# ---- design 1 ----
Fig. 1: design 1, logic cells by family
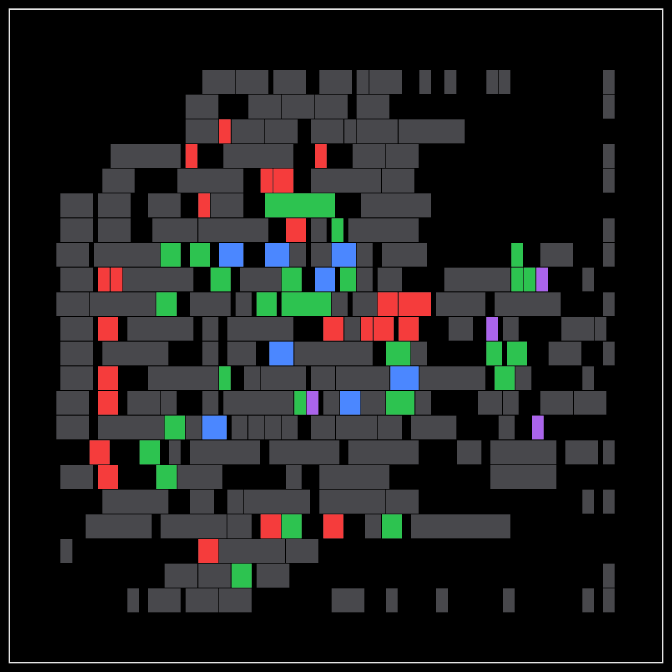

### src/rtl/interrupt_controller.sv
// Prioritised vectored interrupt controller. Latches rising edges on the
// external lines as pending bits, selects the lowest-index unmasked pending
// source, raises INT with its handler vector and tracks the in-service
// interrupt through an int_ack / eoi handshake (no nesting).
module interrupt_controller #(
    parameter int unsigned NUM_SRC    = 8,
    parameter logic [31:0] VEC_BASE   = 32'h0000_0100,
    parameter int unsigned VEC_STRIDE = 4,
    parameter int unsigned ID_W       = $clog2(NUM_SRC)
) (
    input  logic               clk,
    input  logic               rst,
    input  logic [NUM_SRC-1:0] irq_in,
    input  logic               mask_we,
    input  logic [NUM_SRC-1:0] mask_wdata,
    input  logic               int_ack,
    input  logic               eoi,
    output logic               INT,
    output logic [31:0]        vector,
    output logic [ID_W-1:0]    active_id,
    output logic               in_service,
    output logic [NUM_SRC-1:0] pending,
    output logic [NUM_SRC-1:0] mask
);

    typedef enum logic [1:0] {
        IDLE    = 2'd0,
        REQ     = 2'd1,
        SERVICE = 2'd2
    } state_t;

    state_t             state;
    state_t             state_next;
    logic [NUM_SRC-1:0] irq_prev;
    logic [NUM_SRC-1:0] rise;
    logic [NUM_SRC-1:0] eligible;
    logic [NUM_SRC-1:0] clr;
    logic [ID_W-1:0]    sel_id;
    logic               any_eligible;
    logic               do_select;
    logic               do_ack;
    logic               do_eoi;

    // Lowest set index wins; scanning downward lets the lowest overwrite last.
    function automatic logic [ID_W-1:0] lowest_index(input logic [NUM_SRC-1:0] v);
        logic [ID_W-1:0] id;
        id = '0;
        for (int i = NUM_SRC - 1; i >= 0; i--) begin
            if (v[i]) begin
                id = ID_W'(i);
            end
        end
        return id;
    endfunction

    assign rise         = irq_in & ~irq_prev;
    assign eligible     = pending & ~mask;
    assign any_eligible = |eligible;
    assign sel_id       = lowest_index(eligible);

    // State register.
    always_ff @(posedge clk) begin
        if (rst) begin
            state <= IDLE;
        end else begin
            state <= state_next;
        end
    end

    // Next-state logic: one interrupt in flight at a time.
    always_comb begin
        state_next = state;
        case (state)
            IDLE:    if (any_eligible) state_next = REQ;
            REQ:     if (int_ack)      state_next = SERVICE;
            SERVICE: if (eoi)          state_next = IDLE;
            default:                   state_next = IDLE;
        endcase
    end

    // Output decode: handshake events and the pending clear for the acked source.
    always_comb begin
        do_select = (state == IDLE) && any_eligible;
        do_ack    = (state == REQ) && int_ack;
        do_eoi    = (state == SERVICE) && eoi;
        clr       = do_ack ? (NUM_SRC'(1) << active_id) : '0;
    end

    // Edge history, pending latch (set beats clear) and mask register.
    always_ff @(posedge clk) begin
        if (rst) begin
            irq_prev <= '0;
            pending  <= '0;
            mask     <= '0;
        end else begin
            irq_prev <= irq_in;
            pending  <= (pending & ~clr) | rise;
            if (mask_we) begin
                mask <= mask_wdata;
            end
        end
    end

    // Request / service outputs; vector and id hold until the next selection.
    always_ff @(posedge clk) begin
        if (rst) begin
            INT        <= 1'b0;
            vector     <= '0;
            active_id  <= '0;
            in_service <= 1'b0;
        end else begin
            if (do_select) begin
                INT       <= 1'b1;
                vector    <= VEC_BASE + 32'(sel_id) * 32'(VEC_STRIDE);
                active_id <= sel_id;
            end
            if (do_ack) begin
                INT        <= 1'b0;
                in_service <= 1'b1;
            end
            if (do_eoi) begin
                in_service <= 1'b0;
            end
        end
    end

endmodule
### config.mk
export PLATFORM = sky130hd
export DESIGN_NAME = interrupt_controller
export DESIGN_NICKNAME = d
export VERILOG_FILES = /design/src/rtl/interrupt_controller.sv
export SDC_FILE = /design/constraint.sdc
export NUM_CORES = 1
export LEC_CHECK = 0
export CORE_MARGIN = 5
export CORE_UTILIZATION = 41
export DETAILED_ROUTE_END_ITERATION = 10
export GPL_TIMING_DRIVEN = 1
export HOLD_SLACK_MARGIN = 0.05
export PLACE_DENSITY = 0.86
export SYNTH_ARGS = -nofsm -noshare
export SYNTH_HDL_FRONTEND = slang
export SYNTH_SLANG_ARGS = --single-unit
### constraint.sdc
create_clock -name clk -period 1.5 [get_ports clk]
set_input_delay 0.3 -clock clk [delete_from_list [all_inputs] [get_ports clk]]
set_output_delay 0.3 -clock clk [all_outputs]
set_load 0.005 [all_outputs]
# ---- design 2 ----
`config.mk`:
```
export PLATFORM = sky130hd
export DESIGN_NAME = carregador_programa_flat
export DESIGN_NICKNAME = d
export VERILOG_FILES = /design/src/rtl/carregador_programa_pkg.sv /design/src/rtl/carregador_programa_if.sv /design/src/rtl/carregador_programa.sv /design/src/flat_wrapper.sv
export SDC_FILE = /design/constraint.sdc
export NUM_CORES = 1
export LEC_CHECK = 0
export CAP_MARGIN = 20
export CORE_ASPECT_RATIO = 1.2
export CORE_UTILIZATION = 29
export DETAILED_ROUTE_END_ITERATION = 10
export GPL_TIMING_DRIVEN = 1
export MAX_ROUTING_LAYER = met4
export PLACE_DENSITY_LB_ADDON = 0.05
export SLEW_MARGIN = 20
export SYNTH_ARGS = -nofsm -noshare
export SYNTH_HDL_FRONTEND = slang
export SYNTH_SLANG_ARGS = --single-unit
export TNS_END_PERCENT = 20
```
`constraint.sdc`:
```
create_clock -name clock -period 2.19 [get_ports clock]
set_input_delay 0.438 -clock clock [delete_from_list [all_inputs] [get_ports clock]]
set_output_delay 0.438 -clock clock [all_outputs]
set_load 0.005 [all_outputs]
```
`src/rtl/carregador_programa_pkg.sv`:
```
// Shared processor package: program-loader state encoding and default loader geometry.
package carregador_programa_pkg;

  localparam int unsigned DefAddrW        = 8;
  localparam int unsigned DefDataW        = 16;
  localparam int unsigned DefTimeout      = 1024;
  // Number of cycles the processor is held in reset before execution starts.
  localparam int unsigned ResetProcCycles = 2;

  typedef enum logic [2:0] {
    StOcioso,
    StCarga,
    StResetProc,
    StExecuta,
    StFim
  } estado_e;

  function automatic logic estado_busy(estado_e st);
    return (st == StCarga) || (st == StResetProc) || (st == StExecuta);
  endfunction

endpackage

```
`src/rtl/carregador_programa_if.sv`:
```
// Instruction stream input and program-ROM write port of the program loader.
interface carregador_programa_if
  import carregador_programa_pkg::*;
#(
  parameter int unsigned ADDR_W = DefAddrW,
  parameter int unsigned DATA_W = DefDataW
) ();

  logic              in_valid;
  logic              in_ready;
  logic [DATA_W-1:0] in_data;
  logic              in_last;

  logic              mem_we;
  logic [ADDR_W-1:0] mem_addr;
  logic [DATA_W-1:0] mem_wdata;

  modport slave (
    input  in_valid,
    input  in_data,
    input  in_last,
    output in_ready,
    output mem_we,
    output mem_addr,
    output mem_wdata
  );

  modport master (
    output in_valid,
    output in_data,
    output in_last,
    input  in_ready,
    input  mem_we,
    input  mem_addr,
    input  mem_wdata
  );

endinterface

```
`src/rtl/carregador_programa.sv`:
```
// Program loader: streams words into program ROM, resets the processor, runs it under a
// watchdog and captures the top of stack when it halts or times out.
module carregador_programa
  import carregador_programa_pkg::*;
#(
  parameter int unsigned ADDR_W  = DefAddrW,
  parameter int unsigned DATA_W  = DefDataW,
  parameter int unsigned TIMEOUT = DefTimeout
) (
  input  logic                 clock,
  input  logic                 reset,
  input  logic                 start,
  carregador_programa_if.slave bus,
  output logic                 reset_UC,
  output logic                 reset_datapath,
  input  logic                 halt,
  input  logic [DATA_W-1:0]    tos,
  output logic                 busy,
  output logic                 done,
  output logic                 erro,
  output logic [DATA_W-1:0]    resultado
);

  // Cycle counter is shared by the reset window and the execution watchdog.
  localparam int unsigned     CycW    = (TIMEOUT > 2) ? $clog2(TIMEOUT) : 1;
  localparam logic [CycW-1:0] CycLast = CycW'(TIMEOUT - 1);
  localparam logic [CycW-1:0] RpLast  = CycW'(ResetProcCycles - 1);

  estado_e           state_q, state_d;
  logic [ADDR_W-1:0] cnt_q, cnt_d;
  logic [CycW-1:0]   cyc_q, cyc_d;
  logic              mem_we_q, mem_we_d;
  logic [ADDR_W-1:0] mem_addr_q, mem_addr_d;
  logic [DATA_W-1:0] mem_wdata_q, mem_wdata_d;
  logic              done_q, done_d;
  logic              erro_q, erro_d;
  logic [DATA_W-1:0] resultado_q, resultado_d;
  logic              accept;

  always_ff @(posedge clock) begin
    if (reset) begin
      state_q     <= StOcioso;
      cnt_q       <= '0;
      cyc_q       <= '0;
      mem_we_q    <= 1'b0;
      mem_addr_q  <= '0;
      mem_wdata_q <= '0;
      done_q      <= 1'b0;
      erro_q      <= 1'b0;
      resultado_q <= '0;
    end else begin
      state_q     <= state_d;
      cnt_q       <= cnt_d;
      cyc_q       <= cyc_d;
      mem_we_q    <= mem_we_d;
      mem_addr_q  <= mem_addr_d;
      mem_wdata_q <= mem_wdata_d;
      done_q      <= done_d;
      erro_q      <= erro_d;
      resultado_q <= resultado_d;
    end
  end

  always_comb begin
    state_d     = state_q;
    cnt_d       = cnt_q;
    cyc_d       = cyc_q;
    mem_we_d    = 1'b0;
    mem_addr_d  = mem_addr_q;
    mem_wdata_d = mem_wdata_q;
    done_d      = done_q;
    erro_d      = erro_q;
    resultado_d = resultado_q;
    accept      = (state_q == StCarga) && bus.in_valid;

    unique case (state_q)
      StOcioso, StFim: begin
        if (start) begin
          state_d = StCarga;
          cnt_d   = '0;
          done_d  = 1'b0;
          erro_d  = 1'b0;
        end
      end
      StCarga: begin
        if (accept) begin
          mem_we_d    = 1'b1;
          mem_addr_d  = cnt_q;
          mem_wdata_d = bus.in_data;
          // Counter saturates at the top address so it never wraps back to 0.
          if (!(&cnt_q)) begin
            cnt_d = cnt_q + ADDR_W'(1);
          end
          if (bus.in_last) begin
            state_d = StResetProc;
            cyc_d   = '0;
          end else if (&cnt_q) begin
            state_d = StFim;
            erro_d  = 1'b1;
          end
        end
      end
      StResetProc: begin
        if (cyc_q == RpLast) begin
          state_d = StExecuta;
          cyc_d   = '0;
        end else begin
          cyc_d = cyc_q + CycW'(1);
        end
      end
      StExecuta: begin
        if (halt) begin
          resultado_d = tos;
          done_d      = 1'b1;
          state_d     = StFim;
        end else if (cyc_q == CycLast) begin
          resultado_d = tos;
          erro_d      = 1'b1;
          state_d     = StFim;
        end else begin
          cyc_d = cyc_q + CycW'(1);
        end
      end
      default: state_d = StOcioso;
    endcase
  end

  assign bus.in_ready  = (state_q == StCarga);
  // A write still pending when reset arrives is dropped.
  assign bus.mem_we    = mem_we_q & ~reset;
  assign bus.mem_addr  = mem_addr_q;
  assign bus.mem_wdata = mem_wdata_q;

  assign reset_UC       = (state_q != StExecuta);
  assign reset_datapath = (state_q != StExecuta);
  assign busy           = estado_busy(state_q);
  assign done           = done_q;
  assign erro           = erro_q;
  assign resultado      = resultado_q;

endmodule

```
`src/flat_wrapper.sv`:
```
// flat-port wrapper written by rule: the top's interface ports become plain ports
module carregador_programa_flat import carregador_programa_pkg::*;
#(
  parameter int unsigned ADDR_W  = DefAddrW,
  parameter int unsigned DATA_W  = DefDataW,
  parameter int unsigned TIMEOUT = DefTimeout
)
  (clock, reset, start, reset_UC, reset_datapath, halt, tos, busy, done, erro, resultado, bus_in_valid, bus_in_data, bus_in_last, bus_in_ready, bus_mem_we, bus_mem_addr, bus_mem_wdata);
  carregador_programa_if #(.ADDR_W(ADDR_W), .DATA_W(DATA_W)) bus_i ();
  input  logic clock;
  input  logic reset;
  input  logic start;
  output logic reset_UC;
  output logic reset_datapath;
  input  logic halt;
  input  logic [DATA_W-1:0] tos;
  output logic busy;
  output logic done;
  output logic erro;
  output logic [DATA_W-1:0] resultado;
  input wire logic [$bits(bus_i.in_valid)-1:0] bus_in_valid;
  input wire logic [$bits(bus_i.in_data)-1:0] bus_in_data;
  input wire logic [$bits(bus_i.in_last)-1:0] bus_in_last;
  output wire logic [$bits(bus_i.in_ready)-1:0] bus_in_ready;
  output wire logic [$bits(bus_i.mem_we)-1:0] bus_mem_we;
  output wire logic [$bits(bus_i.mem_addr)-1:0] bus_mem_addr;
  output wire logic [$bits(bus_i.mem_wdata)-1:0] bus_mem_wdata;
  assign bus_i.in_valid = bus_in_valid;
  assign bus_i.in_data = bus_in_data;
  assign bus_i.in_last = bus_in_last;
  assign bus_in_ready = bus_i.in_ready;
  assign bus_mem_we = bus_i.mem_we;
  assign bus_mem_addr = bus_i.mem_addr;
  assign bus_mem_wdata = bus_i.mem_wdata;
  carregador_programa #(.ADDR_W(ADDR_W), .DATA_W(DATA_W), .TIMEOUT(TIMEOUT)) u_core (.clock(clock), .reset(reset), .start(start), .bus(bus_i), .reset_UC(reset_UC), .reset_datapath(reset_datapath), .halt(halt), .tos(tos), .busy(busy), .done(done), .erro(erro), .resultado(resultado));
endmodule
```
Fig. 2: design 1, track usage over the die
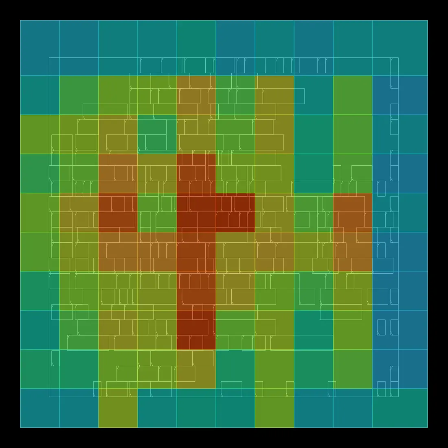
met1 usage: 0.148
Final Core Density: 0.577
Tot GR Track Use: 0.131

Notes on Fig. 1 above:
legend:
  green:
    family: NAND gates
    cells: 26
    most_used: nand2b_1
  blue:
    family: AND and OR gates
    cells: 8
    most_used: or2b_1
    where: centre
  purple:
    family: inverters
    cells: 4
    most_used: inv_1
    where: middle right
  red:
    family: NOR gates
    cells: 23
    most_used: nor2b_1

==> reports/results.ini, design 1 <==
[pwr]
finalPower_uw = 2240
p_clk_uw = 795

[floorplanning]
fp-utilization = 0.425
die_area_um2 = 5160

[cts]
clk_latency_ns = 0.28
cts.clk_slew.worst_paths_ns = 0.06
cts_hold_buf = 0
cts_max_path_buffers = 2

[cells_and_area]
final_cells = 272
seqCellArea_um2 = 661
final_area_um2 = 2130
area_growth_pct = 35.6
combGateArea_um2 = 754

[logic_synthesis]
synth-main-ff-cell = dfxtp_1
syn_inst = 173
simple_gate_share = 0.229
top_cells_by_count = buf_4 (32), dfxtp_1 (32), a21oi_1 (14)
yosysWarnings = 0

[drt]
num_vias = 1268
met2_length_mm = 1.62
drt-met1-wl_mm = 1.26
wl_met3_um = 408

[grt]
busiest_layer = met2

[place]
place.gp.congestion = 0.750

[timing]
slew_viol_final = 0
finalHoldViolations = 0

[worst_setup_path]
crit_path_end_kind = primary output

[run_status]
outcome = finished, final reports clean

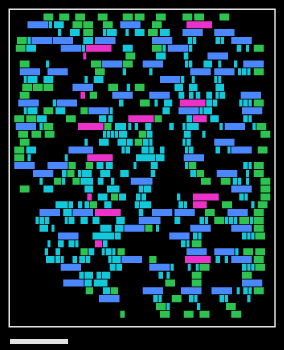
Fig. 3. Cell classes on the final placement (design 2).
The bar under the picture is 20 um long.
legend:
  magenta:
    class: clock drivers and dummy loads
    cells: 15
  green:
    class: other buffers and delay cells
    cells: 105
  blue:
    class: flip-flops
    cells: 64
  cyan:
    class: all other logic
    cells: 244

==> reports/results.ini, design 2 <==
[run_status]
outcome = finished, final reports clean

[grt]
grt.total_usage = 0.156
grt_remaining_overflow = 0
use_met3 = 0.0277
met2_usage = 0.256
grt_max_degree = 30

[cts]
cts_hold_buf = 0
root_buffer = clkbuf_16

[floorplanning]
die_area_um2 = 10100
fp-utilization = 0.297
core_area_um2 = 9470

[cells_and_area]
sh_seq_area = 0.312
nFillCells = 984
area_growth_pct = 46.9
final_util = 0.436
final_layout_top_logic_cells = clkdlybuf4s50_1 (83), nand2_1 (62), dfxtp_1 (61)

[worst_setup_path]
path_delay_family = simple AND/OR/NAND/NOR gates
cp_num_buf_inv = 1
cp_max_fo = 5

[timing]
finalHoldViolations = 0

[logic_synthesis]
simple_gate_share = 0.247
ys_chip_area_um2 = 2810
synth-main-ff-cell = dfxtp_1
top_cells_by_count = dfxtp_1 (64), nand2_1 (62), nor2_1 (34)
ys_cells = 326

[place]
dp_cells = 536
place.gp.congestion = 0.846

[drt]
drt-met1-wl_mm = 3.33

[pwr]
finalPower_uw = 3160


# ---- design 3 ----
## config.mk

```make
export PLATFORM = sky130hd
export DESIGN_NAME = riscv_soft_axi_lite_host_master_flat
export DESIGN_NICKNAME = d
export VERILOG_FILES = /design/src/rtl/riscv_soft_axi_lite_host_master_if.sv /design/src/rtl/riscv_soft_axi_lite_host_master.sv /design/src/flat_wrapper.sv
export SDC_FILE = /design/constraint.sdc
export NUM_CORES = 1
export LEC_CHECK = 0
export ABC_AREA = 0
export CAP_MARGIN = 15
export CORE_UTILIZATION = 34
export CTS_BUF_LIST = sky130_fd_sc_hd__clkbuf_8
export CTS_CLUSTER_SIZE = 28
export DETAILED_ROUTE_END_ITERATION = 10
export PLACE_DENSITY = 0.79
export SETUP_SLACK_MARGIN = 0.15
export SLEW_MARGIN = 20
export SYNTH_ARGS = -nofsm -noshare
export SYNTH_HDL_FRONTEND = slang
export SYNTH_SLANG_ARGS = --single-unit
```

## constraint.sdc

```tcl
create_clock -name M_AXI_ACLK -period 7 [get_ports M_AXI_ACLK]
set_clock_uncertainty 0.1 [all_clocks]
set_input_delay 0.7 -clock M_AXI_ACLK [delete_from_list [all_inputs] [get_ports M_AXI_ACLK]]
set_output_delay 0.7 -clock M_AXI_ACLK [all_outputs]
set_load 0.02 [all_outputs]
```

## src/rtl/riscv_soft_axi_lite_host_master_if.sv

```systemverilog
// rtl/riscv_soft_axi_lite_host_master_if.sv - AXI4-Lite channel bundle between the host master and a slave.
`ifndef AXI_LITE_ADDR_WIDTH
`define AXI_LITE_ADDR_WIDTH 32
`endif
`ifndef AXI_LITE_BUS_WIDTH
`define AXI_LITE_BUS_WIDTH 32
`endif

interface riscv_soft_axi_lite_host_master_if #(
  parameter int ADDR_WIDTH = `AXI_LITE_ADDR_WIDTH,
  parameter int DATA_WIDTH = `AXI_LITE_BUS_WIDTH
);
  logic [ADDR_WIDTH-1:0]   M_AXI_AWADDR;
  logic                    M_AXI_AWVALID;
  logic                    M_AXI_AWREADY;
  logic [DATA_WIDTH-1:0]   M_AXI_WDATA;
  logic [DATA_WIDTH/8-1:0] M_AXI_WSTRB;
  logic                    M_AXI_WVALID;
  logic                    M_AXI_WREADY;
  logic [1:0]              M_AXI_BRESP;
  logic                    M_AXI_BVALID;
  logic                    M_AXI_BREADY;
  logic [ADDR_WIDTH-1:0]   M_AXI_ARADDR;
  logic                    M_AXI_ARVALID;
  logic                    M_AXI_ARREADY;
  logic [DATA_WIDTH-1:0]   M_AXI_RDATA;
  logic [1:0]              M_AXI_RRESP;
  logic                    M_AXI_RVALID;
  logic                    M_AXI_RREADY;

  modport master (
    output M_AXI_AWADDR, M_AXI_AWVALID, input M_AXI_AWREADY,
    output M_AXI_WDATA, M_AXI_WSTRB, M_AXI_WVALID, input M_AXI_WREADY,
    input M_AXI_BRESP, M_AXI_BVALID, output M_AXI_BREADY,
    output M_AXI_ARADDR, M_AXI_ARVALID, input M_AXI_ARREADY,
    input M_AXI_RDATA, M_AXI_RRESP, M_AXI_RVALID, output M_AXI_RREADY
  );

  modport slave (
    input M_AXI_AWADDR, M_AXI_AWVALID, output M_AXI_AWREADY,
    input M_AXI_WDATA, M_AXI_WSTRB, M_AXI_WVALID, output M_AXI_WREADY,
    output M_AXI_BRESP, M_AXI_BVALID, input M_AXI_BREADY,
    input M_AXI_ARADDR, M_AXI_ARVALID, output M_AXI_ARREADY,
    output M_AXI_RDATA, M_AXI_RRESP, M_AXI_RVALID, input M_AXI_RREADY
  );
endinterface

```

## src/rtl/riscv_soft_axi_lite_host_master.sv

```systemverilog
// rtl/riscv_soft_axi_lite_host_master.sv - single-outstanding AXI4-Lite master driven by a host command/response port.
`ifndef AXI_LITE_ADDR_WIDTH
`define AXI_LITE_ADDR_WIDTH 32
`endif
`ifndef AXI_LITE_BUS_WIDTH
`define AXI_LITE_BUS_WIDTH 32
`endif

module riscv_soft_axi_lite_host_master #(
  parameter int ADDR_WIDTH = `AXI_LITE_ADDR_WIDTH,
  parameter int DATA_WIDTH = `AXI_LITE_BUS_WIDTH,
  parameter int LAT_WIDTH  = 16
) (
  input  logic                    M_AXI_ACLK,
  input  logic                    M_AXI_ARESETN,
  input  logic                    cmd_valid,
  output logic                    cmd_ready,
  input  logic                    cmd_write,
  input  logic [ADDR_WIDTH-1:0]   cmd_addr,
  input  logic [DATA_WIDTH-1:0]   cmd_wdata,
  input  logic [DATA_WIDTH/8-1:0] cmd_wstrb,
  output logic                    rsp_valid,
  input  logic                    rsp_ready,
  output logic [DATA_WIDTH-1:0]   rsp_data,
  output logic [1:0]              rsp_resp,
  output logic                    rsp_write,
  output logic [LAT_WIDTH-1:0]    rsp_latency,
  riscv_soft_axi_lite_host_master_if.master axi
);

  typedef enum logic [2:0] {
    IDLE    = 3'd0,
    WR_REQ  = 3'd1,
    WR_RESP = 3'd2,
    RD_REQ  = 3'd3,
    RD_RESP = 3'd4,
    RSP     = 3'd5
  } state_t;

  state_t state, state_next;

  logic [ADDR_WIDTH-1:0]   addr_q;
  logic [DATA_WIDTH-1:0]   wdata_q;
  logic [DATA_WIDTH/8-1:0] wstrb_q;
  logic                    aw_pend, w_pend;
  logic [LAT_WIDTH-1:0]    lat_cnt, lat_inc;

  logic awvalid, wvalid, bready, arvalid, rready;
  logic accept, b_hs, r_hs, counting;

  assign accept   = cmd_valid && cmd_ready;
  assign b_hs     = bready && axi.M_AXI_BVALID;
  assign r_hs     = rready && axi.M_AXI_RVALID;
  assign counting = (state == WR_REQ) || (state == WR_RESP) ||
                    (state == RD_REQ) || (state == RD_RESP);
  // Count includes the cycle in which the B/R handshake itself happens.
  assign lat_inc  = (&lat_cnt) ? lat_cnt : lat_cnt + LAT_WIDTH'(1);

  always_ff @(posedge M_AXI_ACLK or negedge M_AXI_ARESETN) begin
    if (!M_AXI_ARESETN) begin
      state <= IDLE;
    end else begin
      state <= state_next;
    end
  end

  always_comb begin
    state_next = state;
    cmd_ready  = 1'b0;
    awvalid    = 1'b0;
    wvalid     = 1'b0;
    bready     = 1'b0;
    arvalid    = 1'b0;
    rready     = 1'b0;
    rsp_valid  = 1'b0;
    case (state)
      IDLE: begin
        // Gated by reset so the host never sees ready while held in reset.
        cmd_ready = M_AXI_ARESETN;
        if (cmd_valid && M_AXI_ARESETN) begin
          state_next = cmd_write ? WR_REQ : RD_REQ;
        end
      end
      WR_REQ: begin
        awvalid = aw_pend;
        wvalid  = w_pend;
        if ((!aw_pend || axi.M_AXI_AWREADY) && (!w_pend || axi.M_AXI_WREADY)) begin
          state_next = WR_RESP;
        end
      end
      WR_RESP: begin
        bready = 1'b1;
        if (axi.M_AXI_BVALID) state_next = RSP;
      end
      RD_REQ: begin
        arvalid = 1'b1;
        if (axi.M_AXI_ARREADY) state_next = RD_RESP;
      end
      RD_RESP: begin
        rready = 1'b1;
        if (axi.M_AXI_RVALID) state_next = RSP;
      end
      RSP: begin
        rsp_valid = 1'b1;
        if (rsp_ready) state_next = IDLE;
      end
      default: state_next = IDLE;
    endcase
  end

  always_ff @(posedge M_AXI_ACLK) begin
    if (accept) begin
      addr_q  <= cmd_addr;
      wdata_q <= cmd_wdata;
      wstrb_q <= cmd_wstrb;
    end
  end

  always_ff @(posedge M_AXI_ACLK or negedge M_AXI_ARESETN) begin
    if (!M_AXI_ARESETN) begin
      aw_pend     <= 1'b0;
      w_pend      <= 1'b0;
      lat_cnt     <= '0;
      rsp_data    <= '0;
      rsp_resp    <= 2'b00;
      rsp_write   <= 1'b0;
      rsp_latency <= '0;
    end else begin
      if (accept) begin
        aw_pend <= cmd_write;
        w_pend  <= cmd_write;
        lat_cnt <= '0;
      end else if (counting) begin
        lat_cnt <= lat_inc;
      end
      // AW and W retire independently; each VALID drops after its own handshake.
      if (state == WR_REQ) begin
        if (axi.M_AXI_AWREADY) aw_pend <= 1'b0;
        if (axi.M_AXI_WREADY)  w_pend  <= 1'b0;
      end
      if (b_hs) begin
        rsp_data    <= '0;
        rsp_resp    <= axi.M_AXI_BRESP;
        rsp_write   <= 1'b1;
        rsp_latency <= lat_inc;
      end else if (r_hs) begin
        rsp_data    <= axi.M_AXI_RDATA;
        rsp_resp    <= axi.M_AXI_RRESP;
        rsp_write   <= 1'b0;
        rsp_latency <= lat_inc;
      end
    end
  end

  assign axi.M_AXI_AWADDR  = addr_q;
  assign axi.M_AXI_AWVALID = awvalid;
  assign axi.M_AXI_WDATA   = wdata_q;
  assign axi.M_AXI_WSTRB   = wstrb_q;
  assign axi.M_AXI_WVALID  = wvalid;
  assign axi.M_AXI_BREADY  = bready;
  assign axi.M_AXI_ARADDR  = addr_q;
  assign axi.M_AXI_ARVALID = arvalid;
  assign axi.M_AXI_RREADY  = rready;

endmodule

```

## src/flat_wrapper.sv

```systemverilog
// flat-port wrapper written by rule: the top's interface ports become plain ports
module riscv_soft_axi_lite_host_master_flat 
#(
  parameter int ADDR_WIDTH = `AXI_LITE_ADDR_WIDTH,
  parameter int DATA_WIDTH = `AXI_LITE_BUS_WIDTH,
  parameter int LAT_WIDTH  = 16
)
  (M_AXI_ACLK, M_AXI_ARESETN, cmd_valid, cmd_ready, cmd_write, cmd_addr, cmd_wdata, cmd_wstrb, rsp_valid, rsp_ready, rsp_data, rsp_resp, rsp_write, rsp_latency, axi_M_AXI_AWADDR, axi_M_AXI_AWVALID, axi_M_AXI_AWREADY, axi_M_AXI_WDATA, axi_M_AXI_WSTRB, axi_M_AXI_WVALID, axi_M_AXI_WREADY, axi_M_AXI_BRESP, axi_M_AXI_BVALID, axi_M_AXI_BREADY, axi_M_AXI_ARADDR, axi_M_AXI_ARVALID, axi_M_AXI_ARREADY, axi_M_AXI_RDATA, axi_M_AXI_RRESP, axi_M_AXI_RVALID, axi_M_AXI_RREADY);
  riscv_soft_axi_lite_host_master_if #(.ADDR_WIDTH(ADDR_WIDTH), .DATA_WIDTH(DATA_WIDTH)) axi_i ();
  input  logic M_AXI_ACLK;
  input  logic M_AXI_ARESETN;
  input  logic cmd_valid;
  output logic cmd_ready;
  input  logic cmd_write;
  input  logic [ADDR_WIDTH-1:0] cmd_addr;
  input  logic [DATA_WIDTH-1:0] cmd_wdata;
  input  logic [DATA_WIDTH/8-1:0] cmd_wstrb;
  output logic rsp_valid;
  input  logic rsp_ready;
  output logic [DATA_WIDTH-1:0] rsp_data;
  output logic [1:0] rsp_resp;
  output logic rsp_write;
  output logic [LAT_WIDTH-1:0] rsp_latency;
  output wire logic [$bits(axi_i.M_AXI_AWADDR)-1:0] axi_M_AXI_AWADDR;
  output wire logic [$bits(axi_i.M_AXI_AWVALID)-1:0] axi_M_AXI_AWVALID;
  input wire logic [$bits(axi_i.M_AXI_AWREADY)-1:0] axi_M_AXI_AWREADY;
  output wire logic [$bits(axi_i.M_AXI_WDATA)-1:0] axi_M_AXI_WDATA;
  output wire logic [$bits(axi_i.M_AXI_WSTRB)-1:0] axi_M_AXI_WSTRB;
  output wire logic [$bits(axi_i.M_AXI_WVALID)-1:0] axi_M_AXI_WVALID;
  input wire logic [$bits(axi_i.M_AXI_WREADY)-1:0] axi_M_AXI_WREADY;
  input wire logic [$bits(axi_i.M_AXI_BRESP)-1:0] axi_M_AXI_BRESP;
  input wire logic [$bits(axi_i.M_AXI_BVALID)-1:0] axi_M_AXI_BVALID;
  output wire logic [$bits(axi_i.M_AXI_BREADY)-1:0] axi_M_AXI_BREADY;
  output wire logic [$bits(axi_i.M_AXI_ARADDR)-1:0] axi_M_AXI_ARADDR;
  output wire logic [$bits(axi_i.M_AXI_ARVALID)-1:0] axi_M_AXI_ARVALID;
  input wire logic [$bits(axi_i.M_AXI_ARREADY)-1:0] axi_M_AXI_ARREADY;
  input wire logic [$bits(axi_i.M_AXI_RDATA)-1:0] axi_M_AXI_RDATA;
  input wire logic [$bits(axi_i.M_AXI_RRESP)-1:0] axi_M_AXI_RRESP;
  input wire logic [$bits(axi_i.M_AXI_RVALID)-1:0] axi_M_AXI_RVALID;
  output wire logic [$bits(axi_i.M_AXI_RREADY)-1:0] axi_M_AXI_RREADY;
  assign axi_M_AXI_AWADDR = axi_i.M_AXI_AWADDR;
  assign axi_M_AXI_AWVALID = axi_i.M_AXI_AWVALID;
  assign axi_i.M_AXI_AWREADY = axi_M_AXI_AWREADY;
  assign axi_M_AXI_WDATA = axi_i.M_AXI_WDATA;
  assign axi_M_AXI_WSTRB = axi_i.M_AXI_WSTRB;
  assign axi_M_AXI_WVALID = axi_i.M_AXI_WVALID;
  assign axi_i.M_AXI_WREADY = axi_M_AXI_WREADY;
  assign axi_i.M_AXI_BRESP = axi_M_AXI_BRESP;
  assign axi_i.M_AXI_BVALID = axi_M_AXI_BVALID;
  assign axi_M_AXI_BREADY = axi_i.M_AXI_BREADY;
  assign axi_M_AXI_ARADDR = axi_i.M_AXI_ARADDR;
  assign axi_M_AXI_ARVALID = axi_i.M_AXI_ARVALID;
  assign axi_i.M_AXI_ARREADY = axi_M_AXI_ARREADY;
  assign axi_i.M_AXI_RDATA = axi_M_AXI_RDATA;
  assign axi_i.M_AXI_RRESP = axi_M_AXI_RRESP;
  assign axi_i.M_AXI_RVALID = axi_M_AXI_RVALID;
  assign axi_M_AXI_RREADY = axi_i.M_AXI_RREADY;
  riscv_soft_axi_lite_host_master #(.ADDR_WIDTH(ADDR_WIDTH), .DATA_WIDTH(DATA_WIDTH), .LAT_WIDTH(LAT_WIDTH)) u_core (.M_AXI_ACLK(M_AXI_ACLK), .M_AXI_ARESETN(M_AXI_ARESETN), .cmd_valid(cmd_valid), .cmd_ready(cmd_ready), .cmd_write(cmd_write), .cmd_addr(cmd_addr), .cmd_wdata(cmd_wdata), .cmd_wstrb(cmd_wstrb), .rsp_valid(rsp_valid), .rsp_ready(rsp_ready), .rsp_data(rsp_data), .rsp_resp(rsp_resp), .rsp_write(rsp_write), .rsp_latency(rsp_latency), .axi(axi_i));
endmodule
```

# ---- design 4 ----
### src/rtl/qam_demap_multi.sv
// qam_demap_multi: two-stage hard-decision BPSK/QPSK/16-QAM/64-QAM demapper with scaling and saturation.
// Optional saturation counter enabled by defining QAM_DEMAP_STATS_EN.
module qam_demap_multi #(
    parameter int DW     = 16,
    parameter int SHIFT  = 6,
    parameter int TH16   = 20724,
    parameter int TH64_2 = 10112,
    parameter int TH64_4 = 20225,
    parameter int TH64_6 = 30337
) (
    input  logic          clk,
    input  logic          rst,
    input  logic          s_valid,
    output logic          s_ready,
    input  logic [1:0]    s_mode,
    input  logic [DW-1:0] s_re,
    input  logic [DW-1:0] s_im,
    output logic          m_valid,
    input  logic          m_ready,
    output logic [5:0]    m_bits,
    output logic [2:0]    m_nbits,
    output logic [15:0]   sat_cnt,
    input  logic          stat_clr
);
    localparam int XW = DW + SHIFT;
    localparam logic [DW-1:0] T16 = DW'(TH16);
    localparam logic [DW-1:0] T2  = DW'(TH64_2);
    localparam logic [DW-1:0] T4  = DW'(TH64_4);
    localparam logic [DW-1:0] T6  = DW'(TH64_6);

    // Returns {clip, sign, magnitude} of one rescaled, saturated component.
    function automatic logic [DW+1:0] scale(input logic [DW-1:0] s);
        logic [XW-1:0] x;
        logic [SHIFT:0] top;
        logic clip;
        logic [DW-1:0] v;
        logic [DW-1:0] a;
        x    = XW'($signed(s)) << SHIFT;
        top  = x[XW-1:DW-1];
        clip = !(&top || !(|top));
        v    = clip ? {x[XW-1], {(DW-1){!x[XW-1]}}} : x[DW-1:0];
        a    = !v[DW-1] ? v : (v[DW-2:0] == '0 ? {1'b0, {(DW-1){1'b1}}} : -v);
        return {clip, v[DW-1], a};
    endfunction

    logic          v1_q, v2_q, ld2;
    logic          sgn_i_q, sgn_q_q, clip1_q, clip2_q;
    logic [DW-1:0] a_i_q, a_q_q;
    logic [1:0]    mode1_q;
    logic [DW+1:0] sc_i_d, sc_q_d;
    logic [5:0]    bits_q, bits_d;
    logic [2:0]    nbits_q, nbits_d;

    assign ld2     = !v2_q || m_ready;
    assign s_ready = !v1_q || ld2;
    assign m_valid = v2_q;
    assign m_bits  = bits_q;
    assign m_nbits = nbits_q;

    // Rescale and saturate both components of the incoming symbol.
    always_comb begin
        sc_i_d = scale(s_re);
        sc_q_d = scale(s_im);
    end

    // Stage 1: capture sign, magnitude, mode and clip flag.
    always_ff @(posedge clk or posedge rst) begin
        if (rst) begin
            v1_q    <= 1'b0;
            sgn_i_q <= 1'b0;
            sgn_q_q <= 1'b0;
            a_i_q   <= '0;
            a_q_q   <= '0;
            mode1_q <= 2'd0;
            clip1_q <= 1'b0;
        end else if (s_ready) begin
            v1_q <= s_valid;
            if (s_valid) begin
                sgn_i_q <= sc_i_d[DW];
                sgn_q_q <= sc_q_d[DW];
                a_i_q   <= sc_i_d[DW-1:0];
                a_q_q   <= sc_q_d[DW-1:0];
                mode1_q <= s_mode;
                clip1_q <= sc_i_d[DW+1] | sc_q_d[DW+1];
            end
        end
    end

    // Slice magnitudes against Gray-coded thresholds for the symbol's mode.
    always_comb begin
        bits_d  = mode1_q == 2'd0 ? {5'b0, sgn_i_q} :
                  mode1_q == 2'd1 ? {4'b0, sgn_q_q, sgn_i_q} :
                  mode1_q == 2'd2 ? {2'b0, a_q_q > T16, sgn_q_q, a_i_q > T16, sgn_i_q} :
                  {a_q_q > T2 && a_q_q <= T6, a_q_q > T4, sgn_q_q,
                   a_i_q > T2 && a_i_q <= T6, a_i_q > T4, sgn_i_q};
        nbits_d = mode1_q == 2'd0 ? 3'd1 : mode1_q == 2'd1 ? 3'd2 : mode1_q == 2'd2 ? 3'd4 : 3'd6;
    end

    // Stage 2: registered output, held while downstream stalls.
    always_ff @(posedge clk or posedge rst) begin
        if (rst) begin
            v2_q    <= 1'b0;
            bits_q  <= '0;
            nbits_q <= '0;
            clip2_q <= 1'b0;
        end else if (ld2) begin
            v2_q <= v1_q;
            if (v1_q) begin
                bits_q  <= bits_d;
                nbits_q <= nbits_d;
                clip2_q <= clip1_q;
            end
        end
    end

`ifdef QAM_DEMAP_STATS_EN
    logic [15:0] sat_q;
    assign sat_cnt = sat_q;

    // Count clipped symbols as they leave, saturating; clear wins over increment.
    always_ff @(posedge clk or posedge rst) begin
        if (rst) sat_q <= '0;
        else if (stat_clr) sat_q <= '0;
        else if (v2_q && m_ready && clip2_q && sat_q != 16'hFFFF) sat_q <= sat_q + 16'd1;
    end
`else
    logic unused_stats;
    assign unused_stats = ^{stat_clr, clip2_q};
    assign sat_cnt = '0;
`endif
endmodule

### config.mk
export PLATFORM = sky130hd
export DESIGN_NAME = qam_demap_multi
export DESIGN_NICKNAME = d
export VERILOG_FILES = /design/src/rtl/qam_demap_multi.sv
export SDC_FILE = /design/constraint.sdc
export NUM_CORES = 1
export LEC_CHECK = 0
export CORE_AREA = 2 2 74 76
export DETAILED_ROUTE_END_ITERATION = 7
export DIE_AREA = 0 0 76 78
export GPL_TIMING_DRIVEN = 0
export PLACE_DENSITY = 0.83
export SLEW_MARGIN = 20
export SYNTH_ARGS = -nofsm -noshare
export SYNTH_HDL_FRONTEND = slang
export SYNTH_SLANG_ARGS = --single-unit
### constraint.sdc
create_clock -name clk -period 4.45 [get_ports clk]
set_input_delay 0.89 -clock clk [delete_from_list [all_inputs] [get_ports clk]]
set_output_delay 0.89 -clock clk [all_outputs]
set_load 0.01 [all_outputs]
# ---- design 5 ----
[config.mk]
export PLATFORM = sky130hd
export DESIGN_NAME = ethernet_mac_encap
export DESIGN_NICKNAME = d
export VERILOG_FILES = /design/src/rtl/ethernet_mac_encap.sv
export SDC_FILE = /design/constraint.sdc
export NUM_CORES = 1
export LEC_CHECK = 0
export ABC_AREA = 1
export CAP_MARGIN = 20
export CORE_MARGIN = 10
export CORE_UTILIZATION = 30
export DETAILED_ROUTE_END_ITERATION = 10
export DONT_BUFFER_PORTS = 1
export PLACE_DENSITY = 0.41
export SKIP_LAST_GASP = 1
export SYNTH_ARGS = -nofsm -noshare
export SYNTH_HDL_FRONTEND = slang
export SYNTH_SLANG_ARGS = --single-unit
[constraint.sdc]
create_clock -name clk -period 1.63 [get_ports clk]
set_input_delay 0.326 -clock clk [delete_from_list [all_inputs] [get_ports clk]]
set_output_delay 0.326 -clock clk [all_outputs]
set_load 0.01 [all_outputs]
[src/rtl/ethernet_mac_encap.sv]
// Transmit-side MAC framing: AXI-stream frame in, GMII bytes out with preamble/SFD,
// minimum-length padding, FCS and inter-frame gap; aborts with txer on underrun or oversize.
module ethernet_mac_encap #(
    parameter int unsigned MIN_PAYLOAD_LENGTH = 46,
    parameter int unsigned MAX_PAYLOAD_LENGTH = 1500,
    parameter int unsigned PREAMBLE_LENGTH    = 7,
    parameter int unsigned IFG_LENGTH         = 12
) (
    input  logic       clk,
    input  logic       reset_n,
    input  logic [7:0] tdata,
    input  logic       tvalid,
    output logic       tready,
    input  logic       tuser,
    input  logic       tlast,
    input  logic       clk_enable,
    output logic [7:0] gmii_txd,
    output logic       gmii_txen,
    output logic       gmii_txer,
    output logic       tx_busy,
    output logic       underrun
);
    localparam int unsigned MIN_FRAME_LENGTH = MIN_PAYLOAD_LENGTH + 14;
    localparam int unsigned MAX_FRAME_LENGTH = MAX_PAYLOAD_LENGTH + 14;
    localparam int unsigned CW   = $clog2(MAX_FRAME_LENGTH + 1);
    localparam int unsigned SMAX = (PREAMBLE_LENGTH > IFG_LENGTH) ? PREAMBLE_LENGTH : IFG_LENGTH;
    localparam int unsigned SW   = $clog2(((SMAX > 4) ? SMAX : 4) + 1);

    typedef enum logic [2:0] {
        S_IDLE, S_PREAMBLE, S_SFD, S_DATA, S_PAD, S_FCS, S_DRAIN, S_IFG
    } state_e;

    state_e          state_q, state_d;
    logic [SW-1:0]   cnt_q, cnt_d;
    logic [CW-1:0]   bcnt_q, bcnt_d, bcnt_inc;
    logic [31:0]     crc_q, crc_d;
    logic [7:0]      txd_q, txd_d;
    logic            txen_q, txen_d;
    logic            txer_q, txer_d;
    logic            underrun_q, underrun_d;

    // Reflected IEEE 802.3 CRC-32, one byte per call.
    function automatic logic [31:0] crc_next(input logic [31:0] c, input logic [7:0] d);
        logic [31:0] r;
        r = c ^ {24'd0, d};
        for (int unsigned i = 0; i < 8; i++) begin
            r = r[0] ? ((r >> 1) ^ 32'hEDB88320) : (r >> 1);
        end
        return r;
    endfunction

    assign bcnt_inc  = bcnt_q + CW'(1);
    assign tready    = clk_enable & ((state_q == S_DATA) | (state_q == S_DRAIN));
    assign tx_busy   = (state_q != S_IDLE);
    assign gmii_txd  = txd_q;
    assign gmii_txen = txen_q;
    assign gmii_txer = txer_q;
    assign underrun  = underrun_q;

    always_comb begin
        state_d    = state_q;
        cnt_d      = cnt_q;
        bcnt_d     = bcnt_q;
        crc_d      = crc_q;
        txd_d      = txd_q;
        txen_d     = txen_q;
        txer_d     = txer_q;
        underrun_d = 1'b0;
        if (clk_enable) begin
            txd_d  = '0;
            txen_d = 1'b0;
            txer_d = 1'b0;
            case (state_q)
                S_IDLE: begin
                    if (tvalid) begin
                        state_d = S_PREAMBLE;
                        cnt_d   = '0;
                    end
                end
                S_PREAMBLE: begin
                    txd_d  = 8'h55;
                    txen_d = 1'b1;
                    if (cnt_q == SW'(PREAMBLE_LENGTH - 1)) begin
                        state_d = S_SFD;
                        cnt_d   = '0;
                    end else begin
                        cnt_d = cnt_q + SW'(1);
                    end
                end
                S_SFD: begin
                    txd_d   = 8'hD5;
                    txen_d  = 1'b1;
                    crc_d   = '1;
                    bcnt_d  = '0;
                    state_d = S_DATA;
                end
                S_DATA: begin
                    txen_d = 1'b1;
                    cnt_d  = '0;
                    // A full-length frame without tlast is cut here; a beat offered in
                    // this cycle is swallowed, so a tlast on it ends the frame directly.
                    if (bcnt_q == CW'(MAX_FRAME_LENGTH)) begin
                        txer_d     = 1'b1;
                        underrun_d = 1'b1;
                        state_d    = (tvalid && tlast) ? S_IFG : S_DRAIN;
                    end else if (tvalid) begin
                        txd_d  = tdata;
                        txer_d = tuser;
                        crc_d  = crc_next(crc_q, tdata);
                        bcnt_d = bcnt_inc;
                        if (tlast) begin
                            state_d = (bcnt_inc < CW'(MIN_FRAME_LENGTH)) ? S_PAD : S_FCS;
                        end
                    end else begin
                        txer_d     = 1'b1;
                        underrun_d = 1'b1;
                        state_d    = S_DRAIN;
                    end
                end
                S_PAD: begin
                    txen_d = 1'b1;
                    crc_d  = crc_next(crc_q, 8'h00);
                    bcnt_d = bcnt_inc;
                    cnt_d  = '0;
                    if (bcnt_inc == CW'(MIN_FRAME_LENGTH)) begin
                        state_d = S_FCS;
                    end
                end
                S_FCS: begin
                    txen_d = 1'b1;
                    case (cnt_q[1:0])
                        2'd0:    txd_d = ~crc_q[7:0];
                        2'd1:    txd_d = ~crc_q[15:8];
                        2'd2:    txd_d = ~crc_q[23:16];
                        default: txd_d = ~crc_q[31:24];
                    endcase
                    if (cnt_q == SW'(3)) begin
                        state_d = S_IFG;
                        cnt_d   = '0;
                    end else begin
                        cnt_d = cnt_q + SW'(1);
                    end
                end
                S_DRAIN: begin
                    cnt_d = '0;
                    if (tvalid && tlast) begin
                        state_d = S_IFG;
                    end
                end
                S_IFG: begin
                    if (cnt_q == SW'(IFG_LENGTH - 1)) begin
                        state_d = S_IDLE;
                        cnt_d   = '0;
                    end else begin
                        cnt_d = cnt_q + SW'(1);
                    end
                end
                default: state_d = S_IDLE;
            endcase
        end
    end

    always_ff @(posedge clk or negedge reset_n) begin
        if (!reset_n) begin
            state_q    <= S_IDLE;
            cnt_q      <= '0;
            bcnt_q     <= '0;
            crc_q      <= '0;
            txd_q      <= '0;
            txen_q     <= 1'b0;
            txer_q     <= 1'b0;
            underrun_q <= 1'b0;
        end else begin
            state_q    <= state_d;
            cnt_q      <= cnt_d;
            bcnt_q     <= bcnt_d;
            crc_q      <= crc_d;
            txd_q      <= txd_d;
            txen_q     <= txen_d;
            txer_q     <= txer_d;
            underrun_q <= underrun_d;
        end
    end
endmodule
# ---- design 6 ----
===== src/rtl/lmem_sched_ctrl.sv =====
// rtl/lmem_sched_ctrl.sv - Lmem sequencer for the layered QC-LDPC decoder
// Orders codeword load, per-layer read/write passes, early stop and hard-decision unload.
module lmem_sched_ctrl #(
  parameter int ADDRDEPTH    = 20,
  parameter int ADDRESSWIDTH = 5,
  parameter int LAYERS       = 2,
  parameter int LOAD_DEPTH   = 17,
  parameter int UNLOAD_DEPTH = 16,
  parameter int WR_DELAY     = 14,
  parameter int MAXITRS      = 10,
  parameter int ITRWIDTH     = 4,
  parameter int UNLOAD_LAT   = 2
) (
  input  logic                    clk,
  input  logic                    rst,
  input  logic                    start,
  input  logic                    load_valid,
  input  logic                    syndrome_ok,
  output logic                    loaden,
  output logic                    rd_en,
  output logic [ADDRESSWIDTH-1:0] rd_address,
  output logic                    rd_layer,
  output logic                    wr_en,
  output logic                    wr_layer,
  output logic                    firstprocessing_indicate,
  output logic                    unload_en,
  output logic [ADDRESSWIDTH-1:0] unloadAddress,
  output logic                    hd_valid,
  output logic [ITRWIDTH-1:0]     itr_count,
  output logic                    busy,
  output logic                    done
);

  localparam int MAX_A  = (ADDRDEPTH > LOAD_DEPTH) ? ADDRDEPTH : LOAD_DEPTH;
  localparam int MAX_B  = (WR_DELAY > UNLOAD_DEPTH + UNLOAD_LAT) ? WR_DELAY : UNLOAD_DEPTH + UNLOAD_LAT;
  localparam int MAX_C  = (MAX_A > MAX_B) ? MAX_A : MAX_B;
  localparam int CNTW_R = $clog2(MAX_C);
  localparam int CNTW   = (CNTW_R > ADDRESSWIDTH) ? CNTW_R : ADDRESSWIDTH;

  localparam logic [CNTW-1:0]     LOAD_LAST   = CNTW'(LOAD_DEPTH - 1);
  localparam logic [CNTW-1:0]     RD_LAST     = CNTW'(ADDRDEPTH - 1);
  localparam logic [CNTW-1:0]     DRAIN_LAST  = CNTW'(WR_DELAY - 1);
  localparam logic [CNTW-1:0]     UNL_DEPTH_C = CNTW'(UNLOAD_DEPTH);
  localparam logic [CNTW-1:0]     UNL_LAST    = CNTW'(UNLOAD_DEPTH + UNLOAD_LAT - 1);
  localparam logic [ITRWIDTH-1:0] ITR_LAST    = ITRWIDTH'(MAXITRS - 1);
  localparam logic                LAYER_LAST  = 1'(LAYERS - 1);

  typedef enum logic [2:0] {IDLE, LOAD, RD, DRAIN, UNLOAD, FIN} state_t;

  state_t              state, state_nx;
  logic [CNTW-1:0]     cnt, cnt_nx;
  logic                layer, layer_nx;
  logic [ITRWIDTH-1:0] itr, itr_nx;
  logic [WR_DELAY-1:0] wd_en, wd_layer;
  logic [UNLOAD_LAT-1:0] hd_pipe;

  always_ff @(posedge clk) begin
    if (rst) begin
      state    <= IDLE;
      cnt      <= '0;
      layer    <= 1'b0;
      itr      <= '0;
      wd_en    <= '0;
      wd_layer <= '0;
      hd_pipe  <= '0;
    end else begin
      state    <= state_nx;
      cnt      <= cnt_nx;
      layer    <= layer_nx;
      itr      <= itr_nx;
      wd_en    <= {wd_en[WR_DELAY-2:0], rd_en};
      wd_layer <= {wd_layer[WR_DELAY-2:0], rd_layer};
      hd_pipe  <= {hd_pipe[UNLOAD_LAT-2:0], unload_en};
    end
  end

  // One shared counter: beat index in LOAD, address in RD, drain/unload phase elsewhere.
  always_comb begin
    state_nx = state;
    cnt_nx   = cnt;
    layer_nx = layer;
    itr_nx   = itr;
    case (state)
      IDLE: begin
        if (start) begin
          state_nx = LOAD;
          cnt_nx   = '0;
          layer_nx = 1'b0;
          itr_nx   = '0;
        end
      end
      LOAD: begin
        if (load_valid) begin
          if (cnt == LOAD_LAST) begin
            state_nx = RD;
            cnt_nx   = '0;
            layer_nx = 1'b0;
          end else begin
            cnt_nx = cnt + CNTW'(1);
          end
        end
      end
      RD: begin
        if (cnt == RD_LAST) begin
          state_nx = DRAIN;
          cnt_nx   = '0;
        end else begin
          cnt_nx = cnt + CNTW'(1);
        end
      end
      DRAIN: begin
        // Exit on the cycle carrying the layer's last write so the next read abuts it.
        if (cnt == DRAIN_LAST) begin
          cnt_nx = '0;
          if (layer != LAYER_LAST) begin
            state_nx = RD;
            layer_nx = layer + 1'b1;
          end else if (syndrome_ok || itr == ITR_LAST) begin
            state_nx = UNLOAD;
          end else begin
            state_nx = RD;
            layer_nx = 1'b0;
            itr_nx   = itr + ITRWIDTH'(1);
          end
        end else begin
          cnt_nx = cnt + CNTW'(1);
        end
      end
      UNLOAD: begin
        if (cnt == UNL_LAST) begin
          state_nx = FIN;
          cnt_nx   = '0;
        end else begin
          cnt_nx = cnt + CNTW'(1);
        end
      end
      FIN:     state_nx = IDLE;
      default: state_nx = IDLE;
    endcase
  end

  assign loaden                   = (state == LOAD) && load_valid;
  assign rd_en                    = (state == RD);
  assign rd_address               = rd_en ? cnt[ADDRESSWIDTH-1:0] : '0;
  assign rd_layer                 = rd_en && layer;
  assign wr_en                    = wd_en[WR_DELAY-1];
  assign wr_layer                 = wd_layer[WR_DELAY-1];
  assign firstprocessing_indicate = ((state == RD) || (state == DRAIN)) && (itr == '0);
  assign unload_en                = (state == UNLOAD) && (cnt < UNL_DEPTH_C);
  assign unloadAddress            = unload_en ? cnt[ADDRESSWIDTH-1:0] : '0;
  assign hd_valid                 = hd_pipe[UNLOAD_LAT-1];
  assign itr_count                = itr;
  assign busy                     = (state != IDLE);
  assign done                     = (state == FIN);

endmodule

===== config.mk =====
export PLATFORM = sky130hd
export DESIGN_NAME = lmem_sched_ctrl
export DESIGN_NICKNAME = d
export VERILOG_FILES = /design/src/rtl/lmem_sched_ctrl.sv
export SDC_FILE = /design/constraint.sdc
export NUM_CORES = 1
export LEC_CHECK = 0
export CORE_AREA = 2 2 68 70
export CTS_BUF_LIST = sky130_fd_sc_hd__clkbuf_4
export DETAILED_ROUTE_END_ITERATION = 16
export DIE_AREA = 0 0 70 72
export PLACE_DENSITY = 0.66
export SLEW_MARGIN = 20
export SYNTH_ARGS = -nofsm -noshare
export SYNTH_HDL_FRONTEND = slang
export SYNTH_SLANG_ARGS = --single-unit
export TNS_END_PERCENT = 30

===== constraint.sdc =====
create_clock -name clk -period 4.5 [get_ports clk]
set_input_delay 0.9 -clock clk [delete_from_list [all_inputs] [get_ports clk]]
set_output_delay 0.9 -clock clk [all_outputs]
set_load 0.01 [all_outputs]

Fig. 4: design 6, cell classes on the final placement
The bar under the picture is 20 um long.
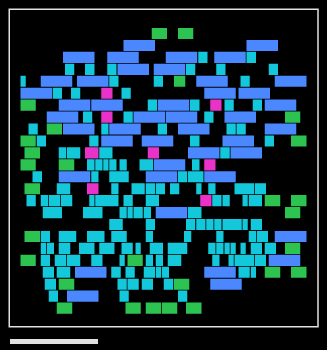
legend:
  blue:
    class: flip-flops
    cells: 43
  magenta:
    class: clock drivers and dummy loads
    cells: 8
  green:
    class: other buffers and delay cells
    cells: 28
  cyan:
    class: all other logic
    cells: 139

==> reports/results.ini, design 6 <==
[run_status]
outcome = finished, final reports clean

[worst_setup_path]
cp-start-kind = register
worst-r2r-cell-count = 4
r2r-start = state[0]
rr_endpoint = cnt[0]

[cells_and_area]
top_area_cell_class = logic gates
nNonClkBuffers = 28
reg_top3 = wd_en (14), wd_layer (14), cnt (5)
sh_comb_area = 0.410
nFillCells = 411

[timing]
finalCriticalPeriod_ns = 3.15
rsz0062_at_grt = no

[logic_synthesis]
synth.avg_cell_area_um2 = 9.54
synth-edff-count = 0
syn-num-nets = 205

[cts]
cts_buffers = 5
cts-htree-levels = 2

[grt]
met2_usage = 0.233

[floorplanning]
die_area_um2 = 5040

[pwr]
seq_power_uw = 448

[drt]
num_vias = 1420

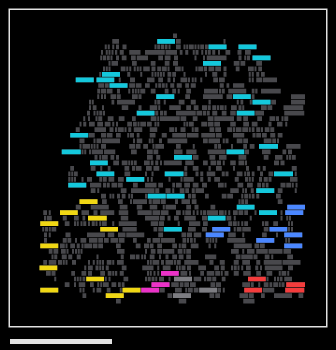
Fig. 5. Register map, names as in the netlist (design 5).
The bar under the picture is 50 um long. Other sequential cells in the stronger grey, the rest of the logic in the fainter grey.
legend:
  red:
    name_in_the_netlist: cnt_q
    flops: 4
    where: lower right
  cyan:
    name_in_the_netlist: crc_q
    flops: 32
  blue:
    name_in_the_netlist: gmii_txd
    flops: 8
  yellow:
    name_in_the_netlist: bcnt_q
    flops: 11
    where: lower left
  magenta:
    name_in_the_netlist: state_q
    flops: 3
not coloured: 3

==> reports/results.ini, design 5 <==
[run_status]
outcome = finished with violations
violations = hold timing, setup timing

[timing]
fin_hold_ws_ns = -0.329
finalHoldViolations = 61
setup_violations = 55
layout_setup_ws_ns = -0.276

[drt]
viasPerCell = 4.96
met2_length_mm = 10.4

[worst_setup_path]
slowest_stage = dfrtp_2

[pwr]
p_sw_frac = 0.487
p_sw_uw = 9150

[floorplanning]
core_area_um2 = 18000

[logic_synthesis]
top_cells_by_count = nand2_1 (192), nor2_1 (74), dfrtp_1 (61), inv_1 (61), xor2_1 (56)
syn-num-nets = 801
ys_chip_area_um2 = 5510

[cells_and_area]
final_area_um2 = 8420
mostFrequentLayoutCell = buf_4

[run]
drv_cap = 0

[grt]
met2_usage = 0.288

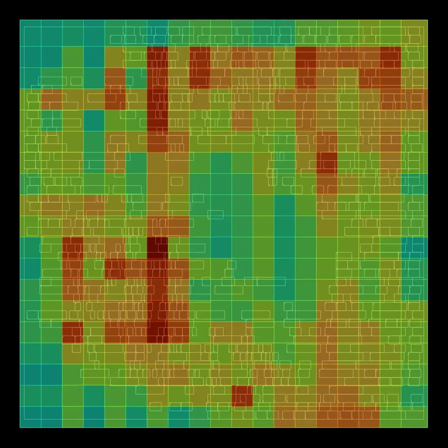
Fig. 6. Track usage over the die (design 3).
met3 usage: 0.0467
Avg WL per Cell: 17.5 um
Tot GR Track Use: 0.190
GRT met2 Usage: 0.338
met1 usage: 0.220

==> reports/results.ini, design 3 <==
[run_status]
outcome = finished, final reports clean

[cells_and_area]
nFillCells = 1428
flops = 140
sh_comb_area = 0.180
nClkBuffers = 17
fin_nets = 834

[pwr]
p_sw_uw = 1140
p_leak_uw = 0.00337

[drt]
num_vias = 4663

[worst_setup_path]
cp-start-kind = register
cp-startpoint = u_core.state[0]
worst_ep_required_time_ns = 6.20
cp_num_buf_inv = 1
path_cells = nand2b_1, nor2_1, and2_1, clkdlybuf4s50_1
endpoint = axi_M_AXI_WVALID
rr_endpoint = u_core.axi.M_AXI_ARADDR[28]

[cts]
cts_buffers = 17
cts.clk_slew.worst_paths_ns = 0.08
postCtsSetupBuffers = 0
root_buffer = clkbuf_8

[timing]
setup_violations = 0
tns_ns = 0
max_freq_mhz = 323

[grt]
grt_pass1_vias = 4535
antenna_found_initial = 1

[logic_synthesis]
ys_seq_share = 0.661
aoi_share = 0.134

[run]
drv_cap = 0

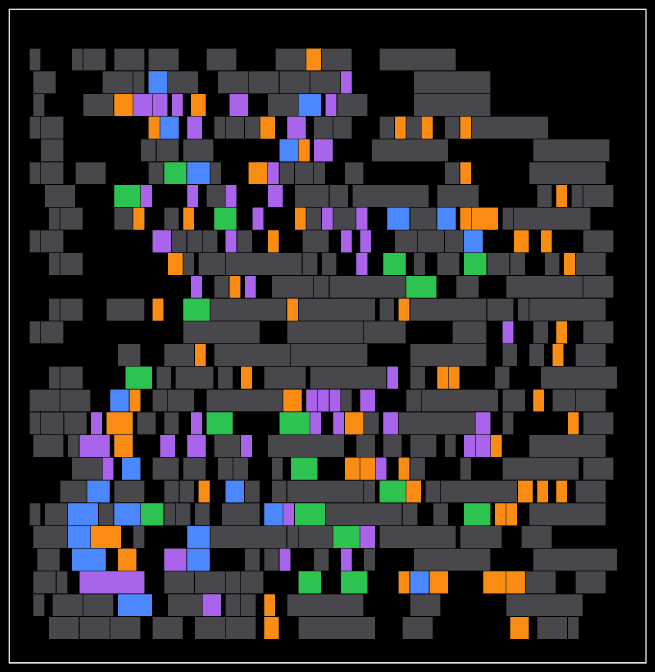
Fig. 7. Logic cells by family (design 4).
legend:
  green:
    family: AND-OR and OR-AND gates
    cells: 18
    most_used: o21a_1
  blue:
    family: AND and OR gates
    cells: 21
    most_used: or4_1
  orange:
    family: NAND gates
    cells: 59
    most_used: nand2_1
    where: widely spread
  purple:
    family: NOR gates
    cells: 51
    most_used: nor2_1

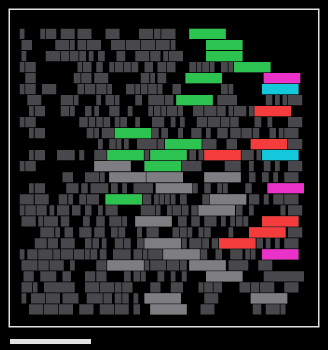
Fig. 8. Register map, names as in the netlist (design 4).
The bar under the picture is 20 um long. Other sequential cells in the stronger grey, the rest of the logic in the fainter grey.
legend:
  red:
    name_in_the_netlist: m_bits
    flops: 6
  magenta:
    name_in_the_netlist: m_nbits
    flops: 3
  green:
    name_in_the_netlist: a_i_q
    flops: 12
  cyan:
    name_in_the_netlist: mode1_q
    flops: 2
not coloured: 16

==> reports/results.ini, design 4 <==
[run_status]
outcome = finished, final reports clean

[drt]
met2_length_mm = 3.14
drt-met1-wl_mm = 2.88
drc = 0

[worst_setup_path]
path_cells = clkdlybuf4s50_1, or4_4, nor4_4, nor2_1, mux2i_1, ha_1, or2b_1, a21oi_2, o21ai_1, a221o_1
critPathKind = in -> reg
arrival_ns = 3.55

[cells_and_area]
fin_nets = 428
sh_comb_area = 0.442
final_layout_top_logic_cells = clkdlybuf4s50_1 (47), dfrtp_1 (39), nand2_1 (36)
nFillCells = 463

[logic_synthesis]
ys.flops = 39
async_reset_ff_frac = 1.00
synth.avg_cell_area_um2 = 8.25

[floorplanning]
die_area_um2 = 5930
rows = 26

[timing]
fin_hold_ws_ns = 0.476

[place]
dpl_cell_area_um2 = 3260

[hold_path]
whs_path_depth = 2


==> layout pictures side by side <==
Clock wires, drivers and flops.
panel A
The bar under the picture is 20 um long.
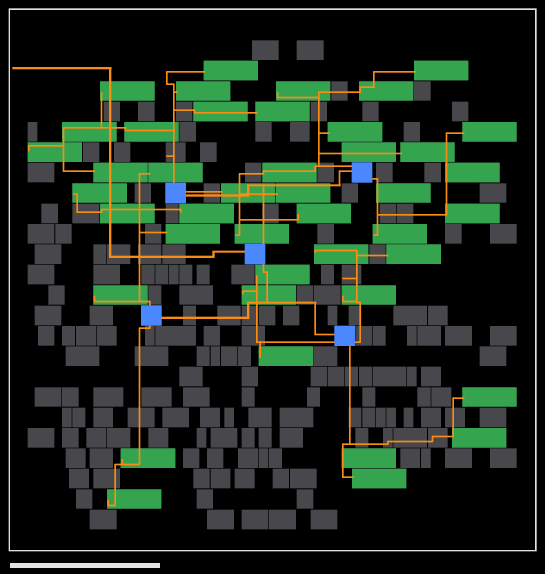
panel B
The bar under the picture is 50 um long.
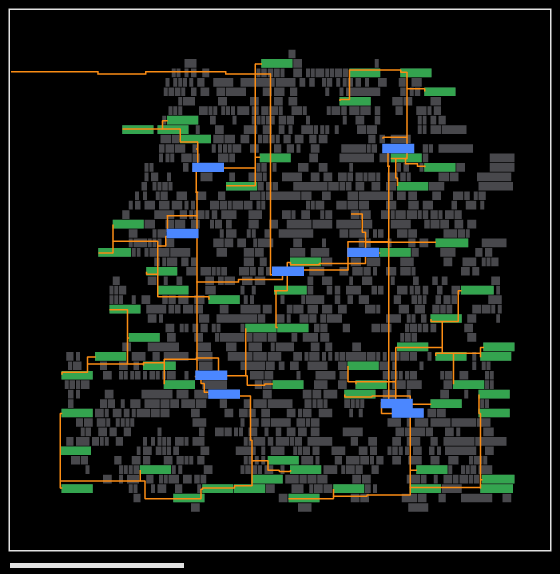
panel C
The bar under the picture is 20 um long.
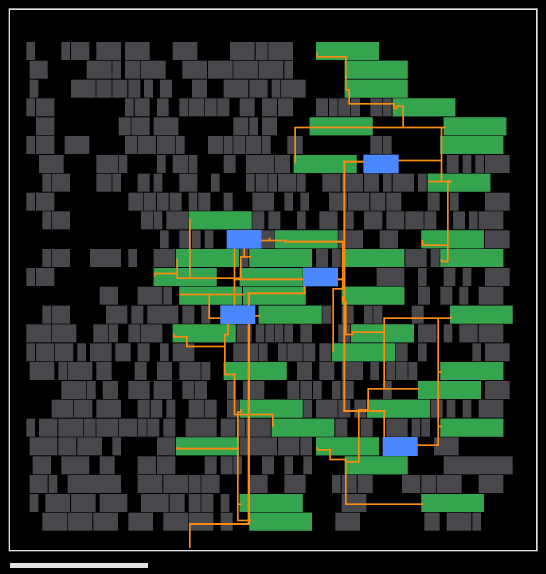
panel D
The bar under the picture is 50 um long.
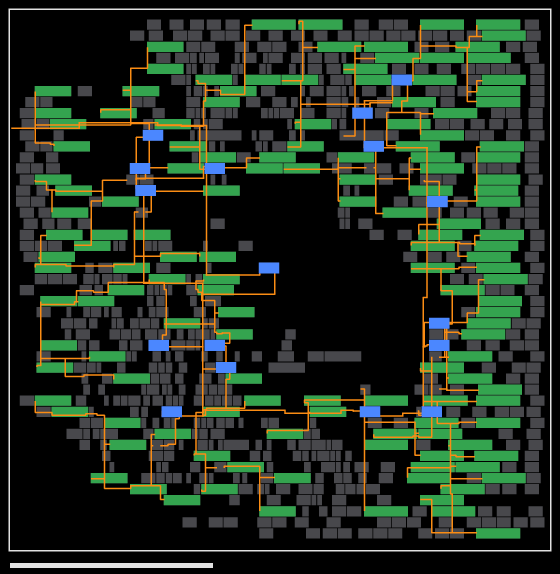
design 3 -> panel D
design 6 -> panel A
design 4 -> panel C
design 5 -> panel B
The one with the largest die is panel B.

Key to panel A:
legend:
  orange:
    item: clock wires
    length: 502 um
  green:
    item: flip-flops
    count: 43
  blue:
    item: cells driving clock nets
    count: 5
flops lie: widely spread


# ---- design 7 ----
Fig. 9: design 7, clock wires, drivers and flops
The bar under the picture is 20 um long.
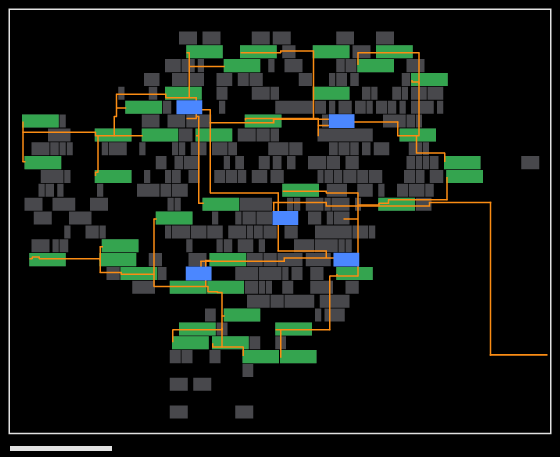

==> config.mk <==
export PLATFORM = sky130hd
export DESIGN_NAME = keypad_scanner_flat
export DESIGN_NICKNAME = d
export VERILOG_FILES = /design/src/rtl/keypad_if.sv /design/src/rtl/keypad_scanner.sv /design/src/flat_wrapper.sv
export SDC_FILE = /design/constraint.sdc
export NUM_CORES = 1
export LEC_CHECK = 0
export CORE_AREA = 2 2 104 81
export DETAILED_ROUTE_END_ITERATION = 8
export DIE_AREA = 0 0 106 83
export GPL_TIMING_DRIVEN = 1
export SKIP_LAST_GASP = 1
export SYNTH_ARGS = -nofsm -noshare
export SYNTH_HDL_FRONTEND = slang
export SYNTH_SLANG_ARGS = --single-unit
export TNS_END_PERCENT = 50
==> constraint.sdc <==
create_clock -name sclk -period 3.63 [get_ports sclk]
set_input_delay 0.9075 -clock sclk [delete_from_list [all_inputs] [get_ports sclk]]
set_output_delay 0.9075 -clock sclk [all_outputs]
set_load 0.005 [all_outputs]
==> src/rtl/keypad_if.sv <==
// Key-event handshake bundle between the keypad scanner (master) and its consumer (slave).
interface keypad_if #(
  parameter int CODE_W = 4
);
  logic              key_valid;
  logic [CODE_W-1:0] key_code;
  logic              key_ack;
  logic              key_held;
  logic              overrun;

  modport master (output key_valid, output key_code, output key_held, output overrun, input key_ack);
  modport slave  (input key_valid, input key_code, input key_held, input overrun, output key_ack);
endinterface

==> src/rtl/keypad_scanner.sv <==
// Matrix keypad scanner: column walk, frame-level debounce, single-key events
// with valid/ack handshake, held indication and overrun reporting.
module keypad_scanner #(
  parameter int  ROWS     = 4,
  parameter int  COLS     = 4,
  parameter int  DWELL    = 4,
  parameter int  DEBOUNCE = 3,
  localparam int CODE_W   = $clog2(ROWS * COLS)
) (
  input  logic            sclk,
  input  logic            reset,
  output logic [COLS-1:0] col_n,
  input  logic [ROWS-1:0] row_n,
  keypad_if.master        kif
);

  localparam int         COL_W   = $clog2(COLS);
  localparam int         DWELL_W = $clog2(DWELL);
  localparam logic [3:0] DEB_L   = 4'(DEBOUNCE);

  typedef enum logic [1:0] {
    ST_IDLE     = 2'd0,
    ST_PRESS_DB = 2'd1,
    ST_HELD     = 2'd2,
    ST_REL_DB   = 2'd3
  } state_t;

  // Saturating (0, 1, 2+) count of asserted rows in one column sample.
  function automatic logic [1:0] hit_count(input logic [ROWS-1:0] hits);
    logic [1:0] n;
    n = 2'd0;
    for (int r = 0; r < ROWS; r++) begin
      if (hits[r] && (n != 2'd2)) begin
        n = n + 2'd1;
      end
    end
    return n;
  endfunction

  function automatic int first_row(input logic [ROWS-1:0] hits);
    int idx;
    idx = 0;
    for (int r = ROWS - 1; r >= 0; r--) begin
      if (hits[r]) begin
        idx = r;
      end
    end
    return idx;
  endfunction

  function automatic logic [1:0] sat_add(input logic [1:0] a, input logic [1:0] b);
    logic [2:0] s;
    s = {1'b0, a} + {1'b0, b};
    return (s > 3'd2) ? 2'd2 : s[1:0];
  endfunction

  logic [ROWS-1:0]    sync1_r, sync2_r;
  logic [COL_W-1:0]   col_r;
  logic [DWELL_W-1:0] dwell_r;
  logic [COLS-1:0]    col_n_r;
  logic [1:0]         acc_cnt_r;
  logic [CODE_W-1:0]  acc_code_r;
  state_t             state_r;
  logic [3:0]         dbc_r;
  logic [CODE_W-1:0]  cand_r;
  logic               key_valid_r, key_held_r, overrun_r;
  logic [CODE_W-1:0]  key_code_r;

  logic               sample_s, frame_end_s;
  logic [COL_W-1:0]   next_col_s;
  logic [1:0]         col_hits_s, tot_s;
  logic [CODE_W-1:0]  col_code_s, frame_code_s;
  logic               is_none_s, is_single_s;
  logic [3:0]         dbc_inc_s;
  logic               dbc_last_s, press_event_s;

  assign sample_s      = (dwell_r == DWELL_W'(DWELL - 1));
  assign frame_end_s   = sample_s && (col_r == COL_W'(COLS - 1));
  assign next_col_s    = (col_r == COL_W'(COLS - 1)) ? '0 : (col_r + COL_W'(1));
  assign col_hits_s    = hit_count(~sync2_r);
  assign col_code_s    = CODE_W'(first_row(~sync2_r) * COLS + int'(col_r));
  // Classification includes the column being sampled on the frame-end edge.
  assign tot_s         = sat_add(acc_cnt_r, col_hits_s);
  assign frame_code_s  = (acc_cnt_r == 2'd0) ? col_code_s : acc_code_r;
  assign is_none_s     = (tot_s == 2'd0);
  assign is_single_s   = (tot_s == 2'd1);
  assign dbc_inc_s     = dbc_r + 4'd1;
  assign dbc_last_s    = (dbc_inc_s == DEB_L);
  assign press_event_s = frame_end_s && is_single_s &&
                         (((state_r == ST_IDLE) && (DEBOUNCE == 1)) ||
                          ((state_r == ST_PRESS_DB) && (frame_code_s == cand_r) && dbc_last_s));

  // Two-flop synchroniser for the asynchronous, pulled-up row inputs.
  always_ff @(posedge sclk) begin
    if (reset) begin
      sync1_r <= '1;
      sync2_r <= '1;
    end else begin
      sync1_r <= row_n;
      sync2_r <= sync1_r;
    end
  end

  // Column walk: each column is driven low for DWELL cycles.
  always_ff @(posedge sclk) begin
    if (reset) begin
      col_r   <= '0;
      dwell_r <= '0;
      col_n_r <= ~COLS'(1);
    end else if (sample_s) begin
      dwell_r <= '0;
      col_r   <= next_col_s;
      col_n_r <= ~(COLS'(1) << next_col_s);
    end else begin
      dwell_r <= dwell_r + DWELL_W'(1);
    end
  end

  // Per-frame hit count and first-hit code.
  always_ff @(posedge sclk) begin
    if (reset) begin
      acc_cnt_r  <= 2'd0;
      acc_code_r <= '0;
    end else if (frame_end_s) begin
      acc_cnt_r  <= 2'd0;
      acc_code_r <= '0;
    end else if (sample_s) begin
      acc_cnt_r <= tot_s;
      if ((acc_cnt_r == 2'd0) && (col_hits_s != 2'd0)) begin
        acc_code_r <= col_code_s;
      end
    end
  end

  // Debounce FSM with registered event, handshake, held and overrun outputs.
  always_ff @(posedge sclk) begin
    if (reset) begin
      state_r     <= ST_IDLE;
      dbc_r       <= 4'd0;
      cand_r      <= '0;
      key_valid_r <= 1'b0;
      key_code_r  <= '0;
      key_held_r  <= 1'b0;
      overrun_r   <= 1'b0;
    end else begin
      overrun_r <= 1'b0;
      if (press_event_s) begin
        if (!key_valid_r || kif.key_ack) begin
          key_valid_r <= 1'b1;
          key_code_r  <= frame_code_s;
        end else begin
          overrun_r <= 1'b1;
        end
      end else if (kif.key_ack) begin
        key_valid_r <= 1'b0;
      end

      if (frame_end_s) begin
        case (state_r)
          ST_IDLE: begin
            if (is_single_s) begin
              cand_r <= frame_code_s;
              if (DEBOUNCE == 1) begin
                state_r    <= ST_HELD;
                dbc_r      <= 4'd0;
                key_held_r <= 1'b1;
              end else begin
                state_r <= ST_PRESS_DB;
                dbc_r   <= 4'd1;
              end
            end
          end
          ST_PRESS_DB: begin
            if (!is_single_s) begin
              state_r <= ST_IDLE;
              dbc_r   <= 4'd0;
            end else if (frame_code_s != cand_r) begin
              cand_r <= frame_code_s;
              dbc_r  <= 4'd1;
            end else if (dbc_last_s) begin
              state_r    <= ST_HELD;
              dbc_r      <= 4'd0;
              key_held_r <= 1'b1;
            end else begin
              dbc_r <= dbc_inc_s;
            end
          end
          ST_HELD: begin
            if (is_none_s) begin
              if (DEBOUNCE == 1) begin
                state_r    <= ST_IDLE;
                dbc_r      <= 4'd0;
                key_held_r <= 1'b0;
              end else begin
                state_r <= ST_REL_DB;
                dbc_r   <= 4'd1;
              end
            end
          end
          ST_REL_DB: begin
            if (!is_none_s) begin
              state_r <= ST_HELD;
              dbc_r   <= 4'd0;
            end else if (dbc_last_s) begin
              state_r    <= ST_IDLE;
              dbc_r      <= 4'd0;
              key_held_r <= 1'b0;
            end else begin
              dbc_r <= dbc_inc_s;
            end
          end
          default: begin
            state_r    <= ST_IDLE;
            dbc_r      <= 4'd0;
            key_held_r <= 1'b0;
          end
        endcase
      end
    end
  end

  assign col_n         = col_n_r;
  assign kif.key_valid = key_valid_r;
  assign kif.key_code  = key_code_r;
  assign kif.key_held  = key_held_r;
  assign kif.overrun   = overrun_r;

endmodule

==> src/flat_wrapper.sv <==
// flat-port wrapper written by rule: the top's interface ports become plain ports
module keypad_scanner_flat 
#(
  parameter int  ROWS     = 4,
  parameter int  COLS     = 4,
  parameter int  DWELL    = 4,
  parameter int  DEBOUNCE = 3,
  localparam int CODE_W   = $clog2(ROWS * COLS)
)
  (sclk, reset, col_n, row_n, kif_key_valid, kif_key_code, kif_key_held, kif_overrun, kif_key_ack);
  keypad_if #(.CODE_W(4)) kif_i ();
  input  logic sclk;
  input  logic reset;
  output logic [COLS-1:0] col_n;
  input  logic [ROWS-1:0] row_n;
  output wire logic [$bits(kif_i.key_valid)-1:0] kif_key_valid;
  output wire logic [$bits(kif_i.key_code)-1:0] kif_key_code;
  output wire logic [$bits(kif_i.key_held)-1:0] kif_key_held;
  output wire logic [$bits(kif_i.overrun)-1:0] kif_overrun;
  input wire logic [$bits(kif_i.key_ack)-1:0] kif_key_ack;
  assign kif_key_valid = kif_i.key_valid;
  assign kif_key_code = kif_i.key_code;
  assign kif_key_held = kif_i.key_held;
  assign kif_overrun = kif_i.overrun;
  assign kif_i.key_ack = kif_key_ack;
  keypad_scanner #(.ROWS(ROWS), .COLS(COLS), .DWELL(DWELL), .DEBOUNCE(DEBOUNCE)) u_core (.sclk(sclk), .reset(reset), .col_n(col_n), .row_n(row_n), .kif(kif_i));
endmodule
# ---- design 8 ----
$ cat config.mk
export PLATFORM = sky130hd
export DESIGN_NAME = mult_req_arbiter
export DESIGN_NICKNAME = d
export VERILOG_FILES = /design/src/rtl/mult_req_arbiter.sv
export SDC_FILE = /design/constraint.sdc
export NUM_CORES = 1
export LEC_CHECK = 0
export ABC_AREA = 0
export CAP_MARGIN = 20
export CORE_MARGIN = 3
export CORE_UTILIZATION = 45
export CTS_CLUSTER_SIZE = 10
export DETAILED_ROUTE_END_ITERATION = 6
export PLACE_DENSITY_LB_ADDON = 0.08
export REMOVE_ABC_BUFFERS = 1
export SETUP_SLACK_MARGIN = 0.2
export SKIP_CTS_REPAIR_TIMING = 1
export SYNTH_ARGS = -nofsm -noshare
export SYNTH_HDL_FRONTEND = slang
export SYNTH_SLANG_ARGS = --single-unit
$ cat constraint.sdc
create_clock -name clk -period 3.05 [get_ports clk]
set_input_delay 0.915 -clock clk [delete_from_list [all_inputs] [get_ports clk]]
set_output_delay 0.915 -clock clk [all_outputs]
set_load 0.1 [all_outputs]
$ cat src/rtl/mult_req_arbiter.sv
// rtl/mult_req_arbiter.sv - round-robin front-end sharing one asynchronous Booth multiplier pipeline
// between two clocked 4-phase requesters, with ack synchroniser and handshake watchdog.
module mult_req_arbiter #(
    parameter int WIDTH       = 8,
    parameter int SYNC_STAGES = 2,
    parameter int TIMEOUT     = 15
) (
    input  logic                 clk,
    input  logic                 rst_n,
    input  logic                 req0,
    input  logic [WIDTH-1:0]     a0,
    input  logic [WIDTH-1:0]     b0,
    output logic                 ack0,
    input  logic                 req1,
    input  logic [WIDTH-1:0]     a1,
    input  logic [WIDTH-1:0]     b1,
    output logic                 ack1,
    output logic                 pipe_req,
    output logic [WIDTH-1:0]     pipe_a,
    output logic [WIDTH-1:0]     pipe_b,
    input  logic                 pipe_ack,
    input  logic [2*WIDTH-1:0]   pipe_prod,
    output logic [2*WIDTH-1:0]   prod,
    output logic                 prod_owner,
    output logic                 timeout_err
);

    localparam int CW = $clog2(TIMEOUT + 1);

    typedef enum logic [1:0] {
        IDLE,
        REQ_UP,
        REQ_DOWN,
        CLIENT_ACK
    } state_t;

    state_t                 state;
    logic [SYNC_STAGES-1:0] ack_sync;
    logic                   ack_s;
    logic [CW-1:0]          wd_cnt;
    logic                   wd_expired;
    logic                   last_grant;
    logic                   any_req;
    logic                   winner;
    logic                   owner_req;

    assign ack_s      = ack_sync[SYNC_STAGES-1];
    assign wd_expired = (wd_cnt == CW'(TIMEOUT));
    assign any_req    = req0 | req1;
    // On a tie the client that did not win last time gets the pipeline.
    assign winner     = (req0 && req1) ? ~last_grant : req1;
    assign owner_req  = prod_owner ? req1 : req0;

    always_ff @(posedge clk or negedge rst_n) begin
        if (!rst_n) begin
            ack_sync <= '0;
        end else begin
            ack_sync <= {ack_sync[SYNC_STAGES-2:0], pipe_ack};
        end
    end

    always_ff @(posedge clk or negedge rst_n) begin
        if (!rst_n) begin
            state       <= IDLE;
            pipe_req    <= 1'b0;
            pipe_a      <= '0;
            pipe_b      <= '0;
            prod        <= '0;
            prod_owner  <= 1'b0;
            ack0        <= 1'b0;
            ack1        <= 1'b0;
            timeout_err <= 1'b0;
            last_grant  <= 1'b1;
            wd_cnt      <= '0;
        end else begin
            case (state)
                IDLE: begin
                    if (any_req) begin
                        pipe_a     <= winner ? a1 : a0;
                        pipe_b     <= winner ? b1 : b0;
                        prod_owner <= winner;
                        last_grant <= winner;
                        pipe_req   <= 1'b1;
                        wd_cnt     <= '0;
                        state      <= REQ_UP;
                    end
                end
                REQ_UP: begin
                    if (ack_s) begin
                        prod     <= pipe_prod;
                        pipe_req <= 1'b0;
                        wd_cnt   <= '0;
                        state    <= REQ_DOWN;
                    end else if (wd_expired) begin
                        timeout_err <= 1'b1;
                        prod        <= '0;
                        pipe_req    <= 1'b0;
                        wd_cnt      <= '0;
                        state       <= REQ_DOWN;
                    end else begin
                        wd_cnt <= wd_cnt + 1'b1;
                    end
                end
                REQ_DOWN: begin
                    // A stuck-high ack still releases the client, keeping the captured product.
                    if (!ack_s || wd_expired) begin
                        if (ack_s) begin
                            timeout_err <= 1'b1;
                        end
                        if (prod_owner) begin
                            ack1 <= 1'b1;
                        end else begin
                            ack0 <= 1'b1;
                        end
                        state <= CLIENT_ACK;
                    end else begin
                        wd_cnt <= wd_cnt + 1'b1;
                    end
                end
                CLIENT_ACK: begin
                    if (!owner_req) begin
                        ack0  <= 1'b0;
                        ack1  <= 1'b0;
                        state <= IDLE;
                    end
                end
                default: state <= IDLE;
            endcase
        end
    end

endmodule

# ---- design 9 ----
[config.mk]
export PLATFORM = sky130hd
export DESIGN_NAME = cw305_ascon_dout_capture
export DESIGN_NICKNAME = d
export VERILOG_FILES = /design/src/rtl/cw305_ascon_dout_capture.sv
export SDC_FILE = /design/constraint.sdc
export NUM_CORES = 1
export LEC_CHECK = 0
export CAP_MARGIN = 0
export CORE_MARGIN = 4
export CORE_UTILIZATION = 60
export CTS_BUF_LIST = sky130_fd_sc_hd__clkbuf_8
export CTS_CLUSTER_DIAMETER = 80
export DETAILED_ROUTE_END_ITERATION = 8
export DONT_BUFFER_PORTS = 1
export PLACE_DENSITY = 0.76
export SETUP_SLACK_MARGIN = 0.2
export SLEW_MARGIN = 10
export SYNTH_ARGS = -nofsm -noshare
export SYNTH_HDL_FRONTEND = slang
export SYNTH_SLANG_ARGS = --single-unit
[constraint.sdc]
create_clock -name crypto_clk -period 3 [get_ports crypto_clk]
set_input_delay 0.6 -clock crypto_clk [delete_from_list [all_inputs] [get_ports crypto_clk]]
set_output_delay 0.6 -clock crypto_clk [all_outputs]
set_load 0.1 [all_outputs]
[src/rtl/cw305_ascon_dout_capture.sv]
// Captures ASCON bridge result words into an indexed buffer and tracks arrival,
// completion and busy-cycle count for host readback.
module cw305_ascon_dout_capture #(
    parameter int pWORDS  = 8,
    parameter int pADDR_W = 8,
    parameter int pDATA_W = 32
) (
    input  logic                      crypto_clk,
    input  logic                      reset_i,
    input  logic                      I_clear,
    input  logic                      I_busy,
    input  logic                      I_val_dout,
    input  logic [pADDR_W-1:0]        I_waddr,
    input  logic [pDATA_W-1:0]        I_dout,
    input  logic [$clog2(pWORDS)-1:0] I_rd_idx,
    output logic [pDATA_W-1:0]        O_rd_word,
    output logic [pWORDS-1:0]         O_valid_mask,
    output logic [$clog2(pWORDS):0]   O_word_cnt,
    output logic                      O_done,
    output logic                      O_overflow,
    output logic [15:0]               O_cycle_cnt,
    output logic [1:0]                O_fsm_state
);

    localparam int IDX_W = $clog2(pWORDS);

    typedef enum logic [1:0] {
        IDLE = 2'd0,
        RUN  = 2'd1,
        DONE = 2'd2
    } state_t;

    state_t state_q, state_d;

    logic                 busy_q;
    logic                 seen_busy;
    logic [pDATA_W-1:0]   buffer [pWORDS];
    logic                 in_range;
    logic [IDX_W-1:0]     wr_idx;
    logic                 busy_fall;

    // I_val_dout is a one-cycle valid strobe with no ready: the word is consumed
    // in the cycle it is presented or lost; there is no backpressure.
    assign in_range  = ({1'b0, I_waddr} < (pADDR_W + 1)'(pWORDS));
    assign wr_idx    = I_waddr[IDX_W-1:0];
    assign busy_fall = busy_q && !I_busy && seen_busy;

    always_ff @(posedge crypto_clk) begin
        if (reset_i) begin
            state_q <= IDLE;
        end else begin
            state_q <= state_d;
        end
    end

    always_comb begin
        state_d = state_q;
        if (I_clear) begin
            state_d = RUN;
        end else if (state_q == RUN && busy_fall) begin
            state_d = DONE;
        end
    end

    assign O_done      = (state_q == DONE);
    assign O_fsm_state = state_q;

    always_ff @(posedge crypto_clk) begin
        if (reset_i) begin
            busy_q       <= 1'b0;
            seen_busy    <= 1'b0;
            O_valid_mask <= '0;
            O_word_cnt   <= '0;
            O_overflow   <= 1'b0;
            O_cycle_cnt  <= '0;
            O_rd_word    <= '0;
            for (int i = 0; i < pWORDS; i++) begin
                buffer[i] <= '0;
            end
        end else begin
            busy_q    <= I_busy;
            O_rd_word <= buffer[I_rd_idx];
            // Clear outranks a coincident strobe; buffer data is kept on purpose.
            if (I_clear) begin
                O_valid_mask <= '0;
                O_word_cnt   <= '0;
                O_overflow   <= 1'b0;
                O_cycle_cnt  <= '0;
                seen_busy    <= 1'b0;
            end else if (state_q == RUN) begin
                if (I_busy) begin
                    seen_busy <= 1'b1;
                    if (O_cycle_cnt != 16'hFFFF) begin
                        O_cycle_cnt <= O_cycle_cnt + 16'd1;
                    end
                end
                if (I_val_dout) begin
                    if (in_range) begin
                        buffer[wr_idx] <= I_dout;
                        if (!O_valid_mask[wr_idx]) begin
                            O_valid_mask[wr_idx] <= 1'b1;
                            O_word_cnt           <= O_word_cnt + 1'b1;
                        end
                    end else begin
                        O_overflow <= 1'b1;
                    end
                end
            end
        end
    end

endmodule

Fig. 10: design 7, logic cells by family
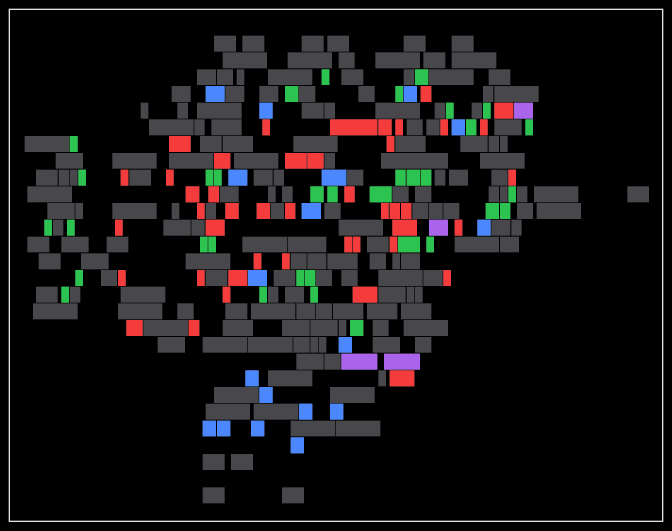
legend:
  blue:
    family: AND and OR gates
    cells: 18
    most_used: or2_2
  green:
    family: NAND gates
    cells: 34
    most_used: nand2_1
  purple:
    family: XOR/XNOR gates
    cells: 4
    most_used: xnor2_2
  red:
    family: NOR gates
    cells: 44
    most_used: nor2_1

## Picture notes: Fig. 9
legend:
  orange:
    item: clock wires
    length: 617 um
  green:
    item: flip-flops
    count: 39
  blue:
    item: cells driving clock nets
    count: 5
routed clock nets: 6

==> reports/results.ini, design 7 <==
[cts]
root_buffer = clkbuf_8
clk_latency_ns = 0.30
cts.clk_slew.worst_paths_ns = 0.08
cts_buffers = 5

[logic_synthesis]
netlist_area_um2 = 2060
ys_top_cells_by_area = dfxtp_1 (38%), ha_1 (7.9%), mux2i_1 (4.4%)
ys_cells = 236
synth_cell_types = 51
synth-main-ff-cell = dfxtp_1
synth-edff-count = 0
yosysWarnings = 0

[floorplanning]
die_area_um2 = 8800
rows = 28
core_area_um2 = 7740

[run_status]
outcome = finished, final reports clean

[grt]
busiest_layer = met2
met2_usage = 0.167

[place]
post-place-ws_ns = -0.0324
numPortBuffers = 17

[cells_and_area]
area_growth_pct = 25.9
nNonClkBuffers = 31
logic_gate_count = 173

[timing]
fin_hold_ws_ns = 0.411
worst_pin_slew_ns = 0.687

[run]
warnings = 33

[worst_setup_path]
path_delay_family = adder cells
endpoint = u_core.cand_r[0]

[drt]
viasPerCell = 4.86

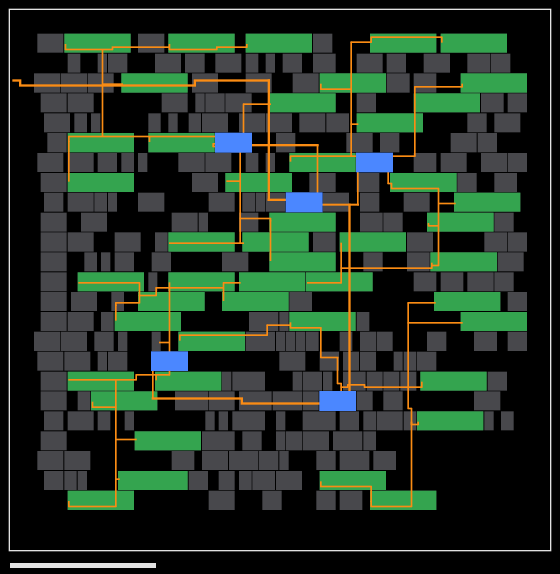
Fig. 11. Clock wires, drivers and flops (design 8).
The bar under the picture is 20 um long.
legend:
  orange:
    item: clock wires
    length: 589 um
  green:
    item: flip-flops
    count: 46
  blue:
    item: cells driving clock nets
    count: 5
routed clock nets: 6

==> reports/results.ini, design 8 <==
[logic_synthesis]
ys_chip_area_um2 = 2080
ys_cells = 181
synth.comb.largest_family = AND-OR/OR-AND gates

[run_status]
outcome = finished, final reports clean

[drt]
drc = 0
wl_per_cell_um = 15.1
viasPerCell = 5.28
wl_met3_um = 382

[timing]
rsz0062_at_grt = no
fin_hold_ws_ns = 0.353

[run]
drv_cap = 0

[worst_setup_path]
worst_ep_required_time_ns = 3.24
rr_endpoint = wd_cnt[3]

[grt]
met1_usage = 0.233
busiest_layer = met2

[cells_and_area]
flops = 46

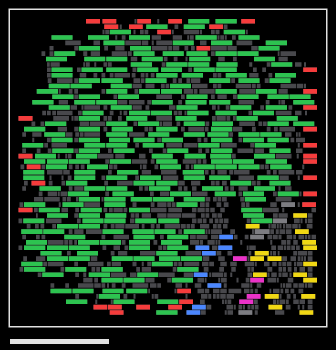
Fig. 12. Register map, names as in the netlist (design 9).
The bar under the picture is 50 um long. Other sequential cells in the stronger grey, the rest of the logic in the fainter grey.
legend:
  yellow:
    name_in_the_netlist: O_cycle_cnt
    flops: 16
    where: lower right
  blue:
    name_in_the_netlist: O_valid_mask
    flops: 8
  red:
    name_in_the_netlist: O_rd_word
    flops: 32
    where: widely spread
  magenta:
    name_in_the_netlist: O_word_cnt
    flops: 4
    where: lower right
  green:
    name_in_the_netlist: buffer
    flops: 256
    where: widely spread
not coloured: 5

==> reports/results.ini, design 9 <==
[run_status]
outcome = finished, final reports clean

[worst_setup_path]
endpoint = O_done
cp-startpoint = O_fsm_state[1]
r2r-start = O_cycle_cnt[0]
crit_top_cell = buf_4

[grt]
grt_pass1_vias = 8008
met2_usage = 0.389

[timing]
slew_headroom = 0.325
finalCriticalPeriod_ns = 2.33
worst_clock_skew_ns = 0.00958

[logic_synthesis]
ys.flops = 321
netlist_area_um2 = 13700
synth_cell_types = 48
synth-edff-count = 256

[floorplanning]
io_pins = 112

[cells_and_area]
nFillCells = 1565
top_area_cell_class = sequential cells
final-nonclk-buf-share = 0.0324

[hold_path]
min_path_type = in -> reg

[drt]
wl_met3_mm = 1.89

[place]
dpl_cell_area_um2 = 14400


==> gallery <==
Cell classes on the final placement.
Plate I
The bar under the picture is 20 um long.
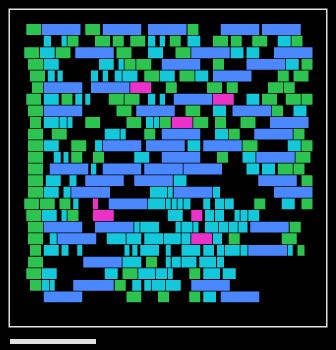
Plate II
The bar under the picture is 50 um long.
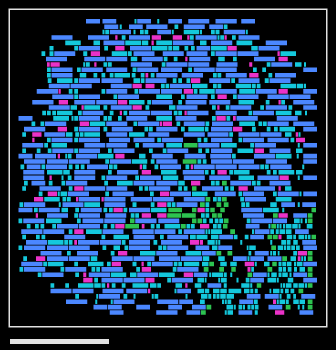
Plate III
The bar under the picture is 20 um long.
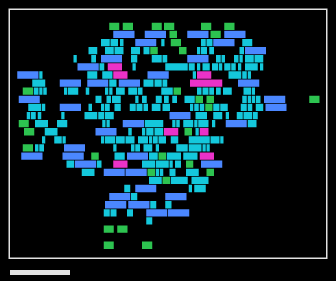
- Plate III = design 7
- Plate I = design 8
- Plate II = design 9
Of these, largest die: Plate II
Of these, lowest utilization: Plate III

Key to Plate III:
legend:
  magenta:
    class: clock drivers and dummy loads
    cells: 8
  green:
    class: other buffers and delay cells
    cells: 31
  blue:
    class: flip-flops
    cells: 39
  cyan:
    class: all other logic
    cells: 188


# ---- design 10 ----
Fig. 13: design 10, register map, names as in the netlist
The bar under the picture is 50 um long. Other sequential cells in the stronger grey, the rest of the logic in the fainter grey.
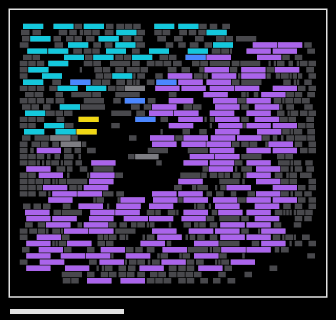

File: config.mk
export PLATFORM = sky130hd
export DESIGN_NAME = shift_issue_buffer
export DESIGN_NICKNAME = d
export VERILOG_FILES = /design/src/rtl/shift_issue_buffer_pkg.sv /design/src/rtl/shift_issue_buffer_operand_fifo.sv /design/src/rtl/shift_issue_buffer.sv
export SDC_FILE = /design/constraint.sdc
export NUM_CORES = 1
export LEC_CHECK = 0
export ABC_CLOCK_PERIOD_IN_PS = 5250
export CORE_ASPECT_RATIO = 0.9
export CORE_MARGIN = 4
export CORE_UTILIZATION = 47
export DETAILED_ROUTE_END_ITERATION = 6
export PLACE_DENSITY = 0.81
export SKIP_CTS_REPAIR_TIMING = 1
export SLEW_MARGIN = 20
export SYNTH_ARGS = -nofsm -noshare
export SYNTH_HDL_FRONTEND = slang
export SYNTH_SLANG_ARGS = --single-unit
File: constraint.sdc
create_clock -name CLK -period 5.25 [get_ports CLK]
set_input_delay 0.525 -clock CLK [delete_from_list [all_inputs] [get_ports CLK]]
set_output_delay 0.525 -clock CLK [all_outputs]
set_load 0.01 [all_outputs]
File: src/rtl/shift_issue_buffer_pkg.sv
`default_nettype none
// shift_issue_buffer_pkg -- funct codes and operand decode shared by the shift issue stage.
// Revision 1.0
package shift_issue_buffer_pkg;

   localparam logic [5:0] FUNCT_SLL  = 6'h01;
   localparam logic [5:0] FUNCT_SRL  = 6'h02;
   localparam logic [5:0] FUNCT_SLLV = 6'h04;
   localparam logic [5:0] FUNCT_SRLV = 6'h06;

   typedef struct packed {
      logic [31:0] d;
      logic [31:0] s;
      logic        lnr;
   } shift_op_t;

   localparam int OP_W = $bits(shift_op_t);

   function automatic logic funct_supported(input logic [5:0] funct);
      return (funct == FUNCT_SLL)  || (funct == FUNCT_SRL) ||
             (funct == FUNCT_SLLV) || (funct == FUNCT_SRLV);
   endfunction

   // Variable forms take the full rs word; oversize amounts are left for the shifter to zero.
   function automatic shift_op_t decode_op(input logic [5:0]  funct,
                                           input logic [4:0]  shamt,
                                           input logic [31:0] rs,
                                           input logic [31:0] rt);
      shift_op_t op;
      op.d   = rt;
      op.lnr = (funct == FUNCT_SLL) || (funct == FUNCT_SLLV);
      op.s   = ((funct == FUNCT_SLLV) || (funct == FUNCT_SRLV)) ? rs : {27'b0, shamt};
      return op;
   endfunction

endpackage
`default_nettype wire

File: src/rtl/shift_issue_buffer_operand_fifo.sv
`default_nettype none
// shift_operand_fifo -- DEPTH-entry synchronous FIFO with combinational head read.
// Revision 1.0
module shift_operand_fifo #(
   parameter int DEPTH = 2,
   parameter int WIDTH = 70
) (
   input  logic             clk,
   input  logic             rst_n,
   input  logic             push,
   input  logic [WIDTH-1:0] wdata,
   input  logic             pop,
   output logic [WIDTH-1:0] rdata,
   output logic             full,
   output logic             empty
);

   localparam int PTR_W = (DEPTH > 1) ? $clog2(DEPTH) : 1;
   localparam int CNT_W = $clog2(DEPTH) + 1;
   localparam logic [CNT_W-1:0] CNT_FULL = CNT_W'(DEPTH);

   logic [WIDTH-1:0] mem [DEPTH];
   logic [PTR_W-1:0] wr_ptr;
   logic [PTR_W-1:0] rd_ptr;
   logic [CNT_W-1:0] count;
   logic             do_push;
   logic             do_pop;

   assign do_push = push & ~full;
   assign do_pop  = pop & ~empty;
   assign full    = (count == CNT_FULL);
   assign empty   = (count == '0);
   assign rdata   = mem[rd_ptr];

   always_ff @(posedge clk) begin
      if (do_push) mem[wr_ptr] <= wdata;
   end

   // Power-of-two depth lets the pointers wrap by natural overflow.
   always_ff @(posedge clk or negedge rst_n) begin
      if (!rst_n) begin
         wr_ptr <= '0;
         rd_ptr <= '0;
         count  <= '0;
      end else begin
         if (do_push) wr_ptr <= wr_ptr + 1'b1;
         if (do_pop)  rd_ptr <= rd_ptr + 1'b1;
         case ({do_push, do_pop})
            2'b10:   count <= count + 1'b1;
            2'b01:   count <= count - 1'b1;
            default: count <= count;
         endcase
      end
   end

endmodule
`default_nettype wire

File: src/rtl/shift_issue_buffer.sv
`default_nettype none
// shift_issue_buffer -- decodes shift ops into an operand FIFO feeding SHIFT32 and registers results.
// Revision 1.0
module shift_issue_buffer
   import shift_issue_buffer_pkg::*;
#(
   parameter int DEPTH = 2,
   parameter int TAG_W = 5
) (
   input  logic             CLK,
   input  logic             RST,
   input  logic             IN_VALID,
   output logic             IN_READY,
   input  logic [5:0]       IN_FUNCT,
   input  logic [4:0]       IN_SHAMT,
   input  logic [31:0]      IN_RS,
   input  logic [31:0]      IN_RT,
   input  logic [TAG_W-1:0] IN_TAG,
   output logic [31:0]      SH_D,
   output logic [31:0]      SH_S,
   output logic             SH_LNR,
   input  logic [31:0]      SH_Y,
   output logic             OUT_VALID,
   input  logic             OUT_READY,
   output logic [31:0]      OUT_DATA,
   output logic [TAG_W-1:0] OUT_TAG,
   output logic             ERR_FUNCT
);

   localparam int ENT_W = OP_W + TAG_W;

   logic             accept;
   logic             supported;
   logic             push;
   logic             advance;
   logic             fifo_full;
   logic             fifo_empty;
   shift_op_t        in_op;
   shift_op_t        head_op;
   logic [TAG_W-1:0] head_tag;
   logic [ENT_W-1:0] head_ent;

   assign supported = funct_supported(IN_FUNCT);
   assign accept    = IN_VALID & IN_READY;
   assign push      = accept & supported;
   assign in_op     = decode_op(IN_FUNCT, IN_SHAMT, IN_RS, IN_RT);
   assign advance   = ~fifo_empty & (~OUT_VALID | OUT_READY);
   assign IN_READY  = ~fifo_full;

   shift_operand_fifo #(
      .DEPTH (DEPTH),
      .WIDTH (ENT_W)
   ) u_fifo (
      .clk   (CLK),
      .rst_n (RST),
      .push  (push),
      .wdata ({in_op, IN_TAG}),
      .pop   (advance),
      .rdata (head_ent),
      .full  (fifo_full),
      .empty (fifo_empty)
   );

   assign {head_op, head_tag} = head_ent;

   // Keep the shifter inputs quiet while nothing is queued.
   assign SH_D   = fifo_empty ? '0   : head_op.d;
   assign SH_S   = fifo_empty ? '0   : head_op.s;
   assign SH_LNR = fifo_empty ? 1'b0 : head_op.lnr;

   always_ff @(posedge CLK or negedge RST) begin
      if (!RST) begin
         OUT_VALID <= 1'b0;
         OUT_DATA  <= '0;
         OUT_TAG   <= '0;
      end else if (advance) begin
         OUT_VALID <= 1'b1;
         OUT_DATA  <= SH_Y;
         OUT_TAG   <= head_tag;
      end else if (OUT_VALID && OUT_READY) begin
         OUT_VALID <= 1'b0;
      end
   end

   always_ff @(posedge CLK or negedge RST) begin
      if (!RST) ERR_FUNCT <= 1'b0;
      else      ERR_FUNCT <= accept & ~supported;
   end

endmodule
`default_nettype wire

# ---- design 11 ----
### config.mk
export PLATFORM = sky130hd
export DESIGN_NAME = alu_reg_arbiter
export DESIGN_NICKNAME = d
export VERILOG_FILES = /design/src/rtl/alu_ctrl_pkg.sv /design/src/rtl/rr_arbiter.sv /design/src/rtl/alu_reg_arbiter.sv
export SDC_FILE = /design/constraint.sdc
export NUM_CORES = 1
export LEC_CHECK = 0
export CAP_MARGIN = 5
export CORE_AREA = 2 2 68 57
export DETAILED_ROUTE_END_ITERATION = 10
export DIE_AREA = 0 0 70 59
export PLACE_DENSITY = 0.75
export SLEW_MARGIN = 20
export SYNTH_ARGS = -nofsm -noshare
export SYNTH_HDL_FRONTEND = slang
export SYNTH_SLANG_ARGS = --single-unit
### constraint.sdc
create_clock -name clk -period 1.9 [get_ports clk]
set_clock_uncertainty 0.05 [all_clocks]
set_input_delay 0.19 -clock clk [delete_from_list [all_inputs] [get_ports clk]]
set_output_delay 0.19 -clock clk [all_outputs]
set_load 0.005 [all_outputs]
### src/rtl/alu_ctrl_pkg.sv
// rtl/alu_ctrl_pkg.sv - shared types and constants for the ALU request arbiter
// Contents:
//   ctrl_state_t  controller FSM state encoding
//   ALU_OP_W      native opcode width of the shared ALU
//   alu_op_t      opcode type of the shared ALU
//   OPCNT_W       width of the saturating completed-operation counter
package alu_ctrl_pkg;

  typedef enum logic [1:0] {
    IDLE    = 2'd0,
    ISSUE   = 2'd1,
    CAPTURE = 2'd2,
    RESP    = 2'd3
  } ctrl_state_t;

  localparam int ALU_OP_W = 2;
  typedef logic [ALU_OP_W-1:0] alu_op_t;

  localparam int OPCNT_W = 8;

endpackage

### src/rtl/rr_arbiter.sv
// rtl/rr_arbiter.sv - combinational round-robin grant selection
// Ports:
//   req        in   NUM_REQ  request vector
//   ptr        in   IDX_W    highest-priority index for this decision
//   grant      out  NUM_REQ  one-hot grant (zero when no request)
//   grant_idx  out  IDX_W    encoded index of the granted requester
//   grant_any  out  1        some requester was granted
module rr_arbiter #(
  parameter int NUM_REQ = 2,
  parameter int IDX_W   = 1
) (
  input  logic [NUM_REQ-1:0] req,
  input  logic [IDX_W-1:0]   ptr,
  output logic [NUM_REQ-1:0] grant,
  output logic [IDX_W-1:0]   grant_idx,
  output logic               grant_any
);

  always_comb begin
    int         k;
    logic [IDX_W-1:0] kk;
    grant     = '0;
    grant_idx = '0;
    grant_any = 1'b0;
    k         = 0;
    kk        = '0;
    // Scan starting at the pointer and wrapping; the first hit wins.
    for (int i = 0; i < NUM_REQ; i++) begin
      k  = (int'(ptr) + i) % NUM_REQ;
      kk = IDX_W'(k);
      if (!grant_any && req[kk]) begin
        grant[kk] = 1'b1;
        grant_idx = kk;
        grant_any = 1'b1;
      end
    end
  end

endmodule

### src/rtl/alu_reg_arbiter.sv
// rtl/alu_reg_arbiter.sv - shares one ALU register among NUM_REQ requesters
// Ports:
//   clk, reset                     clock, asynchronous active-high reset
//   req_valid/req_ready            per-requester command handshake
//   req_op/req_data                per-requester opcode and operand
//   rsp_valid/rsp_ready            per-requester response handshake
//   rsp_data/rsp_zero              shared captured result and zero flag
//   alu_data_in/alu_op/alu_load    drive to the shared ALU
//   alu_data_out/alu_zero_flag     result from the shared ALU
//   busy                           controller not idle
//   timeout_err                    sticky: a response was dropped
//   op_count                       saturating count of completed operations
module alu_reg_arbiter
  import alu_ctrl_pkg::*;
#(
  parameter int NUM_REQ     = 2,
  parameter int DATA_W      = 4,
  parameter int OP_W        = 2,
  parameter int RSP_TIMEOUT = 15
) (
  input  logic                             clk,
  input  logic                             reset,
  input  logic [NUM_REQ-1:0]               req_valid,
  output logic [NUM_REQ-1:0]               req_ready,
  input  logic [NUM_REQ-1:0][OP_W-1:0]     req_op,
  input  logic [NUM_REQ-1:0][DATA_W-1:0]   req_data,
  output logic [NUM_REQ-1:0]               rsp_valid,
  input  logic [NUM_REQ-1:0]               rsp_ready,
  output logic [DATA_W-1:0]                rsp_data,
  output logic                             rsp_zero,
  output logic [DATA_W-1:0]                alu_data_in,
  output logic [OP_W-1:0]                  alu_op,
  output logic                             alu_load,
  input  logic [DATA_W-1:0]                alu_data_out,
  input  logic                             alu_zero_flag,
  output logic                             busy,
  output logic                             timeout_err,
  output logic [OPCNT_W-1:0]               op_count
);

  localparam int IDX_W = (NUM_REQ > 1) ? $clog2(NUM_REQ) : 1;
  localparam int TMO_W = $clog2(RSP_TIMEOUT + 1);

  ctrl_state_t          state_q, state_d;
  logic [IDX_W-1:0]     gnt_q, gnt_d;
  logic [IDX_W-1:0]     ptr_q, ptr_d;
  logic [OP_W-1:0]      alu_op_q, alu_op_d;
  logic [DATA_W-1:0]    alu_data_q, alu_data_d;
  logic                 alu_load_q, alu_load_d;
  logic [DATA_W-1:0]    rsp_data_q, rsp_data_d;
  logic                 rsp_zero_q, rsp_zero_d;
  logic [NUM_REQ-1:0]   rsp_valid_q, rsp_valid_d;
  logic [TMO_W-1:0]     tmo_q, tmo_d;
  logic                 timeout_err_q, timeout_err_d;
  logic [OPCNT_W-1:0]   op_count_q, op_count_d;

  logic [NUM_REQ-1:0]   arb_grant;
  logic [IDX_W-1:0]     arb_idx;
  logic                 arb_any;
  logic [IDX_W-1:0]     ptr_next;

  rr_arbiter #(
    .NUM_REQ (NUM_REQ),
    .IDX_W   (IDX_W)
  ) u_rr_arbiter (
    .req       (req_valid),
    .ptr       (ptr_q),
    .grant     (arb_grant),
    .grant_idx (arb_idx),
    .grant_any (arb_any)
  );

  // Pointer moves just past the requester that was served, win or drop.
  assign ptr_next = (gnt_q == IDX_W'(NUM_REQ - 1)) ? '0 : gnt_q + 1'b1;

  always_comb begin
    state_d       = state_q;
    gnt_d         = gnt_q;
    ptr_d         = ptr_q;
    alu_op_d      = alu_op_q;
    alu_data_d    = alu_data_q;
    alu_load_d    = 1'b0;
    rsp_data_d    = rsp_data_q;
    rsp_zero_d    = rsp_zero_q;
    rsp_valid_d   = rsp_valid_q;
    tmo_d         = tmo_q;
    timeout_err_d = timeout_err_q;
    op_count_d    = op_count_q;

    case (state_q)
      IDLE: begin
        if (arb_any) begin
          gnt_d      = arb_idx;
          alu_op_d   = req_op[arb_idx];
          alu_data_d = req_data[arb_idx];
          // Registered so the load pulse covers exactly the ISSUE cycle.
          alu_load_d = 1'b1;
          state_d    = ISSUE;
        end
      end
      ISSUE: begin
        state_d = CAPTURE;
      end
      CAPTURE: begin
        rsp_data_d  = alu_data_out;
        rsp_zero_d  = alu_zero_flag;
        rsp_valid_d = NUM_REQ'(1) << gnt_q;
        tmo_d       = '0;
        state_d     = RESP;
      end
      RESP: begin
        if (rsp_ready[gnt_q]) begin
          rsp_valid_d = '0;
          ptr_d       = ptr_next;
          if (op_count_q != '1) begin
            op_count_d = op_count_q + 1'b1;
          end
          state_d = IDLE;
        end else if (tmo_q == TMO_W'(RSP_TIMEOUT - 1)) begin
          // Counter values 0..RSP_TIMEOUT-1 give RSP_TIMEOUT cycles of valid.
          rsp_valid_d   = '0;
          ptr_d         = ptr_next;
          timeout_err_d = 1'b1;
          state_d       = IDLE;
        end else begin
          tmo_d = tmo_q + 1'b1;
        end
      end
      default: begin
        state_d = IDLE;
      end
    endcase
  end

  always_ff @(posedge clk or posedge reset) begin
    if (reset) begin
      state_q       <= IDLE;
      gnt_q         <= '0;
      ptr_q         <= '0;
      alu_op_q      <= '0;
      alu_data_q    <= '0;
      alu_load_q    <= 1'b0;
      rsp_data_q    <= '0;
      rsp_zero_q    <= 1'b0;
      rsp_valid_q   <= '0;
      tmo_q         <= '0;
      timeout_err_q <= 1'b0;
      op_count_q    <= '0;
    end else begin
      state_q       <= state_d;
      gnt_q         <= gnt_d;
      ptr_q         <= ptr_d;
      alu_op_q      <= alu_op_d;
      alu_data_q    <= alu_data_d;
      alu_load_q    <= alu_load_d;
      rsp_data_q    <= rsp_data_d;
      rsp_zero_q    <= rsp_zero_d;
      rsp_valid_q   <= rsp_valid_d;
      tmo_q         <= tmo_d;
      timeout_err_q <= timeout_err_d;
      op_count_q    <= op_count_d;
    end
  end

  assign req_ready   = (state_q == IDLE) ? arb_grant : '0;
  assign rsp_valid   = rsp_valid_q;
  assign rsp_data    = rsp_data_q;
  assign rsp_zero    = rsp_zero_q;
  assign alu_data_in = alu_data_q;
  assign alu_op      = alu_op_q;
  assign alu_load    = alu_load_q;
  assign busy        = (state_q != IDLE);
  assign timeout_err = timeout_err_q;
  assign op_count    = op_count_q;

endmodule

Fig. 14: design 10, logic cells by family
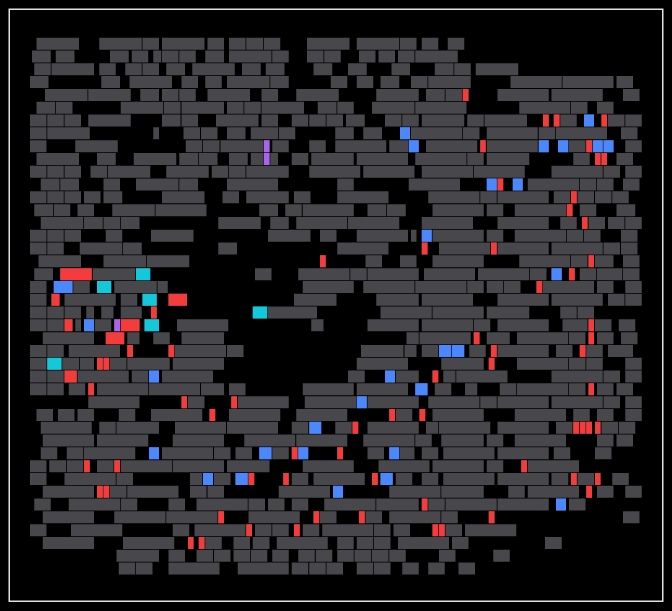
legend:
  purple:
    family: inverters
    cells: 3
    most_used: inv_1
  blue:
    family: AND and OR gates
    cells: 29
    most_used: and2_1
  red:
    family: NOR gates
    cells: 73
    most_used: nor2_1
  cyan:
    family: XOR/XNOR gates
    cells: 6
    most_used: xnor2_1
    where: middle left

About Fig. 13:
legend:
  purple:
    name_in_the_netlist: u_fifo.mem
    flops: 140
  cyan:
    name_in_the_netlist: OUT_DATA
    flops: 32
  yellow:
    name_in_the_netlist: u_fifo.count
    flops: 2
  blue:
    name_in_the_netlist: OUT_TAG
    flops: 5
    where: top centre
not coloured: 4

==> reports/results.ini, design 10 <==
[pwr]
power_density_nw_per_um2 = 507
comb_power_uw = 1920

[run_status]
outcome = finished, final reports clean

[floorplanning]
die_area_um2 = 17400
io_pins = 221
core_area_um2 = 14900
rows = 42

[drt]
wl_mm = 16.0
wl_met3_mm = 1.19
met2_length_mm = 7.99
num_vias = 4360

[cells_and_area]
nNonClkBuffers = 228
nFillCells = 980
final_area_um2 = 10300
largest-register = u_fifo.mem
num-nonclk-inverters = 3

[logic_synthesis]
synth.comb.largest_family = multiplexers
ys_sh_adder = 0.00174
yosysWarnings = 0

[grt]
grt_max_degree = 44
grt_pass1_vias = 4752

[worst_setup_path]
path_delay_family = buffers and inverters

[place]
dpl_cell_area_um2 = 9620

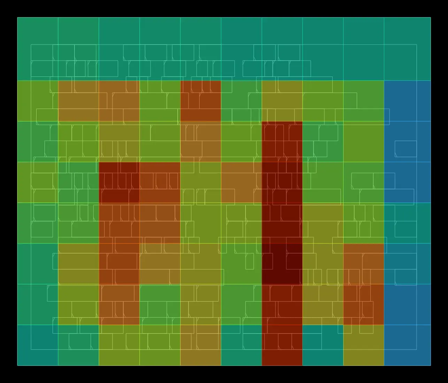
Fig. 15. Track usage over the die (design 11).
Final Core Density: 0.651
Avg WL per Cell: 14.5 um
grt peak-use layer: met2
met1 usage: 0.236
Tot GR Track Use: 0.189

==> reports/results.ini, design 11 <==
[run_status]
outcome = finished, final reports clean

[drt]
viasPerCell = 5.27
first_pass_iters = 4
met2_length_mm = 1.72
drt-met1-wl_mm = 1.54
wl_mm = 3.49

[timing]
tns_ns = 0
worst_pin_slew_ns = 0.378

[worst_setup_path]
worst-r2r-cell-count = 6
endpoint = busy
rr_endpoint = tmo_q[0]
critPathKind = reg -> out

[cells_and_area]
fin_nets = 228
largest_register_ff_count = 8
drive_gt1_frac = 0.161

[cts]
postCtsSetupBuffers = 1

[floorplanning]
fp-utilization = 0.450
rows = 19

[pwr]
cellInternalPower_uw = 2170

[logic_synthesis]
yosysMostFrequentCell = dfrtp_1
ys_chip_area_um2 = 1520
ys_cells = 140

[grt]
grt_pass1_wl_mm = 5.94


==> notes/layouts.md <==
Pictures saved along the way, in no particular order.

Clock wires, drivers and flops.
shot_01.png
The bar under the picture is 50 um long.
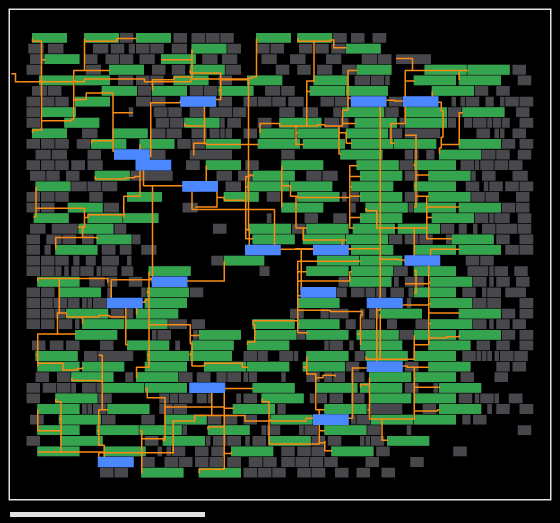
shot_02.png
The bar under the picture is 20 um long.
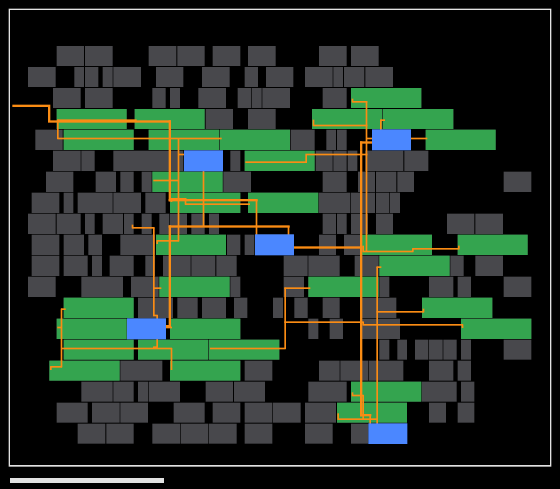
shot_02.png is design 11.
shot_01.png is design 10.
Of these, most sequential cells: shot_01.png
Of these, largest die: shot_01.png



## Gallery

Track usage over the die.
picture 1
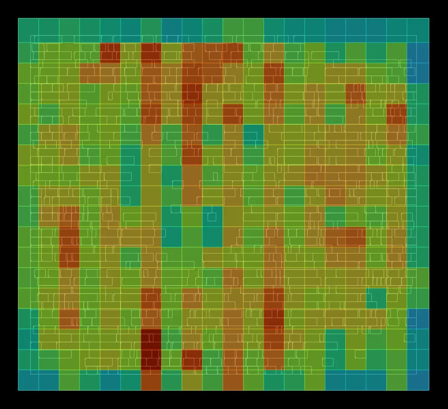
picture 2
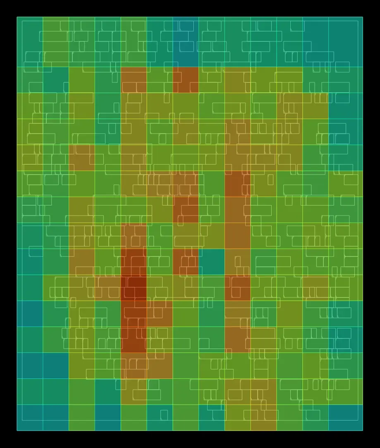
picture 3
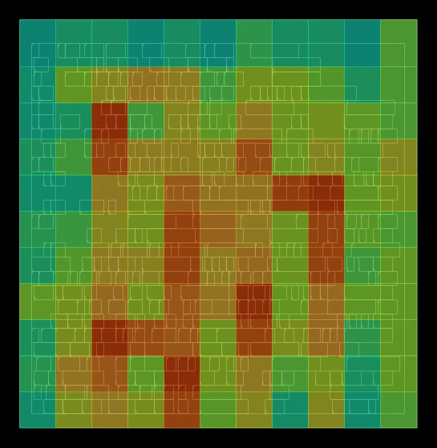
picture 4
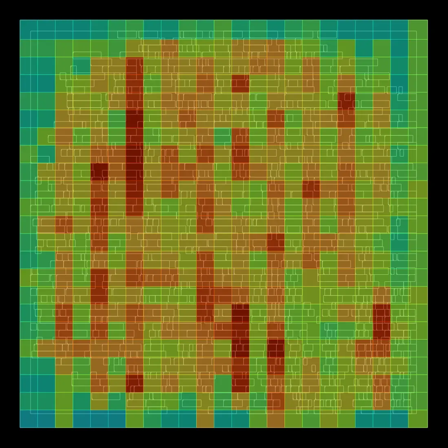
picture 5
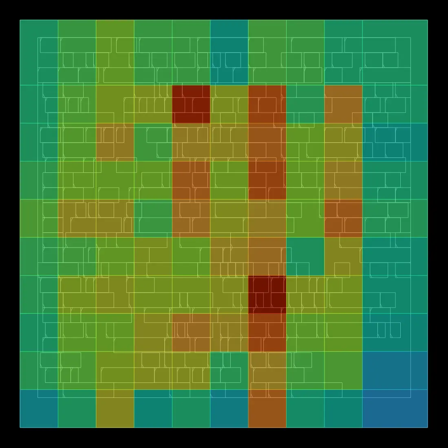
picture 6
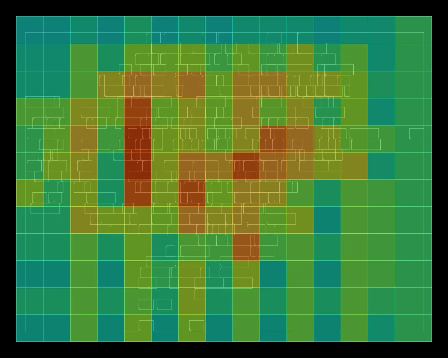
Of these, lowest utilization: picture 6
Of these, most wire per cell: picture 4
For design 9, see picture 4.
For design 10, see picture 1.
For design 8, see picture 5.
For design 2, see picture 2.
For design 7, see picture 6.
For design 4, see picture 3.


==> gallery <==
Register map, names as in the netlist.
image #1
The bar under the picture is 20 um long. Other sequential cells in the stronger grey, the rest of the logic in the fainter grey.
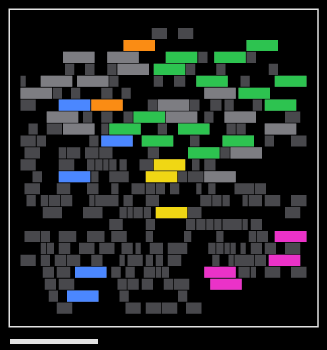
image #2
The bar under the picture is 50 um long. Other sequential cells in the stronger grey, the rest of the logic in the fainter grey.
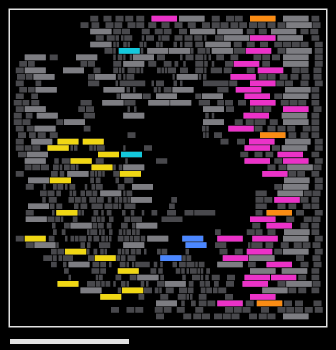
image #3
The bar under the picture is 20 um long. Other sequential cells in the stronger grey, the rest of the logic in the fainter grey.
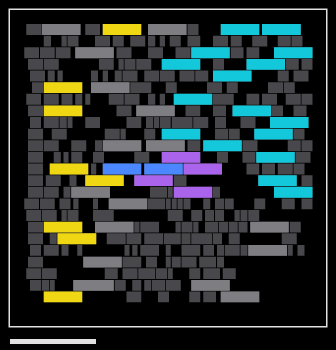
image #4
The bar under the picture is 20 um long. Other sequential cells in the stronger grey, the rest of the logic in the fainter grey.
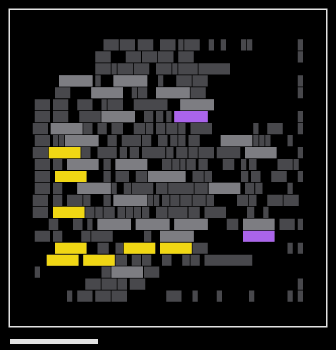
image #5
The bar under the picture is 20 um long. Other sequential cells in the stronger grey, the rest of the logic in the fainter grey.
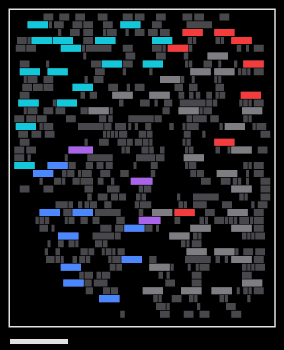
image #6
The bar under the picture is 20 um long. Other sequential cells in the stronger grey, the rest of the logic in the fainter grey.
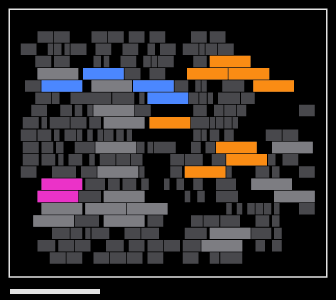
| from | picture |
|---|---|
| design 1 | image #4 |
| design 3 | image #2 |
| design 8 | image #3 |
| design 2 | image #5 |
| design 6 | image #1 |
| design 11 | image #6 |
- largest die: image #2
- most sequential cells: image #2

